# ---- block 1 ----
===== src/rtl/wdt_pkg.sv =====
// wdt_pkg: shared state encoding and register map for the watchdog bank and counter
package wdt_pkg;
  typedef enum logic [1:0] {IDLE, RUN, ARMED, RESET} wdt_state_e;
  localparam logic [11:0] WDT_LOAD_ADDR  = 12'h000;
  localparam logic [11:0] WDT_VALUE_ADDR = 12'h004;
  localparam logic [11:0] WDT_CTL_ADDR   = 12'h008;
  localparam logic [11:0] WDT_ICR_ADDR   = 12'h00C;
  localparam logic [11:0] WDT_TEST_ADDR  = 12'h418;
  localparam logic [11:0] WDT_LOCK_ADDR  = 12'hC00;
  localparam logic [31:0] WDT_UNLOCK_KEY = 32'h1ACC_E551;
endpackage


===== src/rtl/wdt_counter.sv =====
// wdt_counter: watchdog down-counter with timeout event and second-timeout reset escalation
module wdt_counter
  import wdt_pkg::*;
#(
  parameter int          RST_CYCLES = 4,
  parameter logic [31:0] LOAD_RST   = 32'hFFFF_FFFF
) (
  input  logic        pclk,
  input  logic        preset,
  input  logic        wr_en,
  input  logic [31:0] paddr,
  input  logic [31:0] pwdata,
  input  logic        lock,
  input  logic        int_en,
  input  logic        resen,
  input  logic        stall,
  input  logic        dbg_halt,
  input  logic        test,
  input  logic        wr_en_icr,
  output logic [31:0] cnt_load,
  output logic [31:0] cnt_value,
  output logic        value_eq0,
  output logic        test_reset,
  output logic        wdt_rst
);
  localparam int RW = $clog2(RST_CYCLES + 1);
  wdt_state_e state, state_d;
  logic [31:0] load_d, value_d;
  logic eq0_d, trst_d, wrst_d, load_wr, tick, unused_paddr;
  logic [RW-1:0] rcnt, rcnt_d;
  assign unused_paddr = ^paddr[31:12];
  assign load_wr = wr_en && paddr[11:0] == WDT_LOAD_ADDR && !lock;
  assign tick = (state == RUN || state == ARMED) && !(stall && dbg_halt);
  always_comb begin
    state_d = state;
    load_d  = cnt_load;
    value_d = cnt_value;
    eq0_d   = 1'b0;
    trst_d  = test_reset;
    wrst_d  = wdt_rst;
    rcnt_d  = rcnt;
    if (state == IDLE) begin
      if (int_en) begin
        state_d = RUN;
        value_d = cnt_load;
      end
    end else if (state == RESET) begin
      if (rcnt == RW'(RST_CYCLES)) begin
        state_d = RUN;
        value_d = cnt_load;
        wrst_d  = 1'b0;
        rcnt_d  = '0;
      end else rcnt_d = rcnt + 1'b1;
    end else begin
      if (wr_en_icr) trst_d = 1'b0;
      if (wr_en_icr && state == ARMED) begin
        state_d = RUN;
        value_d = cnt_load;
      end else if (tick && !load_wr) begin
        if (cnt_value != 32'd0) value_d = cnt_value - 32'd1;
        else begin
          value_d = cnt_load;
          eq0_d   = 1'b1;
          if (state == RUN) state_d = ARMED;
          else if (resen && !test) begin
            state_d = RESET;
            wrst_d  = 1'b1;
            rcnt_d  = RW'(1);
          end else if (resen) trst_d = 1'b1;
        end
      end
    end
    // a load write overrides any reload chosen above but leaves the pending state alone
    if (load_wr) begin
      load_d  = pwdata;
      value_d = pwdata;
    end
  end
  always_ff @(posedge pclk) begin
    if (preset) begin
      state      <= IDLE;
      cnt_load   <= LOAD_RST;
      cnt_value  <= LOAD_RST;
      value_eq0  <= 1'b0;
      test_reset <= 1'b0;
      wdt_rst    <= 1'b0;
      rcnt       <= '0;
    end else begin
      state      <= state_d;
      cnt_load   <= load_d;
      cnt_value  <= value_d;
      value_eq0  <= eq0_d;
      test_reset <= trst_d;
      wdt_rst    <= wrst_d;
      rcnt       <= rcnt_d;
    end
  end
endmodule


===== config.mk =====
export PLATFORM = sky130hd
export DESIGN_NAME = wdt_counter
export DESIGN_NICKNAME = d
export VERILOG_FILES = /design/src/rtl/wdt_pkg.sv /design/src/rtl/wdt_counter.sv
export SDC_FILE = /design/constraint.sdc
export NUM_CORES = 1
export LEC_CHECK = 0
export ABC_AREA = 1
export CORE_MARGIN = 2
export CORE_UTILIZATION = 52
export CTS_CLUSTER_DIAMETER = 200
export DETAILED_ROUTE_END_ITERATION = 12
export PLACE_DENSITY = 0.87
export SLEW_MARGIN = 15
export SYNTH_ARGS = -nofsm -noshare
export SYNTH_HDL_FRONTEND = slang
export SYNTH_SLANG_ARGS = --single-unit

===== constraint.sdc =====
create_clock -name pclk -period 3.64 [get_ports pclk]
set_clock_uncertainty 0.1 [all_clocks]
set_input_delay 0.364 -clock pclk [delete_from_list [all_inputs] [get_ports pclk]]
set_output_delay 0.364 -clock pclk [all_outputs]
set_load 0.01 [all_outputs]

# ---- block 2 ----
**src/rtl/fetch_queue.sv**
```systemverilog
// Instruction-fetch front end: drives the instruction bus and buffers up to DEPTH
// fetched words in a circular queue, presenting the oldest with PC, PC+4 and rs1/rs2.
module fetch_queue #(
    parameter int unsigned     DEPTH    = 4,
    parameter int unsigned     XLEN     = 32,
    parameter logic [XLEN-1:0] RESET_PC = 32'h0000_0000,
    parameter logic [XLEN-1:0] NOP_INST = 32'h0000_0013
) (
    input  logic                         clk,
    input  logic                         rst,
    input  logic                         iready_n,
    input  logic [XLEN-1:0]              idata,
    output logic [XLEN-1:0]              iaddr,
    input  logic                         keep,
    input  logic                         redirect,
    input  logic [XLEN-1:0]              redirect_pc,
    output logic                         inst_valid,
    output logic [XLEN-1:0]              inst,
    output logic [XLEN-1:0]              inst_pc,
    output logic [XLEN-1:0]              inst_pcp4,
    output logic [4:0]                   inst_rs1,
    output logic [4:0]                   inst_rs2,
    output logic [$clog2(DEPTH+1)-1:0]   count
);

    localparam int unsigned PW = $clog2(DEPTH);
    localparam int unsigned CW = $clog2(DEPTH+1);

    logic [XLEN-1:0] inst_mem_q [DEPTH];
    logic [XLEN-1:0] pc_mem_q   [DEPTH];
    logic [DEPTH-1:0] valid_q, valid_d;
    logic [PW-1:0]    head_q, head_d, tail_q, tail_d;
    logic [CW-1:0]    count_q, count_d;
    logic [XLEN-1:0]  fetch_pc_q, fetch_pc_d;
    logic             deq, enq, space;

    assign inst_valid = valid_q[head_q];
    assign deq   = inst_valid & ~keep & ~redirect;
    assign space = (count_q < CW'(DEPTH)) | deq;
    assign enq   = ~iready_n & space & ~redirect;

    always_comb begin
        head_d     = head_q;
        tail_d     = tail_q;
        count_d    = count_q;
        valid_d    = valid_q;
        fetch_pc_d = fetch_pc_q;
        if (redirect) begin
            head_d     = '0;
            tail_d     = '0;
            count_d    = '0;
            valid_d    = '0;
            fetch_pc_d = redirect_pc;
        end else begin
            if (deq) begin
                valid_d[head_q] = 1'b0;
                head_d          = head_q + PW'(1);
            end
            // Enqueue after dequeue so a full-queue enq+deq on the same slot leaves it valid.
            if (enq) begin
                valid_d[tail_q] = 1'b1;
                tail_d          = tail_q + PW'(1);
                fetch_pc_d      = fetch_pc_q + XLEN'(4);
            end
            count_d = count_q + CW'(enq) - CW'(deq);
        end
    end

    always_ff @(posedge clk or posedge rst) begin
        if (rst) begin
            head_q     <= '0;
            tail_q     <= '0;
            count_q    <= '0;
            valid_q    <= '0;
            fetch_pc_q <= RESET_PC;
        end else begin
            head_q     <= head_d;
            tail_q     <= tail_d;
            count_q    <= count_d;
            valid_q    <= valid_d;
            fetch_pc_q <= fetch_pc_d;
        end
    end

    always_ff @(posedge clk) begin
        if (enq) begin
            inst_mem_q[tail_q] <= idata;
            pc_mem_q[tail_q]   <= fetch_pc_q;
        end
    end

    assign iaddr     = fetch_pc_q;
    assign count     = count_q;
    assign inst      = inst_valid ? inst_mem_q[head_q] : NOP_INST;
    assign inst_pc   = inst_valid ? pc_mem_q[head_q] : '0;
    assign inst_pcp4 = inst_valid ? pc_mem_q[head_q] + XLEN'(4) : '0;
    assign inst_rs1  = inst[19:15];
    assign inst_rs2  = inst[24:20];

endmodule

```
**config.mk**
```make
export PLATFORM = sky130hd
export DESIGN_NAME = fetch_queue
export DESIGN_NICKNAME = d
export VERILOG_FILES = /design/src/rtl/fetch_queue.sv
export SDC_FILE = /design/constraint.sdc
export NUM_CORES = 1
export LEC_CHECK = 0
export ABC_AREA = 1
export CORE_MARGIN = 2
export CORE_UTILIZATION = 50
export DETAILED_ROUTE_END_ITERATION = 8
export GPL_TIMING_DRIVEN = 0
export PLACE_DENSITY = 0.75
export SYNTH_ARGS = -nofsm -noshare
export SYNTH_HDL_FRONTEND = slang
export SYNTH_SLANG_ARGS = --single-unit
```
**constraint.sdc**
```tcl
create_clock -name clk -period 14 [get_ports clk]
set_input_delay 2.1 -clock clk [delete_from_list [all_inputs] [get_ports clk]]
set_output_delay 2.1 -clock clk [all_outputs]
set_load 0.005 [all_outputs]
```
# ---- block 3 ----
===== src/rtl/adsr_envelope_gen.sv =====
// Per-voice ADSR envelope generator with signed amplitude scaling of one oscillator sample.
// Optional ADSR_HARD_RETRIGGER_EN: a rising gate edge zeroes env before ATTACK begins.
module adsr_envelope_gen #(
    parameter int DATA_BITS = 12,
    parameter int ENV_BITS  = 16
) (
    input  logic                 clk,
    input  logic                 rst,
    input  logic                 sample_tick,
    input  logic                 gate,
    input  logic [ENV_BITS-1:0]  attack_inc,
    input  logic [ENV_BITS-1:0]  decay_dec,
    input  logic [ENV_BITS-1:0]  sustain,
    input  logic [ENV_BITS-1:0]  release_dec,
    input  logic [DATA_BITS-1:0] din,
    output logic [DATA_BITS-1:0] dout,
    output logic [ENV_BITS-1:0]  env,
    output logic [2:0]           state,
    output logic                 active
);

    typedef enum logic [2:0] {
        StIdle    = 3'd0,
        StAttack  = 3'd1,
        StDecay   = 3'd2,
        StSustain = 3'd3,
        StRelease = 3'd4
    } state_t;

    localparam logic [ENV_BITS:0] EnvMax = {1'b0, {ENV_BITS{1'b1}}};

    state_t                state_q, state_d;
    logic [ENV_BITS-1:0]   env_q, env_d;
    logic                  gate_prev_q, gate_prev_d;
    logic                  active_q, active_d;
    logic [DATA_BITS-1:0]  dout_q, dout_d;

    logic                  rise;
    logic [ENV_BITS:0]     sum_att;
    logic [ENV_BITS:0]     sus_plus_dec;
    logic signed [DATA_BITS+ENV_BITS:0] prod;

    always_comb begin
        state_d      = state_q;
        env_d        = env_q;
        gate_prev_d  = gate_prev_q;
        rise         = gate & ~gate_prev_q;
        // One extra bit so attack overshoot and sustain+decay never wrap.
        sum_att      = {1'b0, env_q} + {1'b0, attack_inc};
        sus_plus_dec = {1'b0, sustain} + {1'b0, decay_dec};

        if (sample_tick) begin
            gate_prev_d = gate;
            case (state_q)
                StIdle: begin
                    env_d = '0;
                    if (rise) begin
                        state_d = StAttack;
                    end
                end
                StAttack: begin
                    if (!gate) begin
                        state_d = StRelease;
                    end else if (sum_att >= EnvMax) begin
                        env_d   = EnvMax[ENV_BITS-1:0];
                        state_d = StDecay;
                    end else begin
                        env_d = sum_att[ENV_BITS-1:0];
                    end
                end
                StDecay: begin
                    if (!gate) begin
                        state_d = StRelease;
                    end else if ({1'b0, env_q} <= sus_plus_dec) begin
                        env_d   = sustain;
                        state_d = StSustain;
                    end else begin
                        env_d = env_q - decay_dec;
                    end
                end
                StSustain: begin
                    env_d = sustain;
                    if (!gate) begin
                        state_d = StRelease;
                    end
                end
                StRelease: begin
                    if (rise) begin
                        state_d = StAttack;
`ifdef ADSR_HARD_RETRIGGER_EN
                        env_d = '0;
`else
                        env_d = env_q;
`endif
                    end else if (env_q <= release_dec) begin
                        env_d   = '0;
                        state_d = StIdle;
                    end else begin
                        env_d = env_q - release_dec;
                    end
                end
                default: begin
                    env_d   = '0;
                    state_d = StIdle;
                end
            endcase
        end

        active_d = (state_d != StIdle);
        // env is unsigned, so zero-extend before the signed multiply; floor shift, then truncate.
        prod   = $signed(din) * $signed({1'b0, env_q});
        dout_d = DATA_BITS'(prod >>> ENV_BITS);
    end

    always_ff @(posedge clk) begin
        if (rst) begin
            state_q     <= StIdle;
            env_q       <= '0;
            gate_prev_q <= 1'b0;
            active_q    <= 1'b0;
            dout_q      <= '0;
        end else begin
            state_q     <= state_d;
            env_q       <= env_d;
            gate_prev_q <= gate_prev_d;
            active_q    <= active_d;
            dout_q      <= dout_d;
        end
    end

    assign state  = state_q;
    assign env    = env_q;
    assign active = active_q;
    assign dout   = dout_q;

endmodule


===== config.mk =====
export PLATFORM = sky130hd
export DESIGN_NAME = adsr_envelope_gen
export DESIGN_NICKNAME = d
export VERILOG_FILES = /design/src/rtl/adsr_envelope_gen.sv
export SDC_FILE = /design/constraint.sdc
export NUM_CORES = 1
export LEC_CHECK = 0
export CAP_MARGIN = 10
export CELL_PAD_IN_SITES_DETAIL_PLACEMENT = 1
export CELL_PAD_IN_SITES_GLOBAL_PLACEMENT = 1
export CORE_ASPECT_RATIO = 1.2
export CORE_MARGIN = 2
export CORE_UTILIZATION = 35
export CTS_CLUSTER_SIZE = 40
export DETAILED_ROUTE_END_ITERATION = 8
export HOLD_SLACK_MARGIN = 0.06
export PLACE_DENSITY = 0.73
export SLEW_MARGIN = 20
export SYNTH_ARGS = -nofsm -noshare
export SYNTH_HDL_FRONTEND = slang
export SYNTH_SLANG_ARGS = --single-unit

===== constraint.sdc =====
create_clock -name clk -period 9.9 [get_ports clk]
set_clock_uncertainty 0.15 [all_clocks]
set_input_delay 2.97 -clock clk [delete_from_list [all_inputs] [get_ports clk]]
set_output_delay 2.97 -clock clk [all_outputs]
set_load 0.02 [all_outputs]

# ---- block 4 ----
==> config.mk <==
export PLATFORM = sky130hd
export DESIGN_NAME = dcnt16
export DESIGN_NICKNAME = d
export VERILOG_FILES = /design/src/rtl/dcnt_pkg.sv /design/src/rtl/decr16.sv /design/src/rtl/dcnt16.sv
export SDC_FILE = /design/constraint.sdc
export NUM_CORES = 1
export LEC_CHECK = 0
export CORE_UTILIZATION = 30
export CTS_CLUSTER_SIZE = 30
export DETAILED_ROUTE_END_ITERATION = 8
export GPL_TIMING_DRIVEN = 0
export PLACE_DENSITY = 0.47
export SETUP_SLACK_MARGIN = 0.02
export SLEW_MARGIN = 30
export SYNTH_ARGS = -nofsm -noshare
export SYNTH_HDL_FRONTEND = slang
export SYNTH_SLANG_ARGS = --single-unit
==> constraint.sdc <==
create_clock -name clk -period 4.1 [get_ports clk]
set_input_delay 0.82 -clock clk [delete_from_list [all_inputs] [get_ports clk]]
set_output_delay 0.82 -clock clk [all_outputs]
set_load 0.02 [all_outputs]
==> src/rtl/dcnt_pkg.sv <==
// Shared constants and state encoding for the dcnt16 down-counter/timer.
package dcnt_pkg;

  localparam int WIDTH   = 16;
  localparam int NIBBLES = 4;

  typedef enum logic [1:0] {
    IDLE = 2'd0,
    RUN  = 2'd1,
    DONE = 2'd2
  } state_t;

endpackage

==> src/rtl/decr16.sv <==
// Combinational 16-bit decrementer built from four nibble slices; a nibble
// decrements only when every lower nibble is zero (the borrow ripples through).
module decr16
  import dcnt_pkg::*;
(
  input  logic [WIDTH-1:0] in,
  output logic [WIDTH-1:0] out,
  output logic             bw
);

  logic [NIBBLES:0] lower_zero;

  assign lower_zero[0] = 1'b1;

  for (genvar j = 0; j < NIBBLES; j++) begin : g_decr4
    logic [3:0] nib;
    logic       zero;
    assign nib                 = in[4*j +: 4];
    assign zero                = (nib == 4'd0);
    assign lower_zero[j+1]     = lower_zero[j] & zero;
    assign out[4*j +: 4]       = lower_zero[j] ? (nib - 4'd1) : nib;
  end

  // Borrow out: the whole input was zero, so the result wrapped to all ones.
  assign bw = lower_zero[NIBBLES];

endmodule

==> src/rtl/dcnt16.sv <==
// Loadable 16-bit down-counter/timer with terminal-count pulse and auto-reload.
// Handshake: a load is taken on a rising edge when ld_valid & ld_ready.
module dcnt16
  import dcnt_pkg::*;
#(
  parameter int W = WIDTH
) (
  input  logic         clk,
  input  logic         rst_n,
  input  logic         ld_valid,
  output logic         ld_ready,
  input  logic [W-1:0] ld_value,
  input  logic         ld_auto,
  input  logic         en,
  input  logic         abort,
  output logic [W-1:0] count,
  output logic         busy,
  output logic         tc
);

  if (W != 16) begin : g_bad_width
    $error("dcnt16 supports only a 16-bit counter");
  end

  state_t       state;
  logic [W-1:0] reload_q;
  logic         auto_q;
  logic [W-1:0] dec;
  logic         bw;
  logic         dec_zero;
  logic         accept;
  logic         ld_zero;

  decr16 u_decr16 (
    .in  (count),
    .out (dec),
    .bw  (bw)
  );

  // Expiry is detected on the decrementer result rather than comparing count to 1.
  assign dec_zero = (dec == '0);
  assign ld_zero  = (ld_value == '0);
  assign ld_ready = (state != RUN) & ~abort;
  assign accept   = ld_valid & ld_ready;
  assign busy     = (state == RUN);

  always_ff @(posedge clk or negedge rst_n) begin
    if (!rst_n) begin
      state    <= IDLE;
      count    <= '0;
      reload_q <= '0;
      auto_q   <= 1'b0;
      tc       <= 1'b0;
    end else if (abort) begin
      state <= IDLE;
      count <= '0;
      tc    <= 1'b0;
    end else if (accept) begin
      count    <= ld_value;
      reload_q <= ld_value;
      auto_q   <= ld_auto & ~ld_zero;
      state    <= ld_zero ? DONE : RUN;
      tc       <= ld_zero;
    end else begin
      tc <= 1'b0;
      if (state == RUN && en) begin
        if (dec_zero) begin
          tc <= 1'b1;
          if (auto_q) begin
            count <= reload_q;
          end else begin
            count <= '0;
            state <= DONE;
          end
        end else begin
          count <= dec;
        end
      end
    end
  end

  // count is never zero while running, so the decrementer must never borrow there.
  assert property (@(posedge clk) disable iff (!rst_n) (state == RUN) |-> !bw);

endmodule

Figure 1. Placed cells, one color a class (block 4).
Scale bar: 20 um.
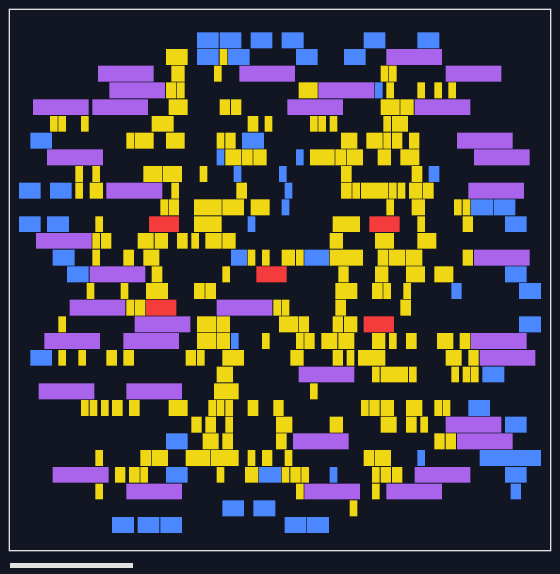
legend:
  remaining buffers and delay cells:
    color: blue
    cells: 56
    share_of_their_area: 18%
  clock drivers:
    color: red
    cells: 5
    share_of_their_area: 2.5%
  sequential cells:
    color: purple
    cells: 36
    share_of_their_area: 33%
  combinational and other logic:
    color: yellow
    cells: 219
    share_of_their_area: 46%

==> flow_summary.yaml, block 4 <==
# physical design summary
sta:
  max_slew.worst_pin.slew_ps: 876
  period_needed_ps: 3310
  final.period_utilization: 0.807
  hold_ws_ps: 444
yosys:
  ys_sh_xor: 0.00396
  syn_area_per_cell_um2: 8.20
  synth_area_leader_cell: "dfrtp_1"
  ys_sh_simple: 0.251
min_path:
  hp-class: "input port to async pin"
finish:
  flops: 36
  final_util: 0.407
  fillCellCount: 738
  nonClockBufferCount: 56
  buf_share: 0.174
  diodes: 0
  postLayoutCellArea_mm2: 0.00283
power:
  swShare: 0.406
  powerClk_mw: 0.233
  peakVddDrop_mv: 0.156
  powerComb_mw: 0.606
  power_frac_clock: 0.173
  power-top-group: "combinational cells"
clock_network:
  cts_root_buffer: "clkbuf_8"
  cts_buffers: 5
  post_cts_buffers: 0
global_route:
  met1_usage: 0.295
setup_path:
  worstPathCellList: "inv_1 -> ha_1 -> nor3b_1 -> and3_1 -> clkbuf_1 -> mux2_2 -> a21o_1 -> nand4_1 -> o21ai_0"
  endpoint: "count[11]"
  path_class: "register to register"
  end_kind: "register"
  rrSetupSlack_ps: 790
die:
  coreArea_mm2: 0.00694
  chipArea_mm2: 0.00773
  die_x_um: 87.9
  pin_count: 41
  std_cell_rows: 30
run:
  warning_count: 29
detailed_routing:
  vias: 2192
  viasPerCell: 5.32
  drt_pass1_iterations: 4
place:
  placedCellCount: 407
status:
  outcome: "complete, no violations"
-- block 4: metrics by stage --
step / setup WS (ps) / total power, mW
6_report: 790 / 1.34
5_1_grt: 528 / 1.45
4_1_cts: 790 / 1.35
3_5_place_dp: 592 / 1.12
3_3_place_gp: 572 / 1.11
2_1_floorplan: 1300 / 0.884
-- block 4: kinds of logic (layout without fill, tap and decap cells) --
kind of cell / Yosys count / after routing
and+or+nand+nor: 116 / 116
AOI/OAI and AO/OA: 81 / 81
DFF: 36 / 36
buffers and inverters: 26 / 72
adders and majority gates: 7 / 7
muxes: 3 / 3
xor gates and xnor gates: 1 / 1
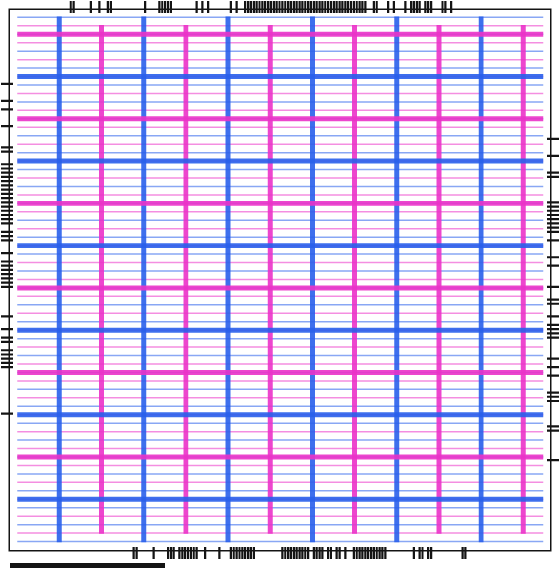
Figure 2: block 2, supply network.
Scale bar: 50 um. Pins as bars on the die edge.
legend:
  VSS:
    color: blue
  VDD:
    color: magenta
met5 straps: 12
signal pins: 211
met1 rails: 63
rows: 62

==> flow_summary.yaml, block 2 <==
# physical design summary
clock_network:
  cts_hold_buf: 0
  clock_latency_ps: 580
setup_path:
  worst_ep_arrival_time_ps: 3860
  r2r-end: "pc_mem_q[1][19]"
status:
  outcome: "complete, no violations"
detailed_routing:
  met3_length_um: 2920
  vias: 11900
  drtAntennaViolNets: 0
global_route:
  gr-usage-met3: 0.0285
  antenna_found_initial: 0
place:
  routabilityCongestion: 0.945
  placedCellCount: 2154
  numPortBuffers: 210
finish:
  sh_comb_area: 0.262
  lay_top_cells: "521 x nand2_1, 256 x edfxtp_1, 210 x clkdlybuf4s50_1, 191 x nor2_1, 102 x inv_1"
  nNetsFinal: 1884
  area_growth_pct: 26.6
  diodes: 0
sta:
  final.period_utilization: 0.426
yosys:
  yosys-top-cells-count: "521 x nand2_1, 256 x edfxtp_1, 195 x nor2_1"
min_path:
  hp-class: "register to register"
-- block 2: logic make-up after synthesis --
logic type | share of synthesized area
and+or+nand+nor | 0.240
DFF | 0.608
buffers and inverters | 0.0614
AOI/OAI and AO/OA | 0.0623
xor gates and xnor gates | 0.0158
adders and majority gates | 0.0118
-- block 2: power by group --
group          switching [mW]  internal (mW)
combinational           0.485          0.367
clock                   0.341          0.473
sequential             0.0818           1.06
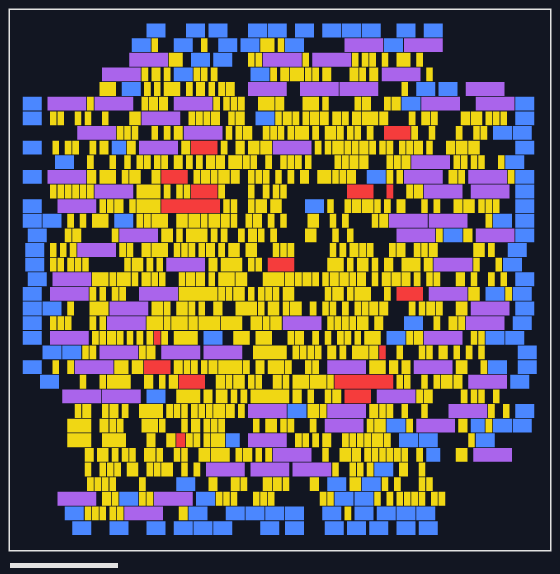
Figure 3: block 1, placed cells, one color a class.
Scale bar: 20 um.
legend:
  combinational and other logic:
    color: yellow
    cells: 683
    share_of_their_area: 53%
  sequential cells:
    color: purple
    cells: 72
    share_of_their_area: 24%
  clock drivers and dummy loads:
    color: red
    cells: 16
    share_of_their_area: 3.5%
  remaining buffers and delay cells:
    color: blue
    cells: 124
    share_of_their_area: 20%

==> flow_summary.yaml, block 1 <==
# physical design summary
finish:
  area_growth_pct: 29.2
  lay_top_cells: "240 x nand2_1, 120 x clkdlybuf4s50_1, 107 x inv_1, 93 x nor2_1, 75 x nand3_1"
  diodes: 0
  final_common_cell: "nand2_1"
detailed_routing:
  met1_length_um: 5920
  wl_per_cell_um: 13.1
sta:
  relSlewSlack: 0.594
  fin_setup_tns_ps: 0
  hold_viol_final: 0
  worst_slack_ps: 1170
  setup_viol: 0
clock_network:
  cts_buffers: 9
  cts_tree: "yes"
  cts.path.max_buffers: 2
  cts_root_buffer: "clkbuf_8"
global_route:
  antenna_found_initial: 0
  met1_usage: 0.349
  grt_usage: 0.274
  grt_pass1_wl_um: 22400
  busiest_layer: "met2"
  grt_pass1_vias: 4885
yosys:
  synth_area_leader_cell: "dfxtp_1"
  synth_cell_types: 35
  syn_area_mm2: 0.00483
  ys_area_mm2: 0.00483
  yosys.area.top_type_share: 0.298
  postSynthSeqShare: 0.298
die:
  chipArea_mm2: 0.0101
  coreArea_mm2: 0.00911
  fp_util: 0.530
power:
  p_seq_mw: 1.11
  finalPower_mw: 3.44
  peakVddDrop_mv: 0.355
  power_frac_seq: 0.324
  powerComb_mw: 1.62
run:
  maxCapViolCount: 0
min_path:
  min_from: "test_reset"
status:
  outcome: "complete, no violations"
setup_path:
  crit_buf_inv: 2
  r2r.worst_path.cells: 12
  crit_cells: 11
==> block 1: kinds of logic (layout without fill, tap and decap cells) <==
group	after synthesis	in the layout	synth area share
AOI/OAI and AO/OA	60	60	0.0723
xor gates and xnor gates	14	14	0.0254
adders and majority gates	10	10	0.0259
DFF	72	72	0.298
buffers and inverters	139	255	0.126
and+or+nand+nor	484	484	0.452
==> block 1: layout make-up <==
class | instances | area share
well taps | 111 | 0.0223
clock buffers | 13 | 0.0239
clock inverters | 3 | 0.0104
flip-flops and latches | 72 | 0.231
inverters | 115 | 0.0700
repair buffers | 124 | 0.197
multi-input cells | 568 | 0.445
Figure 4. Cell outlines without signal wires (block 3).
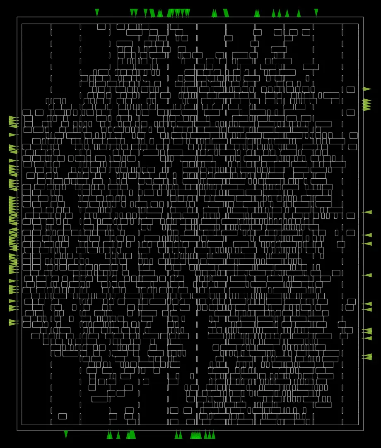
Seq/total area: 0.0528
# rows: 70
post-route insts no fill: 1810
Seq cells: 33

==> flow_summary.yaml, block 3 <==
# physical design summary
finish:
  lay_top_cells: "224 x inv_1, 159 x nand2_1, 156 x ha_1, 143 x fa_1, 111 x clkdlybuf4s50_1"
  postLayoutCellArea_mm2: 0.0125
  nNonClkInverters: 224
  nClkBuffers: 5
  logic_area_mm2: 0.00911
  nNetsFinal: 1792
setup_path:
  startpoint_type: "input port"
  crit_buf_inv: 5
  crit_path_max_incr_delay_ps: 760
power:
  total_leakage_power_nw: 5.86
  swShare: 0.390
  p_sw_mw: 0.224
  cellPowerDensity_mw_per_mm2: 45.9
status:
  outcome: "complete, no violations"
detailed_routing:
  drtAntennaViolNets: 0
  viasPerCell: 5.30
die:
  coreArea_mm2: 0.0304
  die_x_um: 164
place:
  placedCellCount: 1802
  hpwl_um: 28400
clock_network:
  cts_hold_buf: 0
yosys:
  syn_inst: 1318
  synth_area_leader_cell: "fa_1"
sta:
  setup_viol: 0
[block 3: cells by family after synthesis]
| family | count (synthesis) | share of synthesized area |
|---|---|---|
| adder cells (fa/ha/maj) | 299 | 0.446 |
| buffers and inverters | 269 | 0.0952 |
| XOR/XNOR | 60 | 0.0487 |
| AND-OR/OR-AND | 255 | 0.164 |
| flip-flops | 33 | 0.0612 |
| AND/OR/NAND/NOR | 402 | 0.185 |
[block 3: routing by layer]
layer	track usage	vias up	wire (um)
met5	0	-	0
met4	0.0702	0	1030
met3	0.0210	53	1010
met2	0.394	192	17000
met1	0.262	4793	14100
li1	-	4559	-

==> layout pictures side by side <==
Routed clock nets over the placement.
(a)
Scale bar: 20 um.
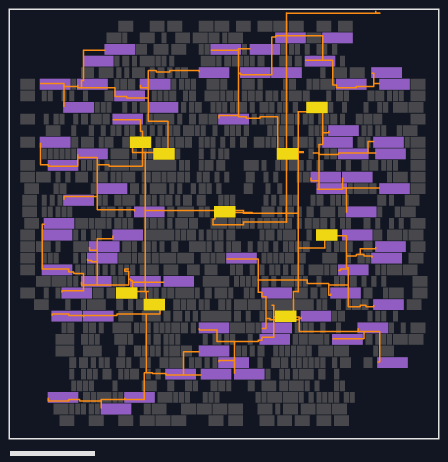
(b)
Scale bar: 50 um.
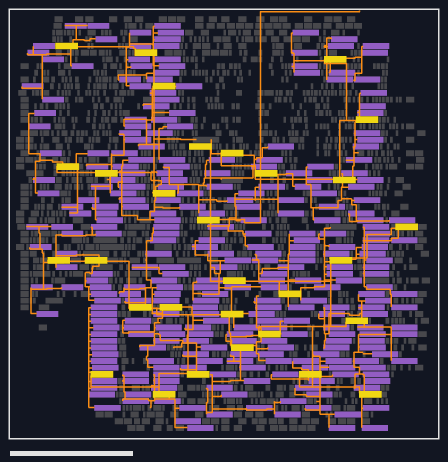
(c)
Scale bar: 20 um.
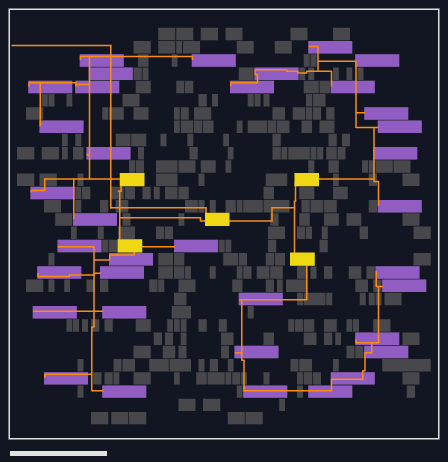
(d)
Scale bar: 50 um.
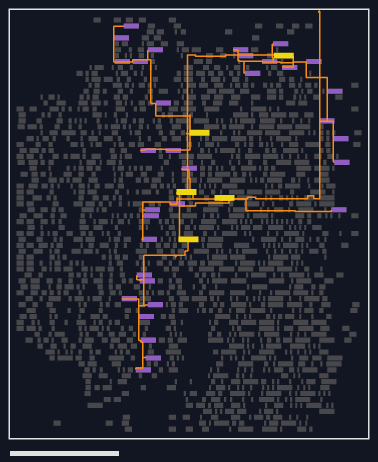
(c) is block 4.
(b) is block 2.
(a) is block 1.
(d) is block 3.


# ---- block 5 ----
Figure 5. Supply network (block 5).
Scale bar: 20 um. Pins as bars on the die edge.
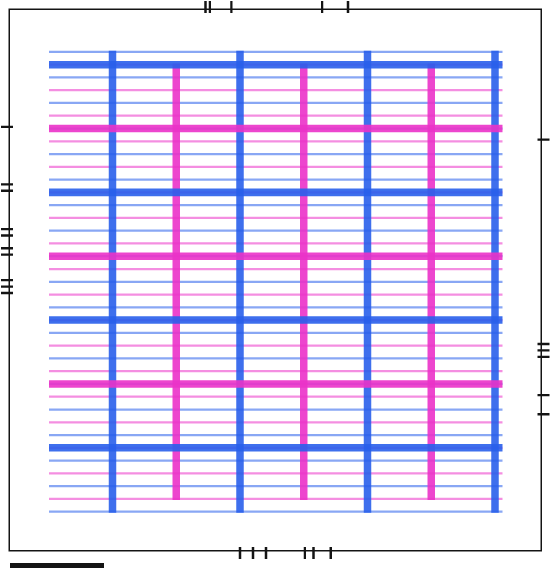

**src/rtl/symbol_scheduler_pkg.sv**
```systemverilog
// -----------------------------------------------------------------------------
// symbol_scheduler_pkg
// Shared modem constants for the symbol scheduler slice: symbol word layout,
// symbol timing, framing symbols and FSM state encodings.
// No ports (package).
// -----------------------------------------------------------------------------
package symbol_scheduler_pkg;

  // Symbol word layout: {x2, x1, x0}
  localparam int DEF_DIM0_WIDTH = 2;
  localparam int DEF_DIM1_WIDTH = 2;
  localparam int DEF_DIM2_WIDTH = 1;
  localparam int DEF_BITS_WIDTH = DEF_DIM0_WIDTH + DEF_DIM1_WIDTH + DEF_DIM2_WIDTH;

  // Symbol timing and framing
  localparam int DEF_SAMPLES_PER_SYMBOL = 10;
  localparam int DEF_PREAMBLE_LEN       = 8;
  localparam int DEF_LEN_WIDTH          = 8;

  localparam logic [DEF_BITS_WIDTH-1:0] DEF_PREAMBLE_A = 5'b10011;
  localparam logic [DEF_BITS_WIDTH-1:0] DEF_PREAMBLE_B = 5'b01100;
  localparam logic [DEF_BITS_WIDTH-1:0] DEF_IDLE_SYM   = 5'b00000;

  // FSM state encodings
  localparam logic [1:0] ST_IDLE     = 2'd0;
  localparam logic [1:0] ST_PREAMBLE = 2'd1;
  localparam logic [1:0] ST_PAYLOAD  = 2'd2;

endpackage

```
**src/rtl/symbol_scheduler_timer.sv**
```systemverilog
// -----------------------------------------------------------------------------
// symbol_timer
// Free-running sample counter that defines the symbol grid. It never stops or
// resynchronises, so symbol boundaries stay fixed relative to reset.
// Ports:
//   clk      in   sample clock
//   rst      in   asynchronous active-high reset (counter to 0)
//   boundary out  high on the last sample cycle of a symbol (combinational
//                 decode of the counter register)
//   strobe   out  registered, high on the first sample cycle of a symbol
// -----------------------------------------------------------------------------
module symbol_timer #(
  parameter int SAMPLES_PER_SYMBOL = 10
) (
  input  logic clk,
  input  logic rst,
  output logic boundary,
  output logic strobe
);

  localparam int CNT_W = (SAMPLES_PER_SYMBOL > 1) ? $clog2(SAMPLES_PER_SYMBOL) : 1;
  localparam logic [CNT_W-1:0] CNT_LAST = CNT_W'(SAMPLES_PER_SYMBOL - 1);

  logic [CNT_W-1:0] cnt_reg;
  logic [CNT_W-1:0] cnt_next;
  logic             strobe_reg;

  assign boundary = (cnt_reg == CNT_LAST);
  assign cnt_next = boundary ? '0 : cnt_reg + CNT_W'(1);
  assign strobe   = strobe_reg;

  // strobe_reg mirrors (cnt == 0): the counter wraps to 0 exactly after a
  // boundary cycle, so the boundary decode is the strobe's next value.
  always_ff @(posedge clk or posedge rst) begin
    if (rst) begin
      cnt_reg    <= '0;
      strobe_reg <= 1'b1;
    end else begin
      cnt_reg    <= cnt_next;
      strobe_reg <= boundary;
    end
  end

endmodule

```
**src/rtl/symbol_scheduler.sv**
```systemverilog
// -----------------------------------------------------------------------------
// symbol_scheduler
// Frame controller in front of the modulator. Frames a burst as
// preamble -> payload -> idle on a fixed symbol grid, takes payload symbols over
// a valid/ready handshake through a one-entry holding register, and substitutes
// the idle symbol when the encoder starves mid-payload.
// Ports:
//   clk         in   sample clock (shared with modulator)
//   rst         in   asynchronous active-high reset, aborts any frame
//   start       in   frame request, honoured only when not busy
//   frame_len   in   payload symbol count, captured with start (0 = ignore)
//   sym_in      in   payload symbol
//   sym_valid   in   sym_in valid
//   sym_ready   out  symbol accepted this cycle when sym_valid is high
//   x0/x1/x2    out  symbol fields sym[1:0], sym[3:2], sym[4] to modulator
//   sym_strobe  out  first sample cycle of every symbol
//   busy        out  frame pending or in progress
//   done        out  one-cycle pulse at end of frame
//   underrun    out  one-cycle pulse when idle is substituted mid-payload
// -----------------------------------------------------------------------------
module symbol_scheduler
  import symbol_scheduler_pkg::*;
#(
  parameter int DIM0_WIDTH         = DEF_DIM0_WIDTH,
  parameter int DIM1_WIDTH         = DEF_DIM1_WIDTH,
  parameter int DIM2_WIDTH         = DEF_DIM2_WIDTH,
  parameter int BITS_WIDTH         = DEF_BITS_WIDTH,
  parameter int SAMPLES_PER_SYMBOL = DEF_SAMPLES_PER_SYMBOL,
  parameter int PREAMBLE_LEN       = DEF_PREAMBLE_LEN,
  parameter logic [BITS_WIDTH-1:0] PREAMBLE_A = DEF_PREAMBLE_A,
  parameter logic [BITS_WIDTH-1:0] PREAMBLE_B = DEF_PREAMBLE_B,
  parameter logic [BITS_WIDTH-1:0] IDLE_SYM   = DEF_IDLE_SYM,
  parameter int LEN_WIDTH          = DEF_LEN_WIDTH
) (
  input  logic                  clk,
  input  logic                  rst,
  input  logic                  start,
  input  logic [LEN_WIDTH-1:0]  frame_len,
  input  logic [BITS_WIDTH-1:0] sym_in,
  input  logic                  sym_valid,
  output logic                  sym_ready,
  output logic [DIM0_WIDTH-1:0] x0,
  output logic [DIM1_WIDTH-1:0] x1,
  output logic [DIM2_WIDTH-1:0] x2,
  output logic                  sym_strobe,
  output logic                  busy,
  output logic                  done,
  output logic                  underrun
);

  localparam int PRE_W = $clog2(PREAMBLE_LEN + 1);
  localparam logic [PRE_W-1:0] PRE_LAST = PRE_W'(PREAMBLE_LEN);

  logic boundary;

  symbol_timer #(
    .SAMPLES_PER_SYMBOL(SAMPLES_PER_SYMBOL)
  ) u_timer (
    .clk     (clk),
    .rst     (rst),
    .boundary(boundary),
    .strobe  (sym_strobe)
  );

  logic [1:0]            state_reg,      state_next;
  logic                  pending_reg,    pending_next;
  logic [LEN_WIDTH-1:0]  len_reg,        len_next;
  logic [LEN_WIDTH-1:0]  remaining_reg,  remaining_next;
  logic [LEN_WIDTH-1:0]  fetched_reg,    fetched_next;
  logic [PRE_W-1:0]      pre_cnt_reg,    pre_cnt_next;
  logic                  hold_valid_reg, hold_valid_next;
  logic [BITS_WIDTH-1:0] hold_reg,       hold_next;
  logic [BITS_WIDTH-1:0] sym_reg,        sym_next;
  logic                  done_reg,       done_next;
  logic                  underrun_reg,   underrun_next;

  logic start_ok;
  logic handshake;
  logic bypass;

  // busy and sym_ready decode registers only, so they carry no input path.
  assign busy      = pending_reg | (state_reg != ST_IDLE);
  assign sym_ready = busy & ~hold_valid_reg & (fetched_reg < len_reg);
  assign start_ok  = start & ~busy & (frame_len != '0);
  assign handshake = sym_valid & sym_ready;

  assign x0       = sym_reg[DIM0_WIDTH-1:0];
  assign x1       = sym_reg[DIM0_WIDTH +: DIM1_WIDTH];
  assign x2       = sym_reg[DIM0_WIDTH + DIM1_WIDTH +: DIM2_WIDTH];
  assign done     = done_reg;
  assign underrun = underrun_reg;

  always_comb begin
    state_next      = state_reg;
    pending_next    = pending_reg;
    len_next        = len_reg;
    remaining_next  = remaining_reg;
    fetched_next    = fetched_reg;
    pre_cnt_next    = pre_cnt_reg;
    hold_valid_next = hold_valid_reg;
    hold_next       = hold_reg;
    sym_next        = sym_reg;
    done_next       = 1'b0;
    underrun_next   = 1'b0;
    bypass          = 1'b0;

    if (state_reg == ST_IDLE) begin
      if (start_ok) begin
        pending_next   = 1'b1;
        len_next       = frame_len;
        remaining_next = frame_len;
        fetched_next   = '0;
      end
      // A start arriving on the boundary cycle itself launches immediately.
      if (boundary && (pending_reg || start_ok)) begin
        state_next   = ST_PREAMBLE;
        pending_next = 1'b0;
        sym_next     = PREAMBLE_A;
        pre_cnt_next = PRE_W'(1);
      end
    end else if (boundary) begin
      if ((state_reg == ST_PREAMBLE) && (pre_cnt_reg < PRE_LAST)) begin
        // pre_cnt holds the index of the next preamble symbol: odd -> B.
        sym_next     = pre_cnt_reg[0] ? PREAMBLE_B : PREAMBLE_A;
        pre_cnt_next = pre_cnt_reg + PRE_W'(1);
      end else begin
        // Last preamble boundary doubles as the first payload boundary so the
        // payload follows the preamble without a gap.
        state_next = ST_PAYLOAD;
        if (remaining_reg == '0) begin
          sym_next   = IDLE_SYM;
          state_next = ST_IDLE;
          done_next  = 1'b1;
        end else if (hold_valid_reg) begin
          sym_next        = hold_reg;
          hold_valid_next = 1'b0;
          remaining_next  = remaining_reg - LEN_WIDTH'(1);
        end else if (handshake) begin
          sym_next       = sym_in;
          bypass         = 1'b1;
          remaining_next = remaining_reg - LEN_WIDTH'(1);
        end else begin
          sym_next      = IDLE_SYM;
          underrun_next = 1'b1;
        end
      end
    end

    if (handshake) begin
      fetched_next = fetched_reg + LEN_WIDTH'(1);
      if (!bypass) begin
        hold_valid_next = 1'b1;
        hold_next       = sym_in;
      end
    end
  end

  always_ff @(posedge clk or posedge rst) begin
    if (rst) begin
      state_reg      <= ST_IDLE;
      pending_reg    <= 1'b0;
      len_reg        <= '0;
      remaining_reg  <= '0;
      fetched_reg    <= '0;
      pre_cnt_reg    <= '0;
      hold_valid_reg <= 1'b0;
      hold_reg       <= '0;
      sym_reg        <= IDLE_SYM;
      done_reg       <= 1'b0;
      underrun_reg   <= 1'b0;
    end else begin
      state_reg      <= state_next;
      pending_reg    <= pending_next;
      len_reg        <= len_next;
      remaining_reg  <= remaining_next;
      fetched_reg    <= fetched_next;
      pre_cnt_reg    <= pre_cnt_next;
      hold_valid_reg <= hold_valid_next;
      hold_reg       <= hold_next;
      sym_reg        <= sym_next;
      done_reg       <= done_next;
      underrun_reg   <= underrun_next;
    end
  end

endmodule
```
**config.mk**
```make
export PLATFORM = sky130hd
export DESIGN_NAME = symbol_scheduler
export DESIGN_NICKNAME = d
export VERILOG_FILES = /design/src/rtl/symbol_scheduler_pkg.sv /design/src/rtl/symbol_scheduler_timer.sv /design/src/rtl/symbol_scheduler.sv
export SDC_FILE = /design/constraint.sdc
export NUM_CORES = 1
export LEC_CHECK = 0
export CAP_MARGIN = 40
export CORE_AREA = 8 8 105 107
export CTS_BUF_LIST = sky130_fd_sc_hd__clkbuf_16
export DETAILED_ROUTE_END_ITERATION = 12
export DIE_AREA = 0 0 113 115
export SLEW_MARGIN = 20
export SYNTH_ARGS = -nofsm -noshare
export SYNTH_HDL_FRONTEND = slang
export SYNTH_HIERARCHICAL = 1
export SYNTH_SLANG_ARGS = --single-unit
```
**constraint.sdc**
```tcl
create_clock -name clk -period 2.48 [get_ports clk]
set_input_delay 0.744 -clock clk [delete_from_list [all_inputs] [get_ports clk]]
set_output_delay 0.744 -clock clk [all_outputs]
set_load 0.01 [all_outputs]
```
# ---- block 6 ----
<file path="config.mk">
export PLATFORM = sky130hd
export DESIGN_NAME = player_shot_unit
export DESIGN_NICKNAME = d
export VERILOG_FILES = /design/src/rtl/stg_pkg.sv /design/src/rtl/stg_first_free.sv /design/src/rtl/player_shot_unit.sv
export SDC_FILE = /design/constraint.sdc
export NUM_CORES = 1
export LEC_CHECK = 0
export ABC_AREA = 1
export CAP_MARGIN = 20
export CORE_ASPECT_RATIO = 1.4
export CORE_MARGIN = 3
export CORE_UTILIZATION = 57
export CTS_CLUSTER_DIAMETER = 40
export DETAILED_ROUTE_END_ITERATION = 16
export PLACE_DENSITY = 0.73
export SLEW_MARGIN = 20
export SYNTH_ARGS = -nofsm -noshare
export SYNTH_HDL_FRONTEND = slang
export SYNTH_SLANG_ARGS = --single-unit
</file>
<file path="constraint.sdc">
create_clock -name clk -period 8.7 [get_ports clk]
set_input_delay 2.61 -clock clk [delete_from_list [all_inputs] [get_ports clk]]
set_output_delay 2.61 -clock clk [all_outputs]
set_load 0.01 [all_outputs]
</file>
<file path="src/rtl/stg_pkg.sv">
// stg_pkg: shared playfield constants, FSM states and boss hitbox test
package stg_pkg;
  localparam int MAX_X = 384;
  localparam int MAX_Y = 448;
  localparam int BOSS_HALF_L = 31;
  localparam int BOSS_HALF_R = 32;
  localparam int BOSS_HALF_T = 47;
  localparam int BOSS_HALF_B = 48;
  localparam int RGB_W = 12;
  typedef enum logic [1:0] {IDLE, SCAN, SPAWN} state_t;
  function automatic logic boss_hit(input logic [9:0] bx, input logic [9:0] by,
                                    input logic [9:0] cx, input logic [9:0] cy);
    logic [10:0] ax, ay, ox, oy;
    ax = {1'b0, bx};
    ay = {1'b0, by};
    ox = {1'b0, cx};
    oy = {1'b0, cy};
    return (ax + 11'(BOSS_HALF_L) >= ox) && (ax <= ox + 11'(BOSS_HALF_R)) &&
           (ay + 11'(BOSS_HALF_T) >= oy) && (ay <= oy + 11'(BOSS_HALF_B));
  endfunction
endpackage

</file>
<file path="src/rtl/stg_first_free.sv">
// stg_first_free: lowest-index inactive slot priority encoder
module stg_first_free #(
  parameter int N = 8,
  localparam int IW = $clog2(N)
) (
  input  logic [N-1:0]  active,
  output logic [IW-1:0] idx,
  output logic          any_free
);
  always_comb begin
    idx = '0;
    any_free = 1'b0;
    for (int i = N - 1; i >= 0; i--)
      if (!active[i]) begin
        idx = IW'(i);
        any_free = 1'b1;
      end
  end
endmodule

</file>
<file path="src/rtl/player_shot_unit.sv">
// player_shot_unit: fires, moves, retires player bullets and reports boss hits
module player_shot_unit import stg_pkg::*; #(
  parameter int N_SLOTS = 8,
  parameter int TICK_CYCLES = 4000,
  parameter int SPEED = 4,
  parameter int COOLDOWN_TICKS = 6,
  parameter int SPAWN_DY = 8,
  parameter logic [RGB_W-1:0] BULLET_RGB = 12'hFF0
) (
  input  logic             clk,
  input  logic             reset,
  input  logic             fire,
  input  logic [9:0]       player_x,
  input  logic [9:0]       player_y,
  input  logic [9:0]       boss_x,
  input  logic [9:0]       boss_y,
  input  logic             boss_alive,
  input  logic [9:0]       x,
  input  logic [9:0]       y,
  output logic             bullet_on,
  output logic [RGB_W-1:0] rgb_out,
  output logic             is_hit,
  output logic [4:0]       active_count
);
  localparam int IW = $clog2(N_SLOTS);
  localparam int TW = $clog2(TICK_CYCLES);
  localparam int CW = $clog2(COOLDOWN_TICKS + 1);
  state_t state;
  logic [N_SLOTS-1:0] act;
  logic [9:0] bx [N_SLOTS];
  logic [9:0] by [N_SLOTS];
  logic [TW-1:0] cnt;
  logic [CW-1:0] cd;
  logic [IW-1:0] idx, free_idx;
  logic fp, hit_q, any_free, tick;
  logic [9:0] cy, ny;
  logic [4:0] pop;
  assign tick = cnt == TW'(TICK_CYCLES - 1);
  assign cy = by[idx];
  assign ny = cy - 10'(SPEED);
  assign is_hit = hit_q;
  assign rgb_out = bullet_on ? BULLET_RGB : '0;
  stg_first_free #(.N(N_SLOTS)) u_first_free (.active(act), .idx(free_idx), .any_free(any_free));
  always_comb begin
    pop = '0;
    bullet_on = 1'b0;
    for (int i = 0; i < N_SLOTS; i++) begin
      pop = pop + 5'(act[i]);
      if (act[i] && 11'(x) + 11'd1 >= 11'(bx[i]) && 11'(x) <= 11'(bx[i]) + 11'd2 &&
          11'(y) + 11'd3 >= 11'(by[i]) && 11'(y) <= 11'(by[i]) + 11'd4)
        bullet_on = 1'b1;
    end
  end
  // Slot coordinates carry no reset; act gates every use of them.
  always_ff @(posedge clk) begin
    if (reset) begin
      state <= IDLE;
      act <= '0;
      cnt <= '0;
      cd <= '0;
      fp <= 1'b0;
      idx <= '0;
      hit_q <= 1'b0;
      active_count <= '0;
    end else begin
      cnt <= tick ? '0 : cnt + 1'b1;
      hit_q <= 1'b0;
      active_count <= pop;
      if (fire) fp <= 1'b1;
      case (state)
        IDLE: if (tick) begin
          state <= SCAN;
          idx <= '0;
        end
        SCAN: begin
          if (act[idx]) begin
            if (cy < 10'(SPEED)) act[idx] <= 1'b0;
            else if (boss_alive && boss_hit(bx[idx], ny, boss_x, boss_y)) begin
              act[idx] <= 1'b0;
              hit_q <= 1'b1;
            end else by[idx] <= ny;
          end
          if (idx == IW'(N_SLOTS - 1)) state <= SPAWN;
          idx <= idx + 1'b1;
        end
        SPAWN: begin
          if (cd != '0) cd <= cd - 1'b1;
          else if (fp && any_free && player_y >= 10'(SPAWN_DY)) begin
            act[free_idx] <= 1'b1;
            bx[free_idx] <= player_x;
            by[free_idx] <= player_y - 10'(SPAWN_DY);
            cd <= CW'(COOLDOWN_TICKS);
          end
          fp <= 1'b0;
          state <= IDLE;
        end
        default: state <= IDLE;
      endcase
    end
  end
endmodule

</file>
Figure 6. Cell outlines without signal wires (block 6).
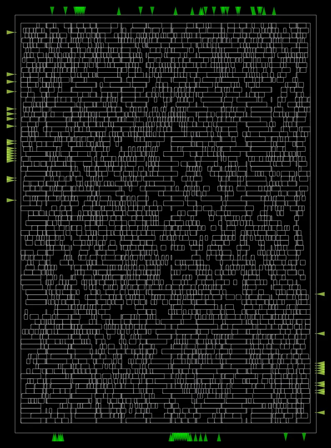
core area: 0.0352 mm2
Final Core Density: 0.661
post-route insts no fill: 3191
Seq cells: 197
tap cells: 456

==> flow_summary.yaml, block 6 <==
# physical design summary
power:
  p_int_mw: 1.59
  power_frac_clock: 0.358
  power-top-group: "registers"
min_path:
  worstHoldPathCells: 1
  min_from: "cnt[0]"
setup_path:
  crit_path_start: "y[0]"
yosys:
  ys_sh_xor: 0.0608
  syn_inst: 2542
  yosys_cells: 2542
die:
  die_x_um: 166
  std_cell_rows: 81
  fp.dieH_um: 230
  chipArea_mm2: 0.0382
status:
  outcome: "complete, no violations"
clock_network:
  cts_resized: 24
  cts_sinks: 197
place:
  numPortBuffers: 77
sta:
  worst_slack_ps: 70.4
  skew_ps: 17.0
detailed_routing:
  drtIter0Drc: 1416
  met3_length_um: 3530
  drt_pass1_iterations: 7
run:
  maxCapViolCount: 0
finish:
  nClkBuffers: 18
[block 6: through the flow]
step | util | setup TNS [ps]
after floorplan | - | 0
after global placement | 0.639 | -1400
after detailed placement | 0.639 | -1750
after CTS | 0.656 | 0
after global routing | 0.661 | -250
final | 0.661 | 0
[block 6: registers in the layout (all words and copies together), names as in the netlist, named ones only]
name,count
act,8
active_count,4
bx,80
by,80
cd,3
cnt,12
fp,1
idx,3
is_hit,1
state,2
[block 6: critical path: cells and delay by family]
kind	cells	cell delay (ps)
simple gates	9	1270
buf+inv	7	1390
fa+ha+maj	2	550
xor+xnor	1	190
Figure 7. Routed clock nets over the placement (block 5).
Scale bar: 20 um.
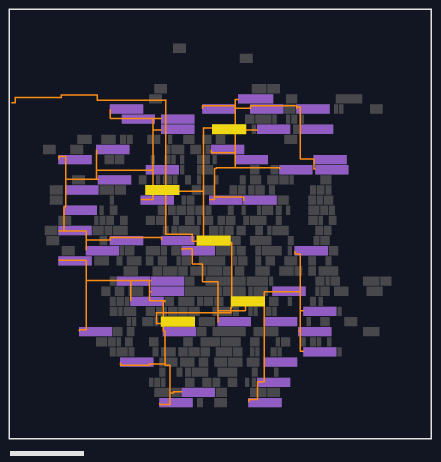
legend:
  flip-flops:
    color: purple
    count: 49
  clock drivers:
    color: yellow
    count: 5
  clock wires:
    color: orange
    length: 678 um
routed clock nets: 6

Figure 8. Placed cells, one color a class (block 5).
Scale bar: 20 um.
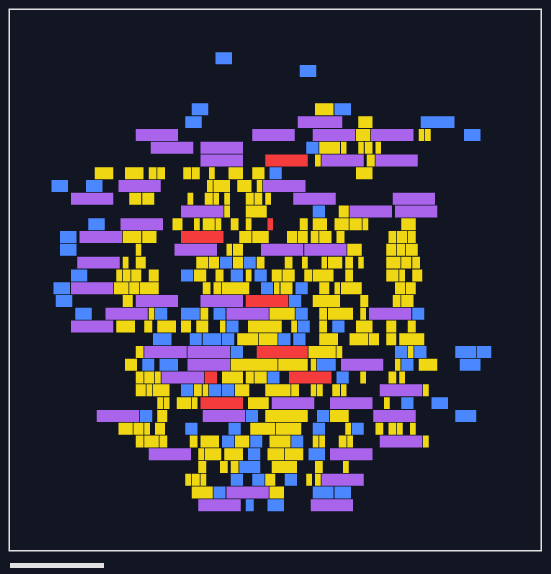
legend:
  sequential cells:
    color: purple
    cells: 49
    share_of_their_area: 34%
  remaining buffers and delay cells:
    color: blue
    cells: 80
    share_of_their_area: 19%
  clock drivers and dummy loads:
    color: red
    cells: 8
    share_of_their_area: 4.5%
  combinational and other logic:
    color: yellow
    cells: 225
    share_of_their_area: 43%

About Figure 5:
legend:
  VDD:
    color: magenta
  VSS:
    color: blue
signal pins: 27
met5 straps: 7
met1 rails: 37

==> flow_summary.yaml, block 5 <==
# physical design summary
place:
  numPortBuffers: 26
  placed_cell_area_mm2: 0.00341
status:
  outcome: "finished, violations left"
  violations: "setup timing"
min_path:
  whs_endpoint: "len_reg[0]"
  min_from: "len_reg[0]"
yosys:
  yosys-top-cells-count: "48 x dfrtp_1, 27 x nand2_1, 24 x nor2_1"
  async_flop_share: 1.00
  synth_area_leader_cell: "dfrtp_1"
  synth.area.top_cells: "dfrtp_1 44%, ha_1 5.0%, nand2_1 3.7%"
detailed_routing:
  drtAntennaViolNets: 0
  drt_pass1_iterations: 4
clock_network:
  cts_hold_buf: 0
  htreeDepth: 2
  cts_buffers: 5
finish:
  diodes: 0
  largest_class: "combinational gates"
power:
  p_sw_mw: 0.653
setup_path:
  path_class: "register to output port"
  startpoint_type: "register"
  crit_path_start: "fetched_reg[1]"
  rrSetupSlack_ps: 90
  endpoint: "sym_ready"
sta:
  setup_viol: 1
  worst_slack_ps: -60.6
run:
  warning_count: 29
  maxCapViolCount: 0
==> block 5: cells by family after synthesis <==
family                     synth area share
muxes                                0.0325
DFF                                   0.449
xor gates and xnor gates            0.00961
buffers and inverters                0.0444
AOI/OAI and AO/OA                     0.222
adders and majority gates            0.0503
and+or+nand+nor                       0.192
==> block 5: routing by layer <==
layer / GRT usage / wire length, um
met1: 0.151 / 3540
met2: 0.201 / 3640
met3: 0.0252 / 307
met4: 0.0417 / 110
met5: 0 / 0

# ---- block 7 ----
Figure 9. Routed clock nets over the placement (block 7).
Scale bar: 50 um.
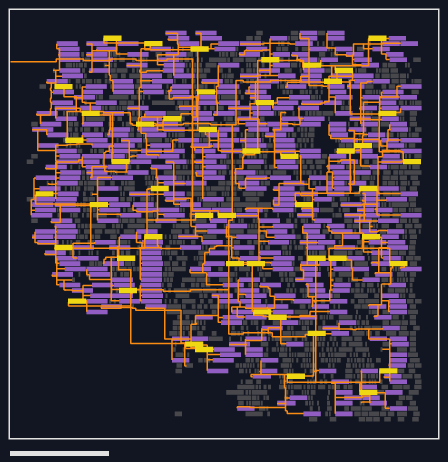

`config.mk`:
```
export PLATFORM = sky130hd
export DESIGN_NAME = dsp_mac_sequencer
export DESIGN_NICKNAME = d
export VERILOG_FILES = /design/src/rtl/dsp_mac_sequencer.sv
export SDC_FILE = /design/constraint.sdc
export NUM_CORES = 1
export LEC_CHECK = 0
export ABC_AREA = 1
export CORE_MARGIN = 8
export CORE_UTILIZATION = 47
export CTS_CLUSTER_SIZE = 24
export DETAILED_ROUTE_END_ITERATION = 8
export PLACE_DENSITY = 0.66
export SYNTH_ARGS = -nofsm -noshare
export SYNTH_HDL_FRONTEND = slang
export SYNTH_SLANG_ARGS = --single-unit
```
`constraint.sdc`:
```
create_clock -name clk -period 2.6 [get_ports clk]
set_clock_uncertainty 0.15 [all_clocks]
set_input_delay 0.78 -clock clk [delete_from_list [all_inputs] [get_ports clk]]
set_output_delay 0.78 -clock clk [all_outputs]
set_load 0.02 [all_outputs]
```
`src/rtl/dsp_mac_sequencer.sv`:
```
// Operand-FIFO sequencer that issues dot-product jobs to a DSP slice as unbroken MAC chains.
// Optional DRAIN watchdog enabled by defining SEQ_WDOG_EN.
module dsp_mac_sequencer #(
  parameter int N         = 9,
  parameter int M         = 9,
  parameter int OPQ_DEPTH = 16,
  parameter int LEN_W     = 5
) (
  input  logic             clk,
  input  logic             rst_n,
  input  logic             cmd_valid,
  output logic             cmd_ready,
  input  logic [1:0]       cmd_mode,
  input  logic [LEN_W-1:0] cmd_len,
  input  logic [1:0]       cmd_shift,
  input  logic [N+M-1:0]   cmd_bias,
  input  logic             op_valid,
  output logic             op_ready,
  input  logic [N-1:0]     op_a,
  input  logic [M-1:0]     op_b,
  output logic             dsp_start,
  output logic [1:0]       dsp_mode,
  output logic [N-1:0]     dsp_aa,
  output logic [M-1:0]     dsp_bb,
  output logic [N+M-1:0]   dsp_cc,
  output logic             dsp_mac,
  output logic [1:0]       dsp_shift,
  input  logic [N+M-1:0]   dsp_out,
  input  logic             dsp_valid,
  output logic             res_valid,
  input  logic             res_ready,
  output logic [N+M-1:0]   res_data,
  output logic             err
);

  localparam int PW = (OPQ_DEPTH > 1) ? $clog2(OPQ_DEPTH) : 1;
  localparam int W  = N + M;

  localparam logic [2:0] S_IDLE  = 3'd0;
  localparam logic [2:0] S_WAIT  = 3'd1;
  localparam logic [2:0] S_ISSUE = 3'd2;
  localparam logic [2:0] S_DRAIN = 3'd3;
  localparam logic [2:0] S_GAP   = 3'd4;

  logic [2:0]          state, state_nxt;
  logic signed [N-1:0] fifo_a [OPQ_DEPTH];
  logic signed [M-1:0] fifo_b [OPQ_DEPTH];
  logic [PW-1:0]       wptr, rptr;
  logic [LEN_W-1:0]    fcnt;
  logic                full, push, pop;

  logic                cmd_fire, cmd_illegal;
  logic [1:0]          job_mode, job_shift;
  logic [LEN_W-1:0]    job_len, icnt, vcnt;
  logic signed [W-1:0] job_bias;
  logic                job_active, last_issue, final_vld, wdog_exp;

  logic signed [N-1:0] aa_s, aa_p0, aa_p1, aa_p2;
  logic signed [M-1:0] bb_s, bb_p0, bb_p1, bb_p2;
  logic signed [W-1:0] cc_s, cc_p0, cc_p1, cc_p2;
  logic                vld_s, vld_p0, vld_p1, vld_p2;

  assign full        = (fcnt == LEN_W'(OPQ_DEPTH));
  assign push        = op_valid && !full;
  assign pop         = (state == S_ISSUE);
  assign cmd_fire    = cmd_valid && cmd_ready;
  assign cmd_illegal = (cmd_mode == 2'd3) || (cmd_len == '0) || (cmd_len > LEN_W'(OPQ_DEPTH));
  assign job_active  = (state == S_ISSUE) || (state == S_DRAIN);
  assign last_issue  = (icnt == job_len - LEN_W'(1));
  assign final_vld   = job_active && dsp_valid && (vcnt == job_len - LEN_W'(1));

  assign cmd_ready = (state == S_IDLE);
  assign op_ready  = !full;
  assign dsp_start = (state == S_ISSUE);
  assign dsp_mode  = job_active ? job_mode  : 2'd0;
  assign dsp_shift = job_active ? job_shift : 2'd0;

  always_ff @(posedge clk) begin
    if (push) begin
      fifo_a[wptr] <= op_a;
      fifo_b[wptr] <= op_b;
    end
  end

  always_ff @(posedge clk) begin
    if (cmd_fire && !cmd_illegal) job_bias <= cmd_bias;
  end

  always_ff @(posedge clk or negedge rst_n) begin
    if (!rst_n) begin
      wptr <= '0;
      rptr <= '0;
      fcnt <= '0;
    end else begin
      if (push) wptr <= wptr + PW'(1);
      if (pop)  rptr <= rptr + PW'(1);
      case ({push, pop})
        2'b10:   fcnt <= fcnt + LEN_W'(1);
        2'b01:   fcnt <= fcnt - LEN_W'(1);
        default: fcnt <= fcnt;
      endcase
    end
  end

`ifdef SEQ_WDOG_EN
  logic [3:0] wdog;

  always_ff @(posedge clk or negedge rst_n) begin
    if (!rst_n)                 wdog <= '0;
    else if (state != S_DRAIN)  wdog <= '0;
    else                        wdog <= wdog + 4'd1;
  end

  // Expires on the 8th DRAIN cycle after the final issue beat.
  assign wdog_exp = (state == S_DRAIN) && (wdog == 4'd7) && !final_vld;
`else
  assign wdog_exp = 1'b0;
`endif

  always_comb begin
    state_nxt = state;
    case (state)
      S_IDLE:  if (cmd_fire && !cmd_illegal) state_nxt = S_WAIT;
      S_WAIT:  if (fcnt >= job_len) state_nxt = S_ISSUE;
      S_ISSUE: if (last_issue) state_nxt = final_vld ? S_GAP : S_DRAIN;
      S_DRAIN: if (final_vld || wdog_exp) state_nxt = S_GAP;
      S_GAP:   if (!res_valid || res_ready) state_nxt = S_IDLE;
      default: state_nxt = S_IDLE;
    endcase
  end

  always_ff @(posedge clk or negedge rst_n) begin
    if (!rst_n) begin
      state     <= S_IDLE;
      job_mode  <= 2'd0;
      job_shift <= 2'd0;
      job_len   <= '0;
      icnt      <= '0;
      vcnt      <= '0;
      res_valid <= 1'b0;
      res_data  <= '0;
      err       <= 1'b0;
    end else begin
      state <= state_nxt;
      err   <= (cmd_fire && cmd_illegal) || wdog_exp;
      if (cmd_fire && !cmd_illegal) begin
        job_mode  <= cmd_mode;
        job_shift <= cmd_shift;
        job_len   <= cmd_len;
      end
      icnt <= (state == S_ISSUE) ? icnt + LEN_W'(1) : '0;
      if (!job_active)    vcnt <= '0;
      else if (dsp_valid) vcnt <= vcnt + LEN_W'(1);
      if (final_vld) begin
        res_valid <= 1'b1;
        res_data  <= dsp_out;
      end else if (res_valid && res_ready) begin
        res_valid <= 1'b0;
      end
    end
  end

  // Stage 0: issue beat; cc carries the bias only on the first beat of the chain.
  always_comb begin
    aa_s  = pop ? fifo_a[rptr] : '0;
    bb_s  = pop ? fifo_b[rptr] : '0;
    cc_s  = (pop && icnt == '0) ? job_bias : '0;
    vld_s = pop;
  end

  // Stages p0..p2: delay line cleared on reset because its taps drive the DSP ports.
  always_ff @(posedge clk or negedge rst_n) begin
    if (!rst_n) begin
      aa_p0 <= '0; aa_p1 <= '0; aa_p2 <= '0;
      bb_p0 <= '0; bb_p1 <= '0; bb_p2 <= '0;
      cc_p0 <= '0; cc_p1 <= '0; cc_p2 <= '0;
      vld_p0 <= 1'b0; vld_p1 <= 1'b0; vld_p2 <= 1'b0;
    end else begin
      aa_p0 <= aa_s;  aa_p1 <= aa_p0;  aa_p2 <= aa_p1;
      bb_p0 <= bb_s;  bb_p1 <= bb_p0;  bb_p2 <= bb_p1;
      cc_p0 <= cc_s;  cc_p1 <= cc_p0;  cc_p2 <= cc_p1;
      vld_p0 <= vld_s; vld_p1 <= vld_p0; vld_p2 <= vld_p1;
    end
  end

  // Tap select: the DSP consumes operands 0/1/3 cycles after start for modes 0/1/2.
  always_comb begin
    case (job_mode)
      2'd0: begin
        dsp_aa = aa_s;  dsp_bb = bb_s;  dsp_cc = cc_s;  dsp_mac = vld_s;
      end
      2'd1: begin
        dsp_aa = aa_p0; dsp_bb = bb_p0; dsp_cc = cc_p0; dsp_mac = vld_p0;
      end
      default: begin
        dsp_aa = aa_p2; dsp_bb = bb_p2; dsp_cc = cc_p2; dsp_mac = vld_p2;
      end
    endcase
  end

endmodule

```
# ---- block 8 ----
<file path="src/rtl/uniform_word_gen_if.sv">
// Command and word-stream signals of the uniform word generator.
// The master modport is the generator side; the slave modport is its environment.
interface uniform_word_gen_if #(
  parameter int W     = 5,
  parameter int CNT_W = 8
);
  logic             cmd_valid;
  logic             cmd_ready;
  logic [1:0]       cmd_mode;
  logic [CNT_W-1:0] cmd_len;
  logic             out_valid;
  logic             out_ready;
  logic [W-1:0]     out_data;
  logic             out_last;
  logic             done;
  logic             busy;

  modport master (
    input  cmd_valid, cmd_mode, cmd_len, out_ready,
    output cmd_ready, out_valid, out_data, out_last, done, busy
  );

  modport slave (
    output cmd_valid, cmd_mode, cmd_len, out_ready,
    input  cmd_ready, out_valid, out_data, out_last, done, busy
  );
endinterface

</file>
<file path="src/rtl/uniform_word_gen.sv">
// Burst source of all-0s / all-1s / alternating / walking-one words on a
// valid/ready stream, with a one-cycle done pulse after each burst.
module uniform_word_gen #(
  parameter int W     = 5,
  parameter int CNT_W = 8
) (
  input  logic                clk,
  input  logic                rst,
  uniform_word_gen_if.master  bus
);
  localparam int PW = $clog2(W);

  typedef enum logic {IDLE, SEND} state_t;

  state_t           state_q, state_d;
  logic [1:0]       mode_q;
  logic [CNT_W-1:0] len_q;
  logic [CNT_W-1:0] idx_q;
  logic [PW-1:0]    pos_q;
  logic             done_q;

  logic accept, xfer, last;

  assign accept = (state_q == IDLE) && bus.cmd_valid;
  assign xfer   = (state_q == SEND) && bus.out_ready;
  assign last   = (idx_q == len_q - CNT_W'(1));

  always_ff @(posedge clk) begin
    if (rst) state_q <= IDLE;
    else     state_q <= state_d;
  end

  always_comb begin
    state_d = state_q;
    case (state_q)
      IDLE:    if (accept && (bus.cmd_len != '0)) state_d = SEND;
      SEND:    if (xfer && last) state_d = IDLE;
      default: state_d = IDLE;
    endcase
  end

  // pos_q tracks idx mod W alongside idx so the walking-one needs no divider.
  always_ff @(posedge clk) begin
    if (rst) begin
      mode_q <= '0;
      len_q  <= '0;
      idx_q  <= '0;
      pos_q  <= '0;
      done_q <= 1'b0;
    end else begin
      done_q <= (accept && (bus.cmd_len == '0)) || (xfer && last);
      if (accept) begin
        mode_q <= bus.cmd_mode;
        len_q  <= bus.cmd_len;
        idx_q  <= '0;
        pos_q  <= '0;
      end else if (xfer) begin
        idx_q <= idx_q + CNT_W'(1);
        pos_q <= (pos_q == PW'(W - 1)) ? '0 : pos_q + PW'(1);
      end
    end
  end

  always_comb begin
    bus.cmd_ready = (state_q == IDLE);
    bus.busy      = (state_q == SEND);
    bus.out_valid = (state_q == SEND);
    bus.out_last  = (state_q == SEND) && last;
    bus.done      = done_q;
    bus.out_data  = '0;
    if (state_q == SEND) begin
      case (mode_q)
        2'b00: bus.out_data = '0;
        2'b01: bus.out_data = '1;
        2'b10: bus.out_data = idx_q[0] ? '1 : '0;
        default: begin
          for (int unsigned b = 0; b < W; b++)
            bus.out_data[b] = (pos_q == PW'(b));
        end
      endcase
    end
  end
endmodule

</file>
<file path="src/flat_wrapper.sv">
// flat-port wrapper written by rule: the top's interface ports become plain ports
module uniform_word_gen_flat 
#(
  parameter int W     = 5,
  parameter int CNT_W = 8
)
  (clk, rst, bus_cmd_valid, bus_cmd_mode, bus_cmd_len, bus_out_ready, bus_cmd_ready, bus_out_valid, bus_out_data, bus_out_last, bus_done, bus_busy);
  uniform_word_gen_if #(.W(W), .CNT_W(CNT_W)) bus_i ();
  input  logic clk;
  input  logic rst;
  input wire logic [$bits(bus_i.cmd_valid)-1:0] bus_cmd_valid;
  input wire logic [$bits(bus_i.cmd_mode)-1:0] bus_cmd_mode;
  input wire logic [$bits(bus_i.cmd_len)-1:0] bus_cmd_len;
  input wire logic [$bits(bus_i.out_ready)-1:0] bus_out_ready;
  output wire logic [$bits(bus_i.cmd_ready)-1:0] bus_cmd_ready;
  output wire logic [$bits(bus_i.out_valid)-1:0] bus_out_valid;
  output wire logic [$bits(bus_i.out_data)-1:0] bus_out_data;
  output wire logic [$bits(bus_i.out_last)-1:0] bus_out_last;
  output wire logic [$bits(bus_i.done)-1:0] bus_done;
  output wire logic [$bits(bus_i.busy)-1:0] bus_busy;
  assign bus_i.cmd_valid = bus_cmd_valid;
  assign bus_i.cmd_mode = bus_cmd_mode;
  assign bus_i.cmd_len = bus_cmd_len;
  assign bus_i.out_ready = bus_out_ready;
  assign bus_cmd_ready = bus_i.cmd_ready;
  assign bus_out_valid = bus_i.out_valid;
  assign bus_out_data = bus_i.out_data;
  assign bus_out_last = bus_i.out_last;
  assign bus_done = bus_i.done;
  assign bus_busy = bus_i.busy;
  uniform_word_gen #(.W(W), .CNT_W(CNT_W)) u_core (.clk(clk), .rst(rst), .bus(bus_i));
endmodule
</file>
<file path="config.mk">
export PLATFORM = sky130hd
export DESIGN_NAME = uniform_word_gen_flat
export DESIGN_NICKNAME = d
export VERILOG_FILES = /design/src/rtl/uniform_word_gen_if.sv /design/src/rtl/uniform_word_gen.sv /design/src/flat_wrapper.sv
export SDC_FILE = /design/constraint.sdc
export NUM_CORES = 1
export LEC_CHECK = 0
export ABC_AREA = 1
export CORE_MARGIN = 2
export CORE_UTILIZATION = 30
export CTS_CLUSTER_DIAMETER = 100
export CTS_CLUSTER_SIZE = 30
export DETAILED_ROUTE_END_ITERATION = 10
export PLACE_DENSITY = 0.62
export SKIP_LAST_GASP = 1
export SYNTH_ARGS = -nofsm -noshare
export SYNTH_HDL_FRONTEND = slang
export SYNTH_SLANG_ARGS = --single-unit
</file>
<file path="constraint.sdc">
create_clock -name clk -period 2.25 [get_ports clk]
set_clock_uncertainty 0.15 [all_clocks]
set_input_delay 0.45 -clock clk [delete_from_list [all_inputs] [get_ports clk]]
set_output_delay 0.45 -clock clk [all_outputs]
set_load 0.005 [all_outputs]
</file>
# ---- block 9 ----
==> config.mk <==
export PLATFORM = sky130hd
export DESIGN_NAME = pipe_hazard_ctrl
export DESIGN_NICKNAME = d
export VERILOG_FILES = /design/src/rtl/pipe_ctrl_pkg.sv /design/src/rtl/pipe_hazard_ctrl_fwd_sel.sv /design/src/rtl/pipe_hazard_ctrl.sv
export SDC_FILE = /design/constraint.sdc
export NUM_CORES = 1
export LEC_CHECK = 0
export CORE_ASPECT_RATIO = 0.7
export CORE_MARGIN = 10
export CORE_UTILIZATION = 48
export CTS_CLUSTER_DIAMETER = 150
export DETAILED_ROUTE_END_ITERATION = 8
export PLACE_DENSITY = 0.8
export SYNTH_ARGS = -nofsm -noshare
export SYNTH_HDL_FRONTEND = slang
export SYNTH_HIERARCHICAL = 1
export SYNTH_SLANG_ARGS = --single-unit
==> constraint.sdc <==
create_clock -name clk -period 4.3 [get_ports clk]
set_input_delay 0.43 -clock clk [delete_from_list [all_inputs] [get_ports clk]]
set_output_delay 0.43 -clock clk [all_outputs]
set_load 0.01 [all_outputs]
==> src/rtl/pipe_ctrl_pkg.sv <==
// Shared encodings for the pipeline sequencing controller.
//   - Controller FSM states (RUN / DRAIN / HALTED)
//   - EX-stage operand forwarding selects
//   - NOP instruction word used when flushing FETCH/DEC
package pipe_ctrl_pkg;

  localparam int REG_W = 3;  // 8 architectural registers

  // Controller states
  localparam logic [1:0] RUN    = 2'd0;
  localparam logic [1:0] DRAIN  = 2'd1;
  localparam logic [1:0] HALTED = 2'd2;

  // EX operand source selects
  localparam logic [1:0] FWD_REG = 2'd0;  // register file read data
  localparam logic [1:0] FWD_MEM = 2'd1;  // ALU result held in the MEM stage
  localparam logic [1:0] FWD_WB  = 2'd2;  // write data held in the WB stage

  localparam logic [15:0] NOP_INST = 16'h1000;

endpackage

==> src/rtl/pipe_hazard_ctrl_fwd_sel.sv <==
// Per-operand RAW hit detection and forwarding priority, purely combinational.
// Ports:
//   rs, rs_used                  DEC source register and its read enable
//   ex_write_reg, ex_write_en    producer currently in EX
//   mem_write_reg, mem_write_en  producer currently in MEM
//   hit_ex, hit_mem              RAW match against EX / MEM producer
//   sel                          forwarding select for when this consumer reaches EX
module fwd_sel
  import pipe_ctrl_pkg::*;
(
  input  logic [REG_W-1:0] rs,
  input  logic             rs_used,
  input  logic [REG_W-1:0] ex_write_reg,
  input  logic             ex_write_en,
  input  logic [REG_W-1:0] mem_write_reg,
  input  logic             mem_write_en,
  output logic             hit_ex,
  output logic             hit_mem,
  output logic [1:0]       sel
);

  // r0 is an ordinary register, so no zero-register exclusion here.
  assign hit_ex  = rs_used & ex_write_en  & (ex_write_reg  == rs);
  assign hit_mem = rs_used & mem_write_en & (mem_write_reg == rs);

  // One cycle later the EX producer sits in MEM and the MEM producer in WB.
  // The EX producer is younger, so its value wins.
  always_comb begin
    // NOTE: default assignment first so every path drives sel and no latch is inferred.
    sel = FWD_REG;
    if (hit_ex)       sel = FWD_MEM;
    else if (hit_mem) sel = FWD_WB;
  end

endmodule

==> src/rtl/pipe_hazard_ctrl.sv <==
// Central sequencing controller for the 5-stage pipeline.
// Ports:
//   clk, rst (async, active-low)
//   dec_*          DEC-stage source registers, read enables, halt flag
//   ex_*, mem_*    destination register / write enable / load flag of EX and MEM
//   ex_jorb        taken jump/branch resolved in EX
//   wb_halt        halt instruction has reached WB
//   pc_en, fd_en   PC and FETCH/DEC register enables
//   fd_flush       load NOP into FETCH/DEC
//   de_bubble      clear DEC/EX control fields
//   fwd_a, fwd_b   registered EX operand forwarding selects
//   halted         core halted (registered)
//   drain_err      wb_halt not seen within the drain window (sticky)
//   stall_cnt, flush_cnt  saturating event counters
module pipe_hazard_ctrl
  import pipe_ctrl_pkg::*;
#(
  parameter int CNT_W     = 16,
  parameter int DRAIN_MAX = 3
) (
  input  logic             clk,
  input  logic             rst,
  input  logic [REG_W-1:0] dec_rs1,
  input  logic [REG_W-1:0] dec_rs2,
  input  logic             dec_rs1_used,
  input  logic             dec_rs2_used,
  input  logic             dec_halt,
  input  logic [REG_W-1:0] ex_write_reg,
  input  logic             ex_write_en,
  input  logic             ex_mem_read,
  input  logic [REG_W-1:0] mem_write_reg,
  input  logic             mem_write_en,
  input  logic             ex_jorb,
  input  logic             wb_halt,
  output logic             pc_en,
  output logic             fd_en,
  output logic             fd_flush,
  output logic             de_bubble,
  output logic [1:0]       fwd_a,
  output logic [1:0]       fwd_b,
  output logic             halted,
  output logic             drain_err,
  output logic [CNT_W-1:0] stall_cnt,
  output logic [CNT_W-1:0] flush_cnt
);

  localparam int            DW         = $clog2(DRAIN_MAX + 2);
  localparam logic [DW-1:0] DRAIN_LAST = DW'(DRAIN_MAX);

  logic [1:0]    state, state_next;
  logic [DW-1:0] drain_cnt, drain_next;
  logic          err_set;

  logic       hit_ex_a, hit_mem_a, hit_ex_b, hit_mem_b;
  logic [1:0] sel_a, sel_b;
  logic       load_use, stall, flush_evt;

  fwd_sel u_fwd_a (
    .rs           (dec_rs1),
    .rs_used      (dec_rs1_used),
    .ex_write_reg (ex_write_reg),
    .ex_write_en  (ex_write_en),
    .mem_write_reg(mem_write_reg),
    .mem_write_en (mem_write_en),
    .hit_ex       (hit_ex_a),
    .hit_mem      (hit_mem_a),
    .sel          (sel_a)
  );

  fwd_sel u_fwd_b (
    .rs           (dec_rs2),
    .rs_used      (dec_rs2_used),
    .ex_write_reg (ex_write_reg),
    .ex_write_en  (ex_write_en),
    .mem_write_reg(mem_write_reg),
    .mem_write_en (mem_write_en),
    .hit_ex       (hit_ex_b),
    .hit_mem      (hit_mem_b),
    .sel          (sel_b)
  );

  // A taken jump/branch squashes the dependent DEC instruction, so it must
  // not also stall.
  assign load_use  = ex_mem_read & (hit_ex_a | hit_ex_b);
  assign stall     = load_use & ~ex_jorb & (state == RUN);
  assign flush_evt = ex_jorb & (state == RUN);

  // Pipeline enables. Outside RUN, and while reset is held, the front end is
  // frozen and bubbles are injected into EX.
  always_comb begin
    pc_en     = 1'b0;
    fd_en     = 1'b0;
    fd_flush  = 1'b0;
    de_bubble = 1'b1;
    if (rst && state == RUN) begin
      if (ex_jorb) begin
        pc_en    = 1'b1;
        fd_en    = 1'b1;
        fd_flush = 1'b1;
      end else if (!stall) begin
        pc_en     = 1'b1;
        fd_en     = 1'b1;
        de_bubble = 1'b0;
      end
    end
  end

  always_comb begin
    state_next = state;
    drain_next = drain_cnt;
    err_set    = 1'b0;
    case (state)
      RUN: begin
        // A halt in the shadow of a taken branch is squashed; a stalled halt
        // is retried next cycle.
        if (dec_halt && !stall && !ex_jorb) begin
          state_next = DRAIN;
          drain_next = '0;
        end
      end
      DRAIN: begin
        if (wb_halt) begin
          state_next = HALTED;
        end else if (drain_cnt == DRAIN_LAST) begin
          state_next = HALTED;
          err_set    = 1'b1;
        end else begin
          drain_next = drain_cnt + 1'b1;
        end
      end
      HALTED:  state_next = HALTED;
      default: state_next = RUN;
    endcase
  end

  always_ff @(posedge clk or negedge rst) begin
    if (!rst) begin
      state     <= RUN;
      drain_cnt <= '0;
      halted    <= 1'b0;
      drain_err <= 1'b0;
      fwd_a     <= FWD_REG;
      fwd_b     <= FWD_REG;
      stall_cnt <= '0;
      flush_cnt <= '0;
    end else begin
      // NOTE: non-blocking assignments so every flop samples pre-edge values.
      state     <= state_next;
      drain_cnt <= drain_next;
      halted    <= halted | (state_next == HALTED);
      drain_err <= drain_err | err_set;
      // A bubbled EX slot carries no consumer, so its selects are parked.
      fwd_a     <= de_bubble ? FWD_REG : sel_a;
      fwd_b     <= de_bubble ? FWD_REG : sel_b;
      if (stall && stall_cnt != '1)     stall_cnt <= stall_cnt + 1'b1;
      if (flush_evt && flush_cnt != '1) flush_cnt <= flush_cnt + 1'b1;
    end
  end

endmodule
# ---- block 10 ----
`src/rtl/proc_pkg.sv`:
```
// proc_pkg: shared types and constants for the step sequencer and its button debouncer.
package proc_pkg;
  typedef logic [1:0] timestep_t;
  typedef enum logic [2:0] {WAIT_REL, REL, PRESS_CHK, HELD, REL_CHK} btn_state_t;
  localparam int DEB_CYCLES_DEFAULT = 16;
endpackage

```
`src/rtl/step_sequencer_if.sv`:
```
// step_sequencer_if: button/instruction inputs and timestep/IR outputs of the sequencer.
interface step_sequencer_if;
  import proc_pkg::*;
  logic       EXECb;
  logic [9:0] INSTR;
  logic       LAST;
  timestep_t  TIME;
  logic [9:0] IR;
  logic       STEP_EN;
  logic       DONE;
  modport master (output EXECb, INSTR, LAST, input TIME, IR, STEP_EN, DONE);
  modport slave  (input EXECb, INSTR, LAST, output TIME, IR, STEP_EN, DONE);
endinterface

```
`src/rtl/btn_debounce.sv`:
```
// btn_debounce: synchronizes the raw active-low button and emits one accept pulse per debounced press.
module btn_debounce import proc_pkg::*; #(
  parameter int DEB_CYCLES = DEB_CYCLES_DEFAULT
) (
  input  logic CLK,
  input  logic RSTb,
  input  logic EXECb,
  output logic accept
);
  localparam logic [15:0] D1 = 16'(DEB_CYCLES - 1);
  localparam logic [15:0] D2 = 16'(DEB_CYCLES - 2);
  logic s1, s2, acc_n;
  logic [15:0] cnt, cnt_n;
  btn_state_t state, state_n;
  always_ff @(posedge CLK or negedge RSTb)
    if (!RSTb) begin
      s1     <= 1'b1;
      s2     <= 1'b1;
      state  <= WAIT_REL;
      cnt    <= '0;
      accept <= 1'b0;
    end else begin
      s1     <= EXECb;
      s2     <= s1;
      state  <= state_n;
      cnt    <= cnt_n;
      accept <= acc_n;
    end
  // The cycle that enters a check state counts as the first stable cycle, hence D2 there.
  always_comb begin
    state_n = state;
    acc_n   = 1'b0;
    case (state)
      WAIT_REL:  if (s2 && cnt == D1) state_n = REL;
      REL:       if (!s2) state_n = PRESS_CHK;
      PRESS_CHK: if (s2) state_n = REL;
                 else if (cnt == D2) begin
                   state_n = HELD;
                   acc_n   = 1'b1;
                 end
      HELD:      if (s2) state_n = REL_CHK;
      REL_CHK:   if (!s2) state_n = HELD;
                 else if (cnt == D2) state_n = REL;
      default:   state_n = WAIT_REL;
    endcase
    cnt_n = (state_n != state || (state == WAIT_REL && !s2)) ? '0 : (&cnt ? cnt : cnt + 16'd1);
  end
endmodule

```
`src/rtl/step_sequencer.sv`:
```
// step_sequencer: advances the instruction timestep and latches IR on each debounced button press.
module step_sequencer import proc_pkg::*; #(
  parameter int DEB_CYCLES = DEB_CYCLES_DEFAULT
) (
  input logic CLK,
  input logic RSTb,
  step_sequencer_if.slave bus
);
  logic       step_en, done_q;
  timestep_t  time_q;
  logic [9:0] ir_q;
  btn_debounce #(.DEB_CYCLES(DEB_CYCLES)) u_deb (
    .CLK(CLK), .RSTb(RSTb), .EXECb(bus.EXECb), .accept(step_en)
  );
  // TIME==3 always completes, so the 2-bit counter never overflows into a bogus step.
  always_ff @(posedge CLK or negedge RSTb)
    if (!RSTb) begin
      time_q <= '0;
      ir_q   <= '0;
      done_q <= 1'b0;
    end else if (step_en) begin
      if (time_q == 2'd0) begin
        ir_q   <= bus.INSTR;
        done_q <= 1'b0;
        time_q <= 2'd1;
      end else if (bus.LAST || time_q == 2'd3) begin
        time_q <= 2'd0;
        done_q <= 1'b1;
      end else
        time_q <= time_q + 2'd1;
    end
  assign bus.STEP_EN = step_en;
  assign bus.TIME    = time_q;
  assign bus.IR      = ir_q;
  assign bus.DONE    = done_q;
endmodule

```
`src/flat_wrapper.sv`:
```
// flat-port wrapper written by rule: the top's interface ports become plain ports
module step_sequencer_flat import proc_pkg::*;
#(
  parameter int DEB_CYCLES = DEB_CYCLES_DEFAULT
)
  (CLK, RSTb, bus_EXECb, bus_INSTR, bus_LAST, bus_TIME, bus_IR, bus_STEP_EN, bus_DONE);
  step_sequencer_if bus_i ();
  input logic CLK;
  input logic RSTb;
  input wire logic [$bits(bus_i.EXECb)-1:0] bus_EXECb;
  input wire logic [$bits(bus_i.INSTR)-1:0] bus_INSTR;
  input wire logic [$bits(bus_i.LAST)-1:0] bus_LAST;
  output wire logic [$bits(bus_i.TIME)-1:0] bus_TIME;
  output wire logic [$bits(bus_i.IR)-1:0] bus_IR;
  output wire logic [$bits(bus_i.STEP_EN)-1:0] bus_STEP_EN;
  output wire logic [$bits(bus_i.DONE)-1:0] bus_DONE;
  assign bus_i.EXECb = bus_EXECb;
  assign bus_i.INSTR = bus_INSTR;
  assign bus_i.LAST = bus_LAST;
  assign bus_TIME = bus_i.TIME;
  assign bus_IR = bus_i.IR;
  assign bus_STEP_EN = bus_i.STEP_EN;
  assign bus_DONE = bus_i.DONE;
  step_sequencer #(.DEB_CYCLES(DEB_CYCLES)) u_core (.CLK(CLK), .RSTb(RSTb), .bus(bus_i));
endmodule
```
`config.mk`:
```
export PLATFORM = sky130hd
export DESIGN_NAME = step_sequencer_flat
export DESIGN_NICKNAME = d
export VERILOG_FILES = /design/src/rtl/proc_pkg.sv /design/src/rtl/step_sequencer_if.sv /design/src/rtl/btn_debounce.sv /design/src/rtl/step_sequencer.sv /design/src/flat_wrapper.sv
export SDC_FILE = /design/constraint.sdc
export NUM_CORES = 1
export LEC_CHECK = 0
export CORE_AREA = 4 4 83 66
export DETAILED_ROUTE_END_ITERATION = 7
export DIE_AREA = 0 0 87 70
export SYNTH_ARGS = -nofsm -noshare
export SYNTH_HDL_FRONTEND = slang
export SYNTH_HIERARCHICAL = 1
export SYNTH_SLANG_ARGS = --single-unit
export TNS_END_PERCENT = 10
```
`constraint.sdc`:
```
create_clock -name CLK -period 3.7 [get_ports CLK]
set_input_delay 0.74 -clock CLK [delete_from_list [all_inputs] [get_ports CLK]]
set_output_delay 0.74 -clock CLK [all_outputs]
set_load 0.03 [all_outputs]
```
Figure 10. Signal wires by layer (block 10).
Only two layers are drawn.
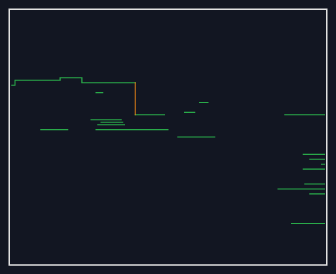
legend:
  metal 3:
    color: green
    wire_length: 170 um
  metal 4:
    color: orange
    wire_length: 8.80 um

Figure 11. Routed clock nets over the placement (block 10).
Scale bar: 20 um.
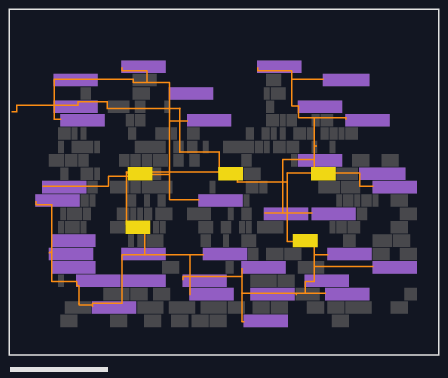
legend:
  clock drivers:
    color: yellow
    count: 5
  clock wires:
    color: orange
    length: 463 um
  flip-flops:
    color: purple
    count: 35
routed clock nets: 6

==> flow_summary.yaml, block 10 <==
# physical design summary
sta:
  worst_slack_ps: 1520
  rsz0062_at_grt: "no"
  fmax_ghz: 0.459
yosys:
  syn_nets: 186
  synth_area_leader_cell: "dfrtp_1"
  logic_family: "simple AND/OR/NAND/NOR gates"
power:
  power_frac_clock: 0.301
  power_frac_seq: 0.489
setup_path:
  rrSetupSlack_ps: 1730
  crit_required_ps: 2960
place:
  hpwl_um: 2760
  routabilityCongestion: 0.805
run:
  warning_count: 28
status:
  outcome: "complete, no violations"
detailed_routing:
  vias: 1371
die:
  std_cell_rows: 22
clock_network:
  htreeDepth: 2
finish:
  nNonClkInverters: 5
## block 10: registers in the layout (all words and copies together), names as in the netlist
| register | count |
|---|---|
| u_core/u_deb/accept | 1 |
| u_core/bus.TIME | 2 |
| u_core/bus.IR | 10 |
| u_core/u_deb/state | 3 |
| u_core/u_deb/s2 | 1 |
| u_core/u_deb/s1 | 1 |
| u_core/u_deb/cnt | 16 |
| u_core/bus.DONE | 1 |
## block 10: routing by layer
metal,vias up,wire length (um),share of wire
met1,673,1870,0.49
met3,2,170,0.045
li1,668,-,-
met4,0,8,0.0021
met2,28,1740,0.46
met5,-,0,0
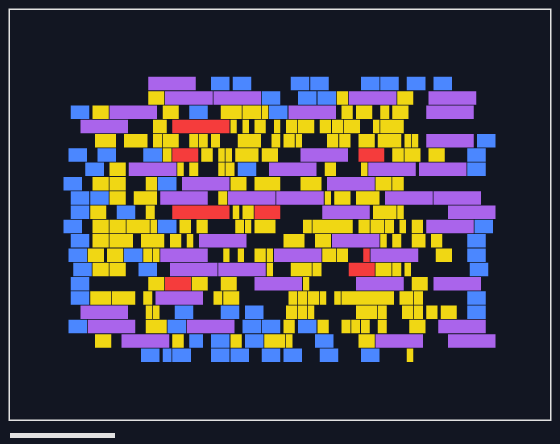
Figure 12: block 9, placed cells, one color a class.
Scale bar: 20 um.
legend:
  clock drivers and dummy loads:
    color: red
    cells: 8
    share_of_their_area: 4.4%
  remaining buffers and delay cells:
    color: blue
    cells: 64
    share_of_their_area: 21%
  sequential cells:
    color: purple
    cells: 43
    share_of_their_area: 35%
  combinational and other logic:
    color: yellow
    cells: 167
    share_of_their_area: 39%

Figure 13. Cell outlines without signal wires (block 9).
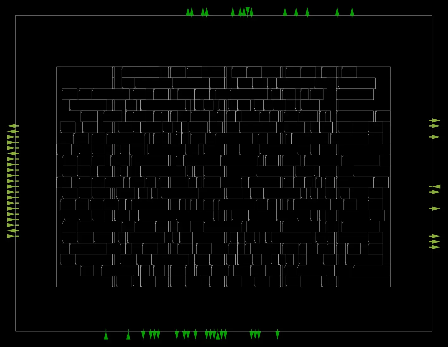
# fillers: 351
core area: 0.00448 mm2
Seq/total area: 0.346
Final Core Density: 0.694
tap cells: 55

==> flow_summary.yaml, block 9 <==
# physical design summary
setup_path:
  crit_cells: 8
  path_class: "input port to output port"
  crit_buf_inv: 3
  crit_fanout: 5
  worst_ep_arrival_time_ps: 2720
  crit_path_max_incr_delay_ps: 510
  cpMaxStageDelayCell: "clkdlybuf4s50_1"
  endpoint: "de_bubble"
  r2r-end: "flush_cnt[1]"
clock_network:
  post_cts_buffers: 0
  clock_latency_ps: 300
status:
  outcome: "complete, no violations"
finish:
  diodes: 0
  sh_comb_area: 0.377
  final_common_cell: "clkdlybuf4s50_1"
  nNetsFinal: 307
  flop_area_mm2: 0.00108
  lay_top_cells: "62 x clkdlybuf4s50_1, 43 x dfrtp_1, 26 x xor2_1, 15 x nand2_1, 13 x nor2_1"
  nClkBuffers: 6
  final-clk-cell-share: 0.0427
  postLayoutCellArea_mm2: 0.00311
sta:
  relSlewSlack: 0.540
  final.period_utilization: 0.733
die:
  fp.dieH_um: 77.9
  chipArea_mm2: 0.00801
  fp_util: 0.514
  die_x_um: 103
power:
  p_sw_mw: 0.345
  total_leakage_power_nw: 1.35
  power_frac_clock: 0.307
  p_seq_mw: 0.522
global_route:
  grt_max_degree: 45
  grt_pass1_wl_um: 8780
detailed_routing:
  viasPerCell: 5.45
  met1_length_um: 2500
  vias: 1836
  drtIter0Drc: 62
  wl_met2_um: 2360
yosys:
  ys_warn_count: 6
  syn_nets: 240
-- block 9: per-stage QoR --
stage          std cells  worst slack (ps)  power [mW]   util
2_1_floorplan        214              2000       0.683      -
3_3_place_gp         329              1280       0.838  0.665
3_5_place_dp         329              1150       0.846  0.665
4_1_cts              337              1130        1.22  0.694
5_1_grt              337               922        1.27  0.694
6_report             337              1150        1.20  0.694
-- block 9: state kept, by name (all words and copies together) (netlist names) --
name       cells
halted         1
state          2
fwd_a          2
drain_cnt      3
fwd_b          2
drain_err      1
stall_cnt     16
flush_cnt     16
Figure 14. Supply network (block 7).
Scale bar: 50 um. Pins as bars on the die edge.
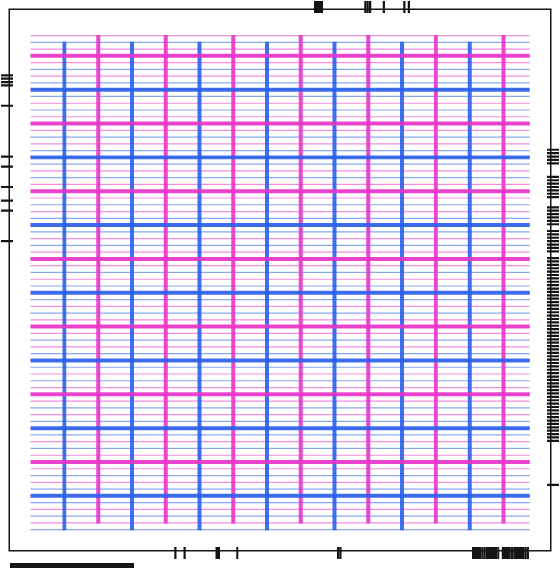
legend:
  VSS:
    color: blue
  VDD:
    color: magenta
rows: 73
signal pins: 133
met4 straps: 14

Figure 15. Cell outlines without signal wires (block 7).
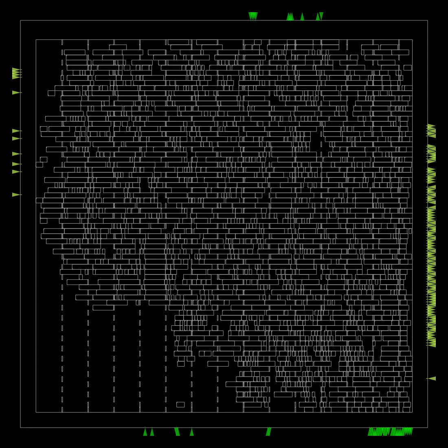
# rows: 73
post-route insts no fill: 2431
Seq cells: 472

Notes on Figure 9 above:
legend:
  clock wires:
    color: orange
    length: 5410 um
  clock drivers:
    color: yellow
    count: 49
  flip-flops:
    color: purple
    count: 472
routed clock nets: 50

==> flow_summary.yaml, block 7 <==
# physical design summary
power:
  p_sw_mw: 11.5
  comb_power_share: 0.464
  p_seq_mw: 10.1
  power_frac_clock: 0.211
  power_frac_seq: 0.324
status:
  outcome: "finished, violations left"
  violations: "setup timing"
clock_network:
  post_cts_buffers: 22
place:
  routabilityCongestion: 0.809
  hpwl_um: 28900
detailed_routing:
  remaining_drc_errors: 0
  wl_met2_um: 24300
  drtAntennaViolNets: 0
global_route:
  grt_pass1_vias: 12700
min_path:
  hp-class: "register to register"
yosys:
  synth_area_leader_cell: "edfxtp_1"
  postSynthSeqShare: 0.703
  logic_family: "simple AND/OR/NAND/NOR gates"
  yosysMostFrequentCell: "edfxtp_1"
  synth_cell_types: 41
  syn_nets: 1663
  async_flop_share: 0.352
finish:
  nNetsFinal: 1953
  lay_top_cells: "306 x edfxtp_1, 237 x nand2_1, 205 x inv_1, 162 x dfrtp_1, 104 x buf_4"
  fillCellCount: 2915
  nClkBuffers: 65
  sh_comb_area: 0.209
die:
  nWellTaps: 525
sta:
  setup_viol: 38
  fin_setup_tns_ps: -21870
  worst_slack_ps: -880
setup_path:
  path_class: "register to output port"
  crit_required_ps: 1670
  crit_fanout: 8
run:
  maxCapViolCount: 0
[block 7: worst paths after layout]
| kind | start | endpoint | slack [ps] | cells after the start |
|---|---|---|---|---|
| worst max register to register | state[2] | fcnt[4] | 20 | 18 |
| worst max-delay path | rptr[0] | dsp_aa[3] | -880 | 11 |
| max in group asynchronous | rst_n | fcnt[2] | 1020 | 3 |
| worst min-delay path | bb_p1[5] | bb_p2[5] | 190 | 0 |
| worst min register to register | bb_p1[5] | bb_p2[5] | 190 | 0 |
| min in group asynchronous | rst_n | cc_p1[7] | 530 | 2 |
Figure 16. Supply network (block 8).
Scale bar: 20 um. Pins as bars on the die edge.
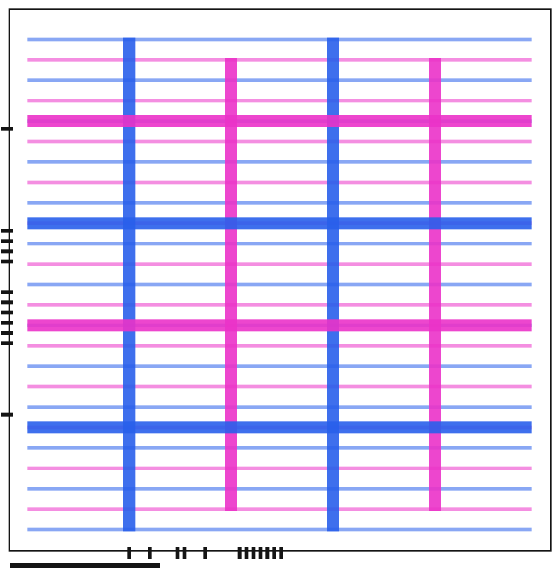
legend:
  VDD:
    color: magenta
  VSS:
    color: blue
signal pins: 24
met1 rails: 25
met4 straps: 4

Figure 17. Placed cells, one color a class (block 8).
Scale bar: 20 um.
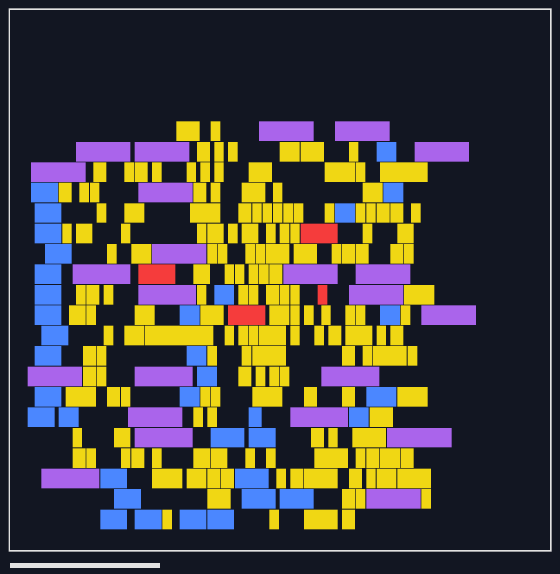
legend:
  remaining buffers and delay cells:
    color: blue
    cells: 35
    share_of_their_area: 18%
  clock drivers and dummy loads:
    color: red
    cells: 4
    share_of_their_area: 2.5%
  sequential cells:
    color: purple
    cells: 23
    share_of_their_area: 26%
  combinational and other logic:
    color: yellow
    cells: 172
    share_of_their_area: 53%

==> flow_summary.yaml, block 8 <==
# physical design summary
clock_network:
  cts_hold_buf: 0
  cts_root_buffer: "clkbuf_8"
  clk_pin_slew_ps: 80
finish:
  flops: 23
  flop_area_um2: 473
  layout-drive-gt1-share: 0.222
  diodes: 0
  area_growth_pct: 34.9
detailed_routing:
  vias: 1292
  wl_per_cell_um: 10.3
die:
  fp_util: 0.316
  std_cell_rows: 24
  chipArea_mm2: 0.00517
  pin_count: 24
yosys:
  synth_adder_area_share: 0.0633
  synth_cell_types: 29
  yosysMostFrequentCell: "nand2_1"
global_route:
  busiest_layer: "met2"
  met1_usage: 0.168
  grt-ovfl-total: 0
sta:
  fin_setup_tns_ps: 0
min_path:
  worstHoldPathCells: 1
place:
  placed_cell_area_mm2: 0.00175
  routabilityCongestion: 0.816
status:
  outcome: "complete, no violations"
setup_path:
  worst_ep_arrival_time_ps: 1560
  r2r.worst_path.cells: 9
  crit_cells: 5
power:
  finalPower_mw: 0.916
## block 8: worst register-to-register path: cells and delay by family (launching register included)
family                     cells  cell delay [ps]
DFF                            1              390
and+or+nand+nor                4              500
adders and majority gates      1              130
buffers and inverters          2              190
AOI/OAI and AO/OA              2              200
## block 8: power by group through the flow
stage               registers, mW  clock network [mW]  logic (mW)
finish                      0.440               0.259       0.217
floorplan                   0.448                   0       0.122
detailed placement          0.447                   0       0.200
global placement            0.447                   0       0.199
global route                0.442               0.280       0.245
CTS                         0.439               0.265       0.208

# ---- block 11 ----
[src/rtl/fb_write_arbiter.sv]
// fb_write_arbiter
//
// Owns the write port of the 160x120, 1 bit-per-pixel frame buffer that
// VGA_Sig_Gen reads through the other RAM port. Two requesters share it:
//   - microprocessor pixel writes (CPU_REQ/CPU_ADDR/CPU_DATA, CPU_ACK), and
//   - a hardware clear/fill engine that writes every visible pixel once.
// When both want the port in the same cycle, a round-robin pointer decides.
// With VBLANK_GATE=1, writes are only issued while VBLANK is high. This
// keeps the RAM write traffic out of the active display period.
//
// Ports:
//   CLK        in   system clock, all state on the rising edge
//   RESET      in   asynchronous active-high reset
//   CPU_REQ    in   CPU write request, held until CPU_ACK
//   CPU_ADDR   in   CPU pixel address {Y, X}
//   CPU_DATA   in   CPU pixel value
//   CPU_ACK    out  one-cycle acknowledge of the CPU request
//   CLR_START  in   single-cycle pulse that starts a clear/fill
//   CLR_VALUE  in   fill value, sampled together with CLR_START
//   CLR_BUSY   out  clear in progress
//   CLR_DONE   out  one-cycle pulse when the clear has completed
//   VBLANK     in   vertical blanking indicator, synchronous to CLK
//   FB_WE      out  frame buffer write enable
//   FB_ADDR    out  frame buffer write address {Y, X}
//   FB_DATA    out  frame buffer write data
//
// Every output is registered.
module fb_write_arbiter #(
  parameter int H_PIXELS    = 160,
  parameter int V_PIXELS    = 120,
  parameter int X_BITS      = 8,
  parameter int ADDR_WIDTH  = 15,
  parameter int VBLANK_GATE = 0
) (
  input  logic                  CLK,
  input  logic                  RESET,
  input  logic                  CPU_REQ,
  input  logic [ADDR_WIDTH-1:0] CPU_ADDR,
  input  logic                  CPU_DATA,
  output logic                  CPU_ACK,
  input  logic                  CLR_START,
  input  logic                  CLR_VALUE,
  output logic                  CLR_BUSY,
  output logic                  CLR_DONE,
  input  logic                  VBLANK,
  output logic                  FB_WE,
  output logic [ADDR_WIDTH-1:0] FB_ADDR,
  output logic                  FB_DATA
);

  localparam int Y_BITS = ADDR_WIDTH - X_BITS;

  localparam logic [0:0] ST_IDLE  = 1'b0;
  localparam logic [0:0] ST_CLEAR = 1'b1;

  // The limits are one bit wider than the fields. A limit equal to
  // 2**field_width then still compares correctly.
  localparam logic [X_BITS:0] X_LIMIT = (X_BITS+1)'(H_PIXELS);
  localparam logic [Y_BITS:0] Y_LIMIT = (Y_BITS+1)'(V_PIXELS);
  localparam logic [X_BITS-1:0] X_LAST = X_BITS'(H_PIXELS - 1);
  localparam logic [Y_BITS-1:0] Y_LAST = Y_BITS'(V_PIXELS - 1);

  logic [0:0]        state;
  logic [X_BITS-1:0] clr_x;
  logic [Y_BITS-1:0] clr_y;
  logic              clr_value;
  logic              clr_final;
  logic              rr_last_clr;

  logic              gate_open;
  logic              cpu_elig;
  logic              clr_elig;
  logic              cpu_grant;
  logic              clr_grant;
  logic              cpu_in_range;
  logic              clr_at_last;
  logic [X_BITS-1:0] cpu_x;
  logic [Y_BITS-1:0] cpu_y;

  // Eligibility and grant.
  // The CPU is not re-sampled during its own ACK cycle. The request is
  // still high in that cycle, but it has already been served.
  // clr_final marks the cycle after the last pixel has been issued. The
  // engine is still busy in that cycle, but it has nothing left to write.
  // rr_last_clr=1 means the clear engine won the most recent grant, so
  // the CPU wins the next tie.
  always_comb begin
    gate_open    = (VBLANK_GATE == 0) || VBLANK;
    cpu_elig     = gate_open && CPU_REQ && !CPU_ACK;
    clr_elig     = gate_open && (state == ST_CLEAR) && !clr_final;
    cpu_grant    = cpu_elig && (!clr_elig || rr_last_clr);
    clr_grant    = clr_elig && !cpu_grant;
    cpu_x        = CPU_ADDR[X_BITS-1:0];
    cpu_y        = CPU_ADDR[ADDR_WIDTH-1:X_BITS];
    cpu_in_range = ({1'b0, cpu_x} < X_LIMIT) && ({1'b0, cpu_y} < Y_LIMIT);
    clr_at_last  = (clr_x == X_LAST) && (clr_y == Y_LAST);
  end

  // Write port and round-robin pointer.
  // A granted CPU write is always acknowledged. It is suppressed at the
  // RAM when it falls outside the visible area, so a stray CPU address
  // cannot corrupt memory beyond the frame. FB_ADDR and FB_DATA hold their
  // values while no write is issued, which avoids needless toggling on the
  // RAM pins.
  always_ff @(posedge CLK or posedge RESET) begin
    if (RESET) begin
      FB_WE       <= 1'b0;
      FB_ADDR     <= '0;
      FB_DATA     <= 1'b0;
      CPU_ACK     <= 1'b0;
      rr_last_clr <= 1'b1;
    end else begin
      FB_WE   <= 1'b0;
      CPU_ACK <= cpu_grant;
      if (cpu_grant) begin
        FB_WE       <= cpu_in_range;
        FB_ADDR     <= CPU_ADDR;
        FB_DATA     <= CPU_DATA;
        rr_last_clr <= 1'b0;
      end else if (clr_grant) begin
        FB_WE       <= 1'b1;
        FB_ADDR     <= {clr_y, clr_x};
        FB_DATA     <= clr_value;
        rr_last_clr <= 1'b1;
      end
    end
  end

  // Clear/fill engine.
  // The sweep advances only when the engine wins the port. A lost
  // arbitration or a closed VBLANK gate therefore leaves X/Y on the same
  // pixel, and no pixel is skipped or written twice. After the final pixel
  // is issued, clr_final keeps CLR_BUSY high for the cycle in which that
  // write appears on FB_WE. The engine then reports done and returns to
  // idle. It is in IDLE during the CLR_DONE cycle, so a new CLR_START is
  // accepted there.
  always_ff @(posedge CLK or posedge RESET) begin
    if (RESET) begin
      state     <= ST_IDLE;
      clr_x     <= '0;
      clr_y     <= '0;
      clr_value <= 1'b0;
      clr_final <= 1'b0;
      CLR_BUSY  <= 1'b0;
      CLR_DONE  <= 1'b0;
    end else begin
      CLR_DONE <= 1'b0;
      case (state)
        ST_IDLE: begin
          if (CLR_START) begin
            state     <= ST_CLEAR;
            clr_value <= CLR_VALUE;
            clr_x     <= '0;
            clr_y     <= '0;
            clr_final <= 1'b0;
            CLR_BUSY  <= 1'b1;
          end
        end
        default: begin
          if (clr_final) begin
            state     <= ST_IDLE;
            clr_final <= 1'b0;
            CLR_BUSY  <= 1'b0;
            CLR_DONE  <= 1'b1;
          end else if (clr_grant) begin
            if (clr_at_last) begin
              clr_final <= 1'b1;
            end else if (clr_x == X_LAST) begin
              clr_x <= '0;
              clr_y <= clr_y + 1'b1;
            end else begin
              clr_x <= clr_x + 1'b1;
            end
          end
        end
      endcase
    end
  end

endmodule

[config.mk]
export PLATFORM = sky130hd
export DESIGN_NAME = fb_write_arbiter
export DESIGN_NICKNAME = d
export VERILOG_FILES = /design/src/rtl/fb_write_arbiter.sv
export SDC_FILE = /design/constraint.sdc
export NUM_CORES = 1
export LEC_CHECK = 0
export CORE_UTILIZATION = 53
export DETAILED_ROUTE_END_ITERATION = 8
export PLACE_DENSITY = 0.84
export SYNTH_ARGS = -nofsm -noshare
export SYNTH_HDL_FRONTEND = slang
export SYNTH_SLANG_ARGS = --single-unit
[constraint.sdc]
create_clock -name CLK -period 4.6 [get_ports CLK]
set_input_delay 1.15 -clock CLK [delete_from_list [all_inputs] [get_ports CLK]]
set_output_delay 1.15 -clock CLK [all_outputs]
set_load 0.02 [all_outputs]
# ---- block 12 ----
File: src/rtl/exec_sequencer.sv
`default_nettype none
// ---------------------------------------------------------------------------
// exec_sequencer : multi-cycle fetch / decode / execute / write-back control
//                  for the regfile + combinational ALU datapath.
//                  Optional macro SEQ_RETIRE_CNT_EN adds the `retired` counter.
// Revision       : 1.0
// ---------------------------------------------------------------------------
module exec_sequencer #(
    parameter int              N        = 32,
    parameter int              PC_W     = 16,
    parameter logic [PC_W-1:0] RESET_PC = '0
) (
    input  logic            clk,
    input  logic            rst,
    input  logic            start,
    input  logic            stop,
    output logic            imem_req,
    output logic [PC_W-1:0] imem_addr,
    input  logic            imem_valid,
    input  logic [31:0]     imem_rdata,
    output logic [4:0]      rf_raddr_a,
    output logic [4:0]      rf_raddr_b,
    input  logic [N-1:0]    rf_rdata_a,
    input  logic [N-1:0]    rf_rdata_b,
    output logic [N-1:0]    alu_a,
    output logic [N-1:0]    alu_b,
    output logic [13:0]     alu_op,
    input  logic [N-1:0]    alu_result,
    output logic            rf_we,
    output logic [4:0]      rf_waddr,
    output logic [N-1:0]    rf_wdata,
`ifdef SEQ_RETIRE_CNT_EN
    output logic [31:0]     retired,
`endif
    output logic [PC_W-1:0] pc,
    output logic            busy,
    output logic            illegal
);

    typedef enum logic [2:0] {
        S_IDLE   = 3'd0,
        S_FETCH  = 3'd1,
        S_DECODE = 3'd2,
        S_EXEC   = 3'd3,
        S_WB     = 3'd4,
        S_HALT   = 3'd5
    } state_t;

    localparam logic [6:0] OP_R   = 7'b0110011;
    localparam logic [6:0] OP_I   = 7'b0010011;
    localparam logic [6:0] OP_SYS = 7'b1110011;

    state_t          state_q;
    logic [PC_W-1:0] pc_q;
    logic [31:0]     ir_q;
    logic [N-1:0]    res_q;
    logic [N-1:0]    alu_a_q;
    logic [N-1:0]    alu_b_q;
    logic            imem_req_q;
    logic            rf_we_q;
    logic            illegal_q;

    logic [6:0]      opcode;
    logic            is_r;
    logic            is_i;
    logic [N-1:0]    imm_sext;
    logic [N-1:0]    alu_a_d;
    logic [N-1:0]    alu_b_d;
    logic            unused_funct3;

    assign opcode        = ir_q[6:0];
    assign is_r          = (opcode == OP_R);
    assign is_i          = (opcode == OP_I);
    assign imm_sext      = {{(N-12){ir_q[31]}}, ir_q[31:20]};
    assign alu_a_d       = rf_rdata_a;
    assign alu_b_d       = is_r ? rf_rdata_b : imm_sext;
    // funct3 is not part of the ALU opcode handed to the datapath
    assign unused_funct3 = ^ir_q[14:12];

`ifdef SEQ_RETIRE_CNT_EN
    logic [31:0] retired_q;
    assign retired = retired_q;
`endif

    always_ff @(posedge clk or posedge rst) begin
        if (rst) begin
            state_q    <= S_IDLE;
            pc_q       <= RESET_PC;
            ir_q       <= '0;
            res_q      <= '0;
            alu_a_q    <= '0;
            alu_b_q    <= '0;
            imem_req_q <= 1'b0;
            rf_we_q    <= 1'b0;
            illegal_q  <= 1'b0;
`ifdef SEQ_RETIRE_CNT_EN
            retired_q  <= '0;
`endif
        end else begin
            case (state_q)
                S_IDLE: begin
                    if (start && !stop) begin
                        state_q    <= S_FETCH;
                        imem_req_q <= 1'b1;
                    end
                end
                S_FETCH: begin
                    if (imem_valid) begin
                        ir_q       <= imem_rdata;
                        imem_req_q <= 1'b0;
                        state_q    <= S_DECODE;
                    end
                end
                S_DECODE: begin
                    if (opcode == OP_SYS) begin
                        state_q <= S_HALT;
                    end else if (!is_r && !is_i) begin
                        illegal_q <= 1'b1;
                        state_q   <= S_WB;
                    end else begin
                        state_q <= S_EXEC;
                    end
                end
                S_EXEC: begin
                    alu_a_q <= alu_a_d;
                    alu_b_q <= alu_b_d;
                    res_q   <= alu_result;
                    rf_we_q <= (ir_q[11:7] != 5'd0);
                    state_q <= S_WB;
                end
                S_WB: begin
                    rf_we_q <= 1'b0;
                    pc_q    <= pc_q + PC_W'(4);
`ifdef SEQ_RETIRE_CNT_EN
                    if (is_r || is_i) begin
                        retired_q <= retired_q + 32'd1;
                    end
`endif
                    if (stop) begin
                        state_q <= S_IDLE;
                    end else begin
                        state_q    <= S_FETCH;
                        imem_req_q <= 1'b1;
                    end
                end
                S_HALT: begin
                    state_q <= S_HALT;
                end
                default: begin
                    state_q <= S_IDLE;
                end
            endcase
        end
    end

    // ALU operands follow the register file live during EXEC and hold afterwards
    assign alu_a      = (state_q == S_EXEC) ? alu_a_d : alu_a_q;
    assign alu_b      = (state_q == S_EXEC) ? alu_b_d : alu_b_q;
    assign alu_op     = {ir_q[31:25], ir_q[6:0]};
    assign imem_req   = imem_req_q;
    assign imem_addr  = pc_q;
    assign rf_raddr_a = ir_q[19:15];
    assign rf_raddr_b = ir_q[24:20];
    assign rf_we      = rf_we_q;
    assign rf_waddr   = ir_q[11:7];
    assign rf_wdata   = res_q;
    assign pc         = pc_q;
    assign busy       = (state_q != S_IDLE);
    assign illegal    = illegal_q;

endmodule
`default_nettype wire

File: config.mk
export PLATFORM = sky130hd
export DESIGN_NAME = exec_sequencer
export DESIGN_NICKNAME = d
export VERILOG_FILES = /design/src/rtl/exec_sequencer.sv
export SDC_FILE = /design/constraint.sdc
export NUM_CORES = 1
export LEC_CHECK = 0
export CAP_MARGIN = 25
export CORE_MARGIN = 2
export CORE_UTILIZATION = 25
export CTS_BUF_LIST = sky130_fd_sc_hd__clkbuf_8 sky130_fd_sc_hd__clkbuf_16
export DETAILED_ROUTE_END_ITERATION = 8
export GPL_TIMING_DRIVEN = 0
export HOLD_SLACK_MARGIN = 0.15
export SETUP_SLACK_MARGIN = 0.2
export SLEW_MARGIN = 10
export SYNTH_ARGS = -nofsm -noshare
export SYNTH_HDL_FRONTEND = slang
export SYNTH_SLANG_ARGS = --single-unit
File: constraint.sdc
create_clock -name clk -period 7.5 [get_ports clk]
set_clock_uncertainty 0.2 [all_clocks]
set_input_delay 1.5 -clock clk [delete_from_list [all_inputs] [get_ports clk]]
set_output_delay 1.5 -clock clk [all_outputs]
set_load 0.02 [all_outputs]
Figure 18. Routed clock nets over the placement (block 11).
Scale bar: 20 um.
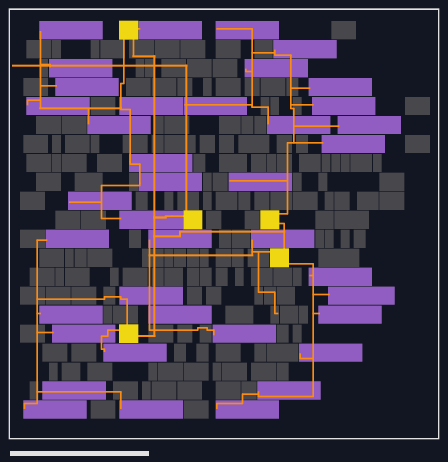
legend:
  flip-flops:
    color: purple
    count: 39
  clock drivers:
    color: yellow
    count: 5
  clock wires:
    color: orange
    length: 472 um
flops lie: spread over the die
routed clock nets: 6

==> flow_summary.yaml, block 11 <==
# physical design summary
status:
  outcome: "complete, no violations"
setup_path:
  end_kind: "register"
  worstPathCellList: "clkdlybuf4s50_1 -> nor2b_2 -> a21oi_4 -> o21ai_2 -> or3_1 -> a21oi_1"
  crit_required_ps: 4890
yosys:
  yosys.area.top_type_share: 0.509
  yosys_cells: 179
  ys_sh_simple: 0.165
  logic_family: "AND-OR/OR-AND gates"
  synth_flops: 39
  mux_share: 0.0221
  ys_sh_xor: 0.00469
  synthAoiAreaFrac: 0.200
  synth_area_leader_cell: "dfrtp_1"
detailed_routing:
  drt_pass1_iterations: 7
  remaining_drc_errors: 0
  wirelength_um: 4540
power:
  finalPower_mw: 0.956
  power_frac_clock: 0.180
  powerClk_mw: 0.172
  power-top-group: "registers"
  cellPowerDensity_mw_per_mm2: 410
min_path:
  worstHoldPathCells: 2
  whs_endpoint: "FB_ADDR[2]"
finish:
  top_regs: "FB_ADDR x15, clr_x x8, clr_y x7"
  fin_cells: 266
  lay_top_cells: "40 x clkdlybuf4s50_1, 38 x dfrtp_1, 21 x inv_1, 17 x nand2_1, 16 x a222oi_1"
  final_util: 0.693
  diodes: 0
global_route:
  met1_usage: 0.381
  busiest_layer: "met2"
  grt-ovfl-total: 0
  grt_usage: 0.271
  grt_pass1_wl_um: 7380
  gr-usage-met3: 0.0462
sta:
  hold_viol_final: 0
  max_slew.worst_pin.slew_ps: 1080
clock_network:
  cts_resized: 0
  cts_sinks: 39
  clock_latency_ps: 350
  clk_pin_slew_ps: 120
  cts_root_buffer: "clkbuf_4"
  post_cts_buffers: 0
place:
  placedCellCount: 258
die:
  std_cell_rows: 21
-- block 11: critical path, delay by kind of cell --
kind                   cells  cell delay, ps
AND-OR/OR-AND              3            1030
AND/OR/NAND/NOR            2             600
buffers and inverters      1             390
-- block 11: layout make-up --
| cell class | count | area share |
|---|---|---|
| repair buffers | 41 | 0.175 |
| clock buffers | 7 | 0.0193 |
| multi-input cells | 110 | 0.325 |
| clock inverters | 1 | 0.00215 |
| inverters | 22 | 0.0354 |
| well taps | 46 | 0.0247 |
| flip-flops and latches | 39 | 0.419 |
Figure 19. Placed cells, one color a class (block 12).
Scale bar: 50 um.
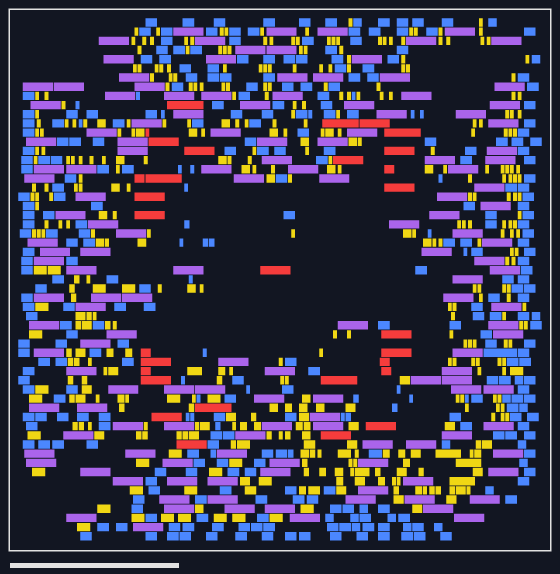
legend:
  remaining buffers and delay cells:
    color: blue
    cells: 341
    share_of_their_area: 33%
  combinational and other logic:
    color: yellow
    cells: 410
    share_of_their_area: 23%
  clock drivers and dummy loads:
    color: red
    cells: 30
    share_of_their_area: 6.8%
  sequential cells:
    color: purple
    cells: 145
    share_of_their_area: 38%

==> flow_summary.yaml, block 12 <==
# physical design summary
finish:
  postLayoutCellArea_mm2: 0.0101
  fillCellCount: 2473
  seq_area_frac: 0.360
  logic_area_mm2: 0.00217
  largest_class: "sequential cells"
  diodes: 0
  final-clk-cell-share: 0.0657
  flop_area_mm2: 0.00363
clock_network:
  cts_tree: "yes"
  htreeDepth: 4
  clock_latency_ps: 420
  cts_hold_buf: 0
min_path:
  min_from: "alu_a_q[14]"
  hp-class: "register to register"
  whs_endpoint: "alu_a_q[14]"
place:
  routabilityCongestion: 0.763
  hpwl_um: 14400
  dp_slack_ps: 2780
power:
  power_frac_clock: 0.223
  power-top-group: "combinational cells"
yosys:
  ys_area_mm2: 0.00609
  synth_cell_types: 45
  syn_inst: 606
  ys_sh_xor: 0.0187
  yosysMostFrequentCell: "nand2_1"
  yosys.area.top_type_share: 0.596
  edf_count: 0
detailed_routing:
  wl_per_cell_um: 16.0
  drtIter0Drc: 302
  remaining_drc_errors: 0
  drtAntennaViolNets: 0
setup_path:
  crit_required_ps: 5800
  startpoint_type: "register"
die:
  coreArea_mm2: 0.0241
  std_cell_rows: 57
  nWellTaps: 324
sta:
  setup_viol: 0
  fmax_ghz: 0.209
  relSlewSlack: 0.531
  period_needed_ps: 4770
  fin_setup_tns_ps: 0
global_route:
  gr-usage-met3: 0.0506
status:
  outcome: "complete, no violations"
block 12: state kept, by name, indices dropped and copies added (netlist names):
name and count:
imem_addr 14, alu_b_q 32, ir_q 29, rf_wdata 32
alu_a_q 32, illegal 1, imem_req 1, rf_we 1
state_q 3
block 12: worst max-delay path, stage by stage (launching register included):
cell	delay [ps]
dfrtp_1	470
and3b_1	240
buf_2	270
clkbuf_1	560
nand2_1	180
o211ai_1	250
clkdlybuf4s50_1	680

==> notes/layouts.md <==
Pictures saved along the way, in no particular order.

Signal wires by layer.
Only two layers are drawn.
Plate I
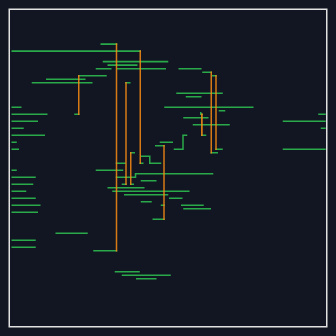
Plate II
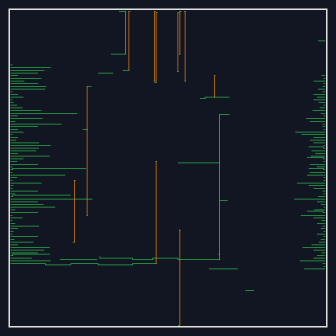
Of these, most wire: Plate II
Plate I is block 11.
Plate II is block 12.

Key to Plate I:
legend:
  metal 3:
    color: green
    wire_length: 328 um
  metal 4:
    color: orange
    wire_length: 144 um



==> gallery <==
Signal wires by layer.
Only two layers are drawn.
panel A
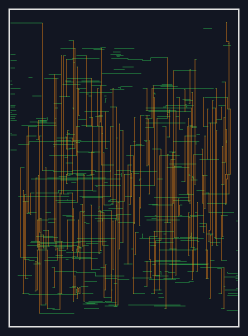
panel B
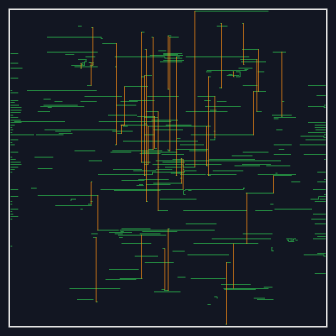
panel C
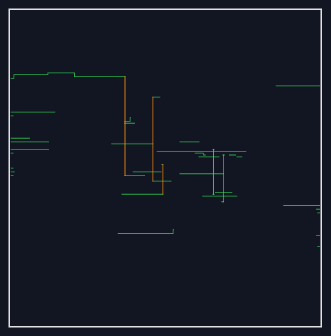
panel D
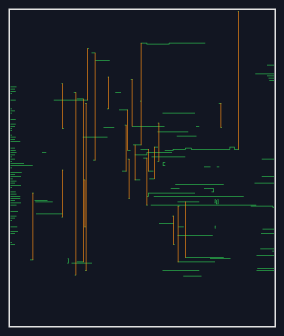
panel E
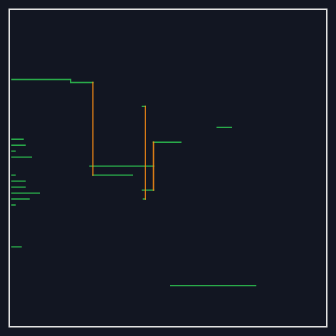
panel F
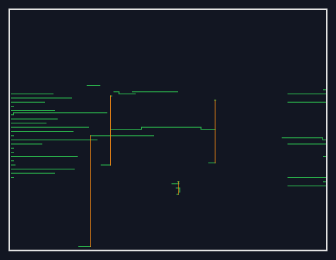
- panel A = block 6
- panel B = block 2
- panel E = block 8
- panel F = block 9
- panel D = block 3
- panel C = block 5
Of these, least wire: panel E
Of these, most wire: panel A

Key to panel B:
legend:
  metal 3:
    color: green
    wire_length: 2920 um
  metal 4:
    color: orange
    wire_length: 1270 um


==> layout pictures side by side <==
Supply network.
image #1
Scale bar: 20 um. Pins as bars on the die edge.
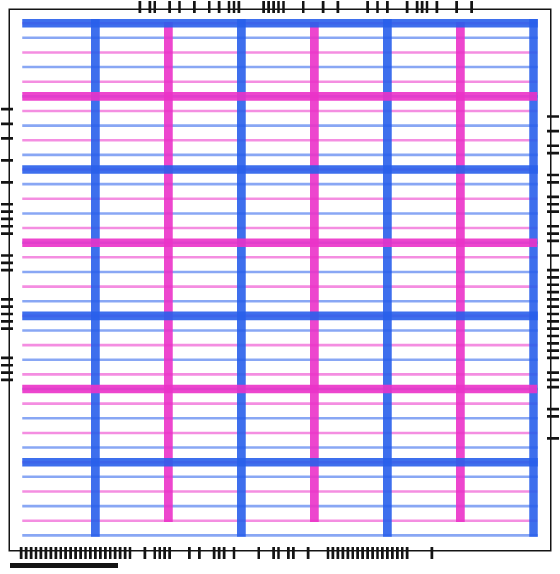
image #2
Scale bar: 20 um. Pins as bars on the die edge.
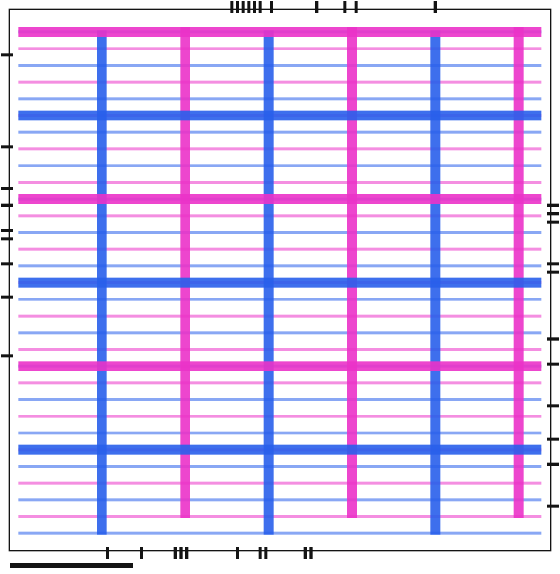
image #3
Scale bar: 20 um. Pins as bars on the die edge.
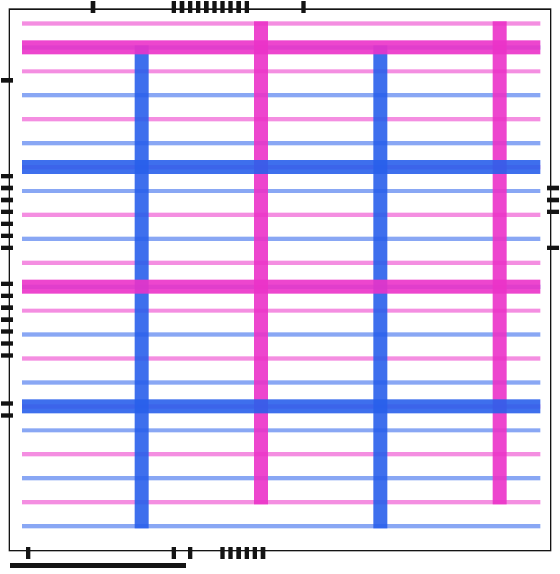
image #4
Scale bar: 20 um. Pins as bars on the die edge.
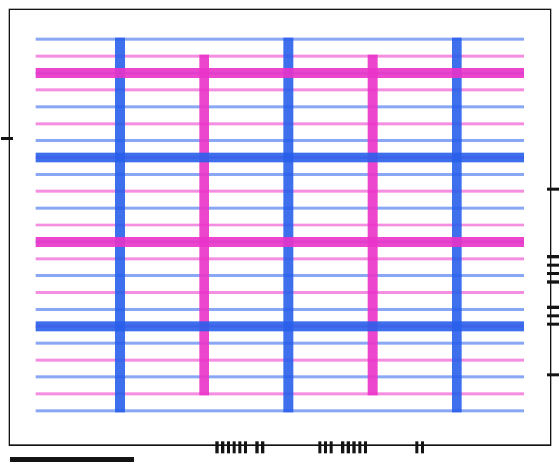
image #5
Scale bar: 50 um. Pins as bars on the die edge.
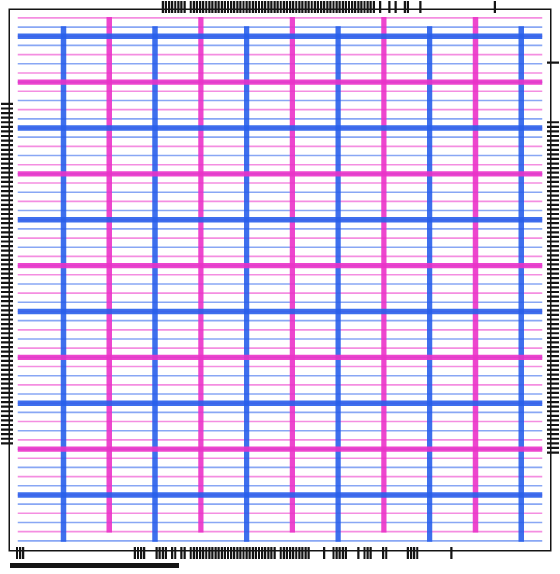
image #6
Scale bar: 20 um. Pins as bars on the die edge.
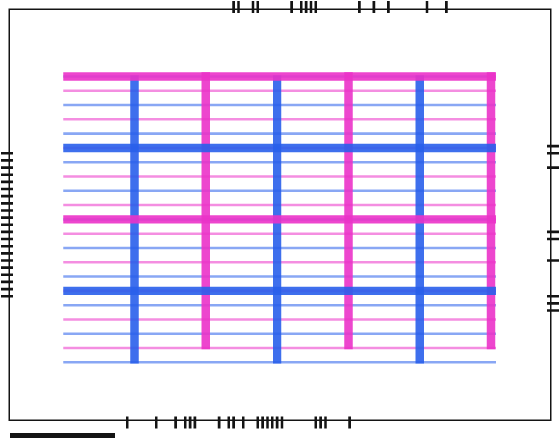
block 10 -> image #4
block 12 -> image #5
block 9 -> image #6
block 4 -> image #2
block 1 -> image #1
block 11 -> image #3
Of these, largest die: image #5

Key to image #2:
legend:
  VSS:
    color: blue
  VDD:
    color: magenta
rows: 30
signal pins: 41
met4 straps: 6

Power figures rest on the tool's default switching activity, not on a simulated workload.
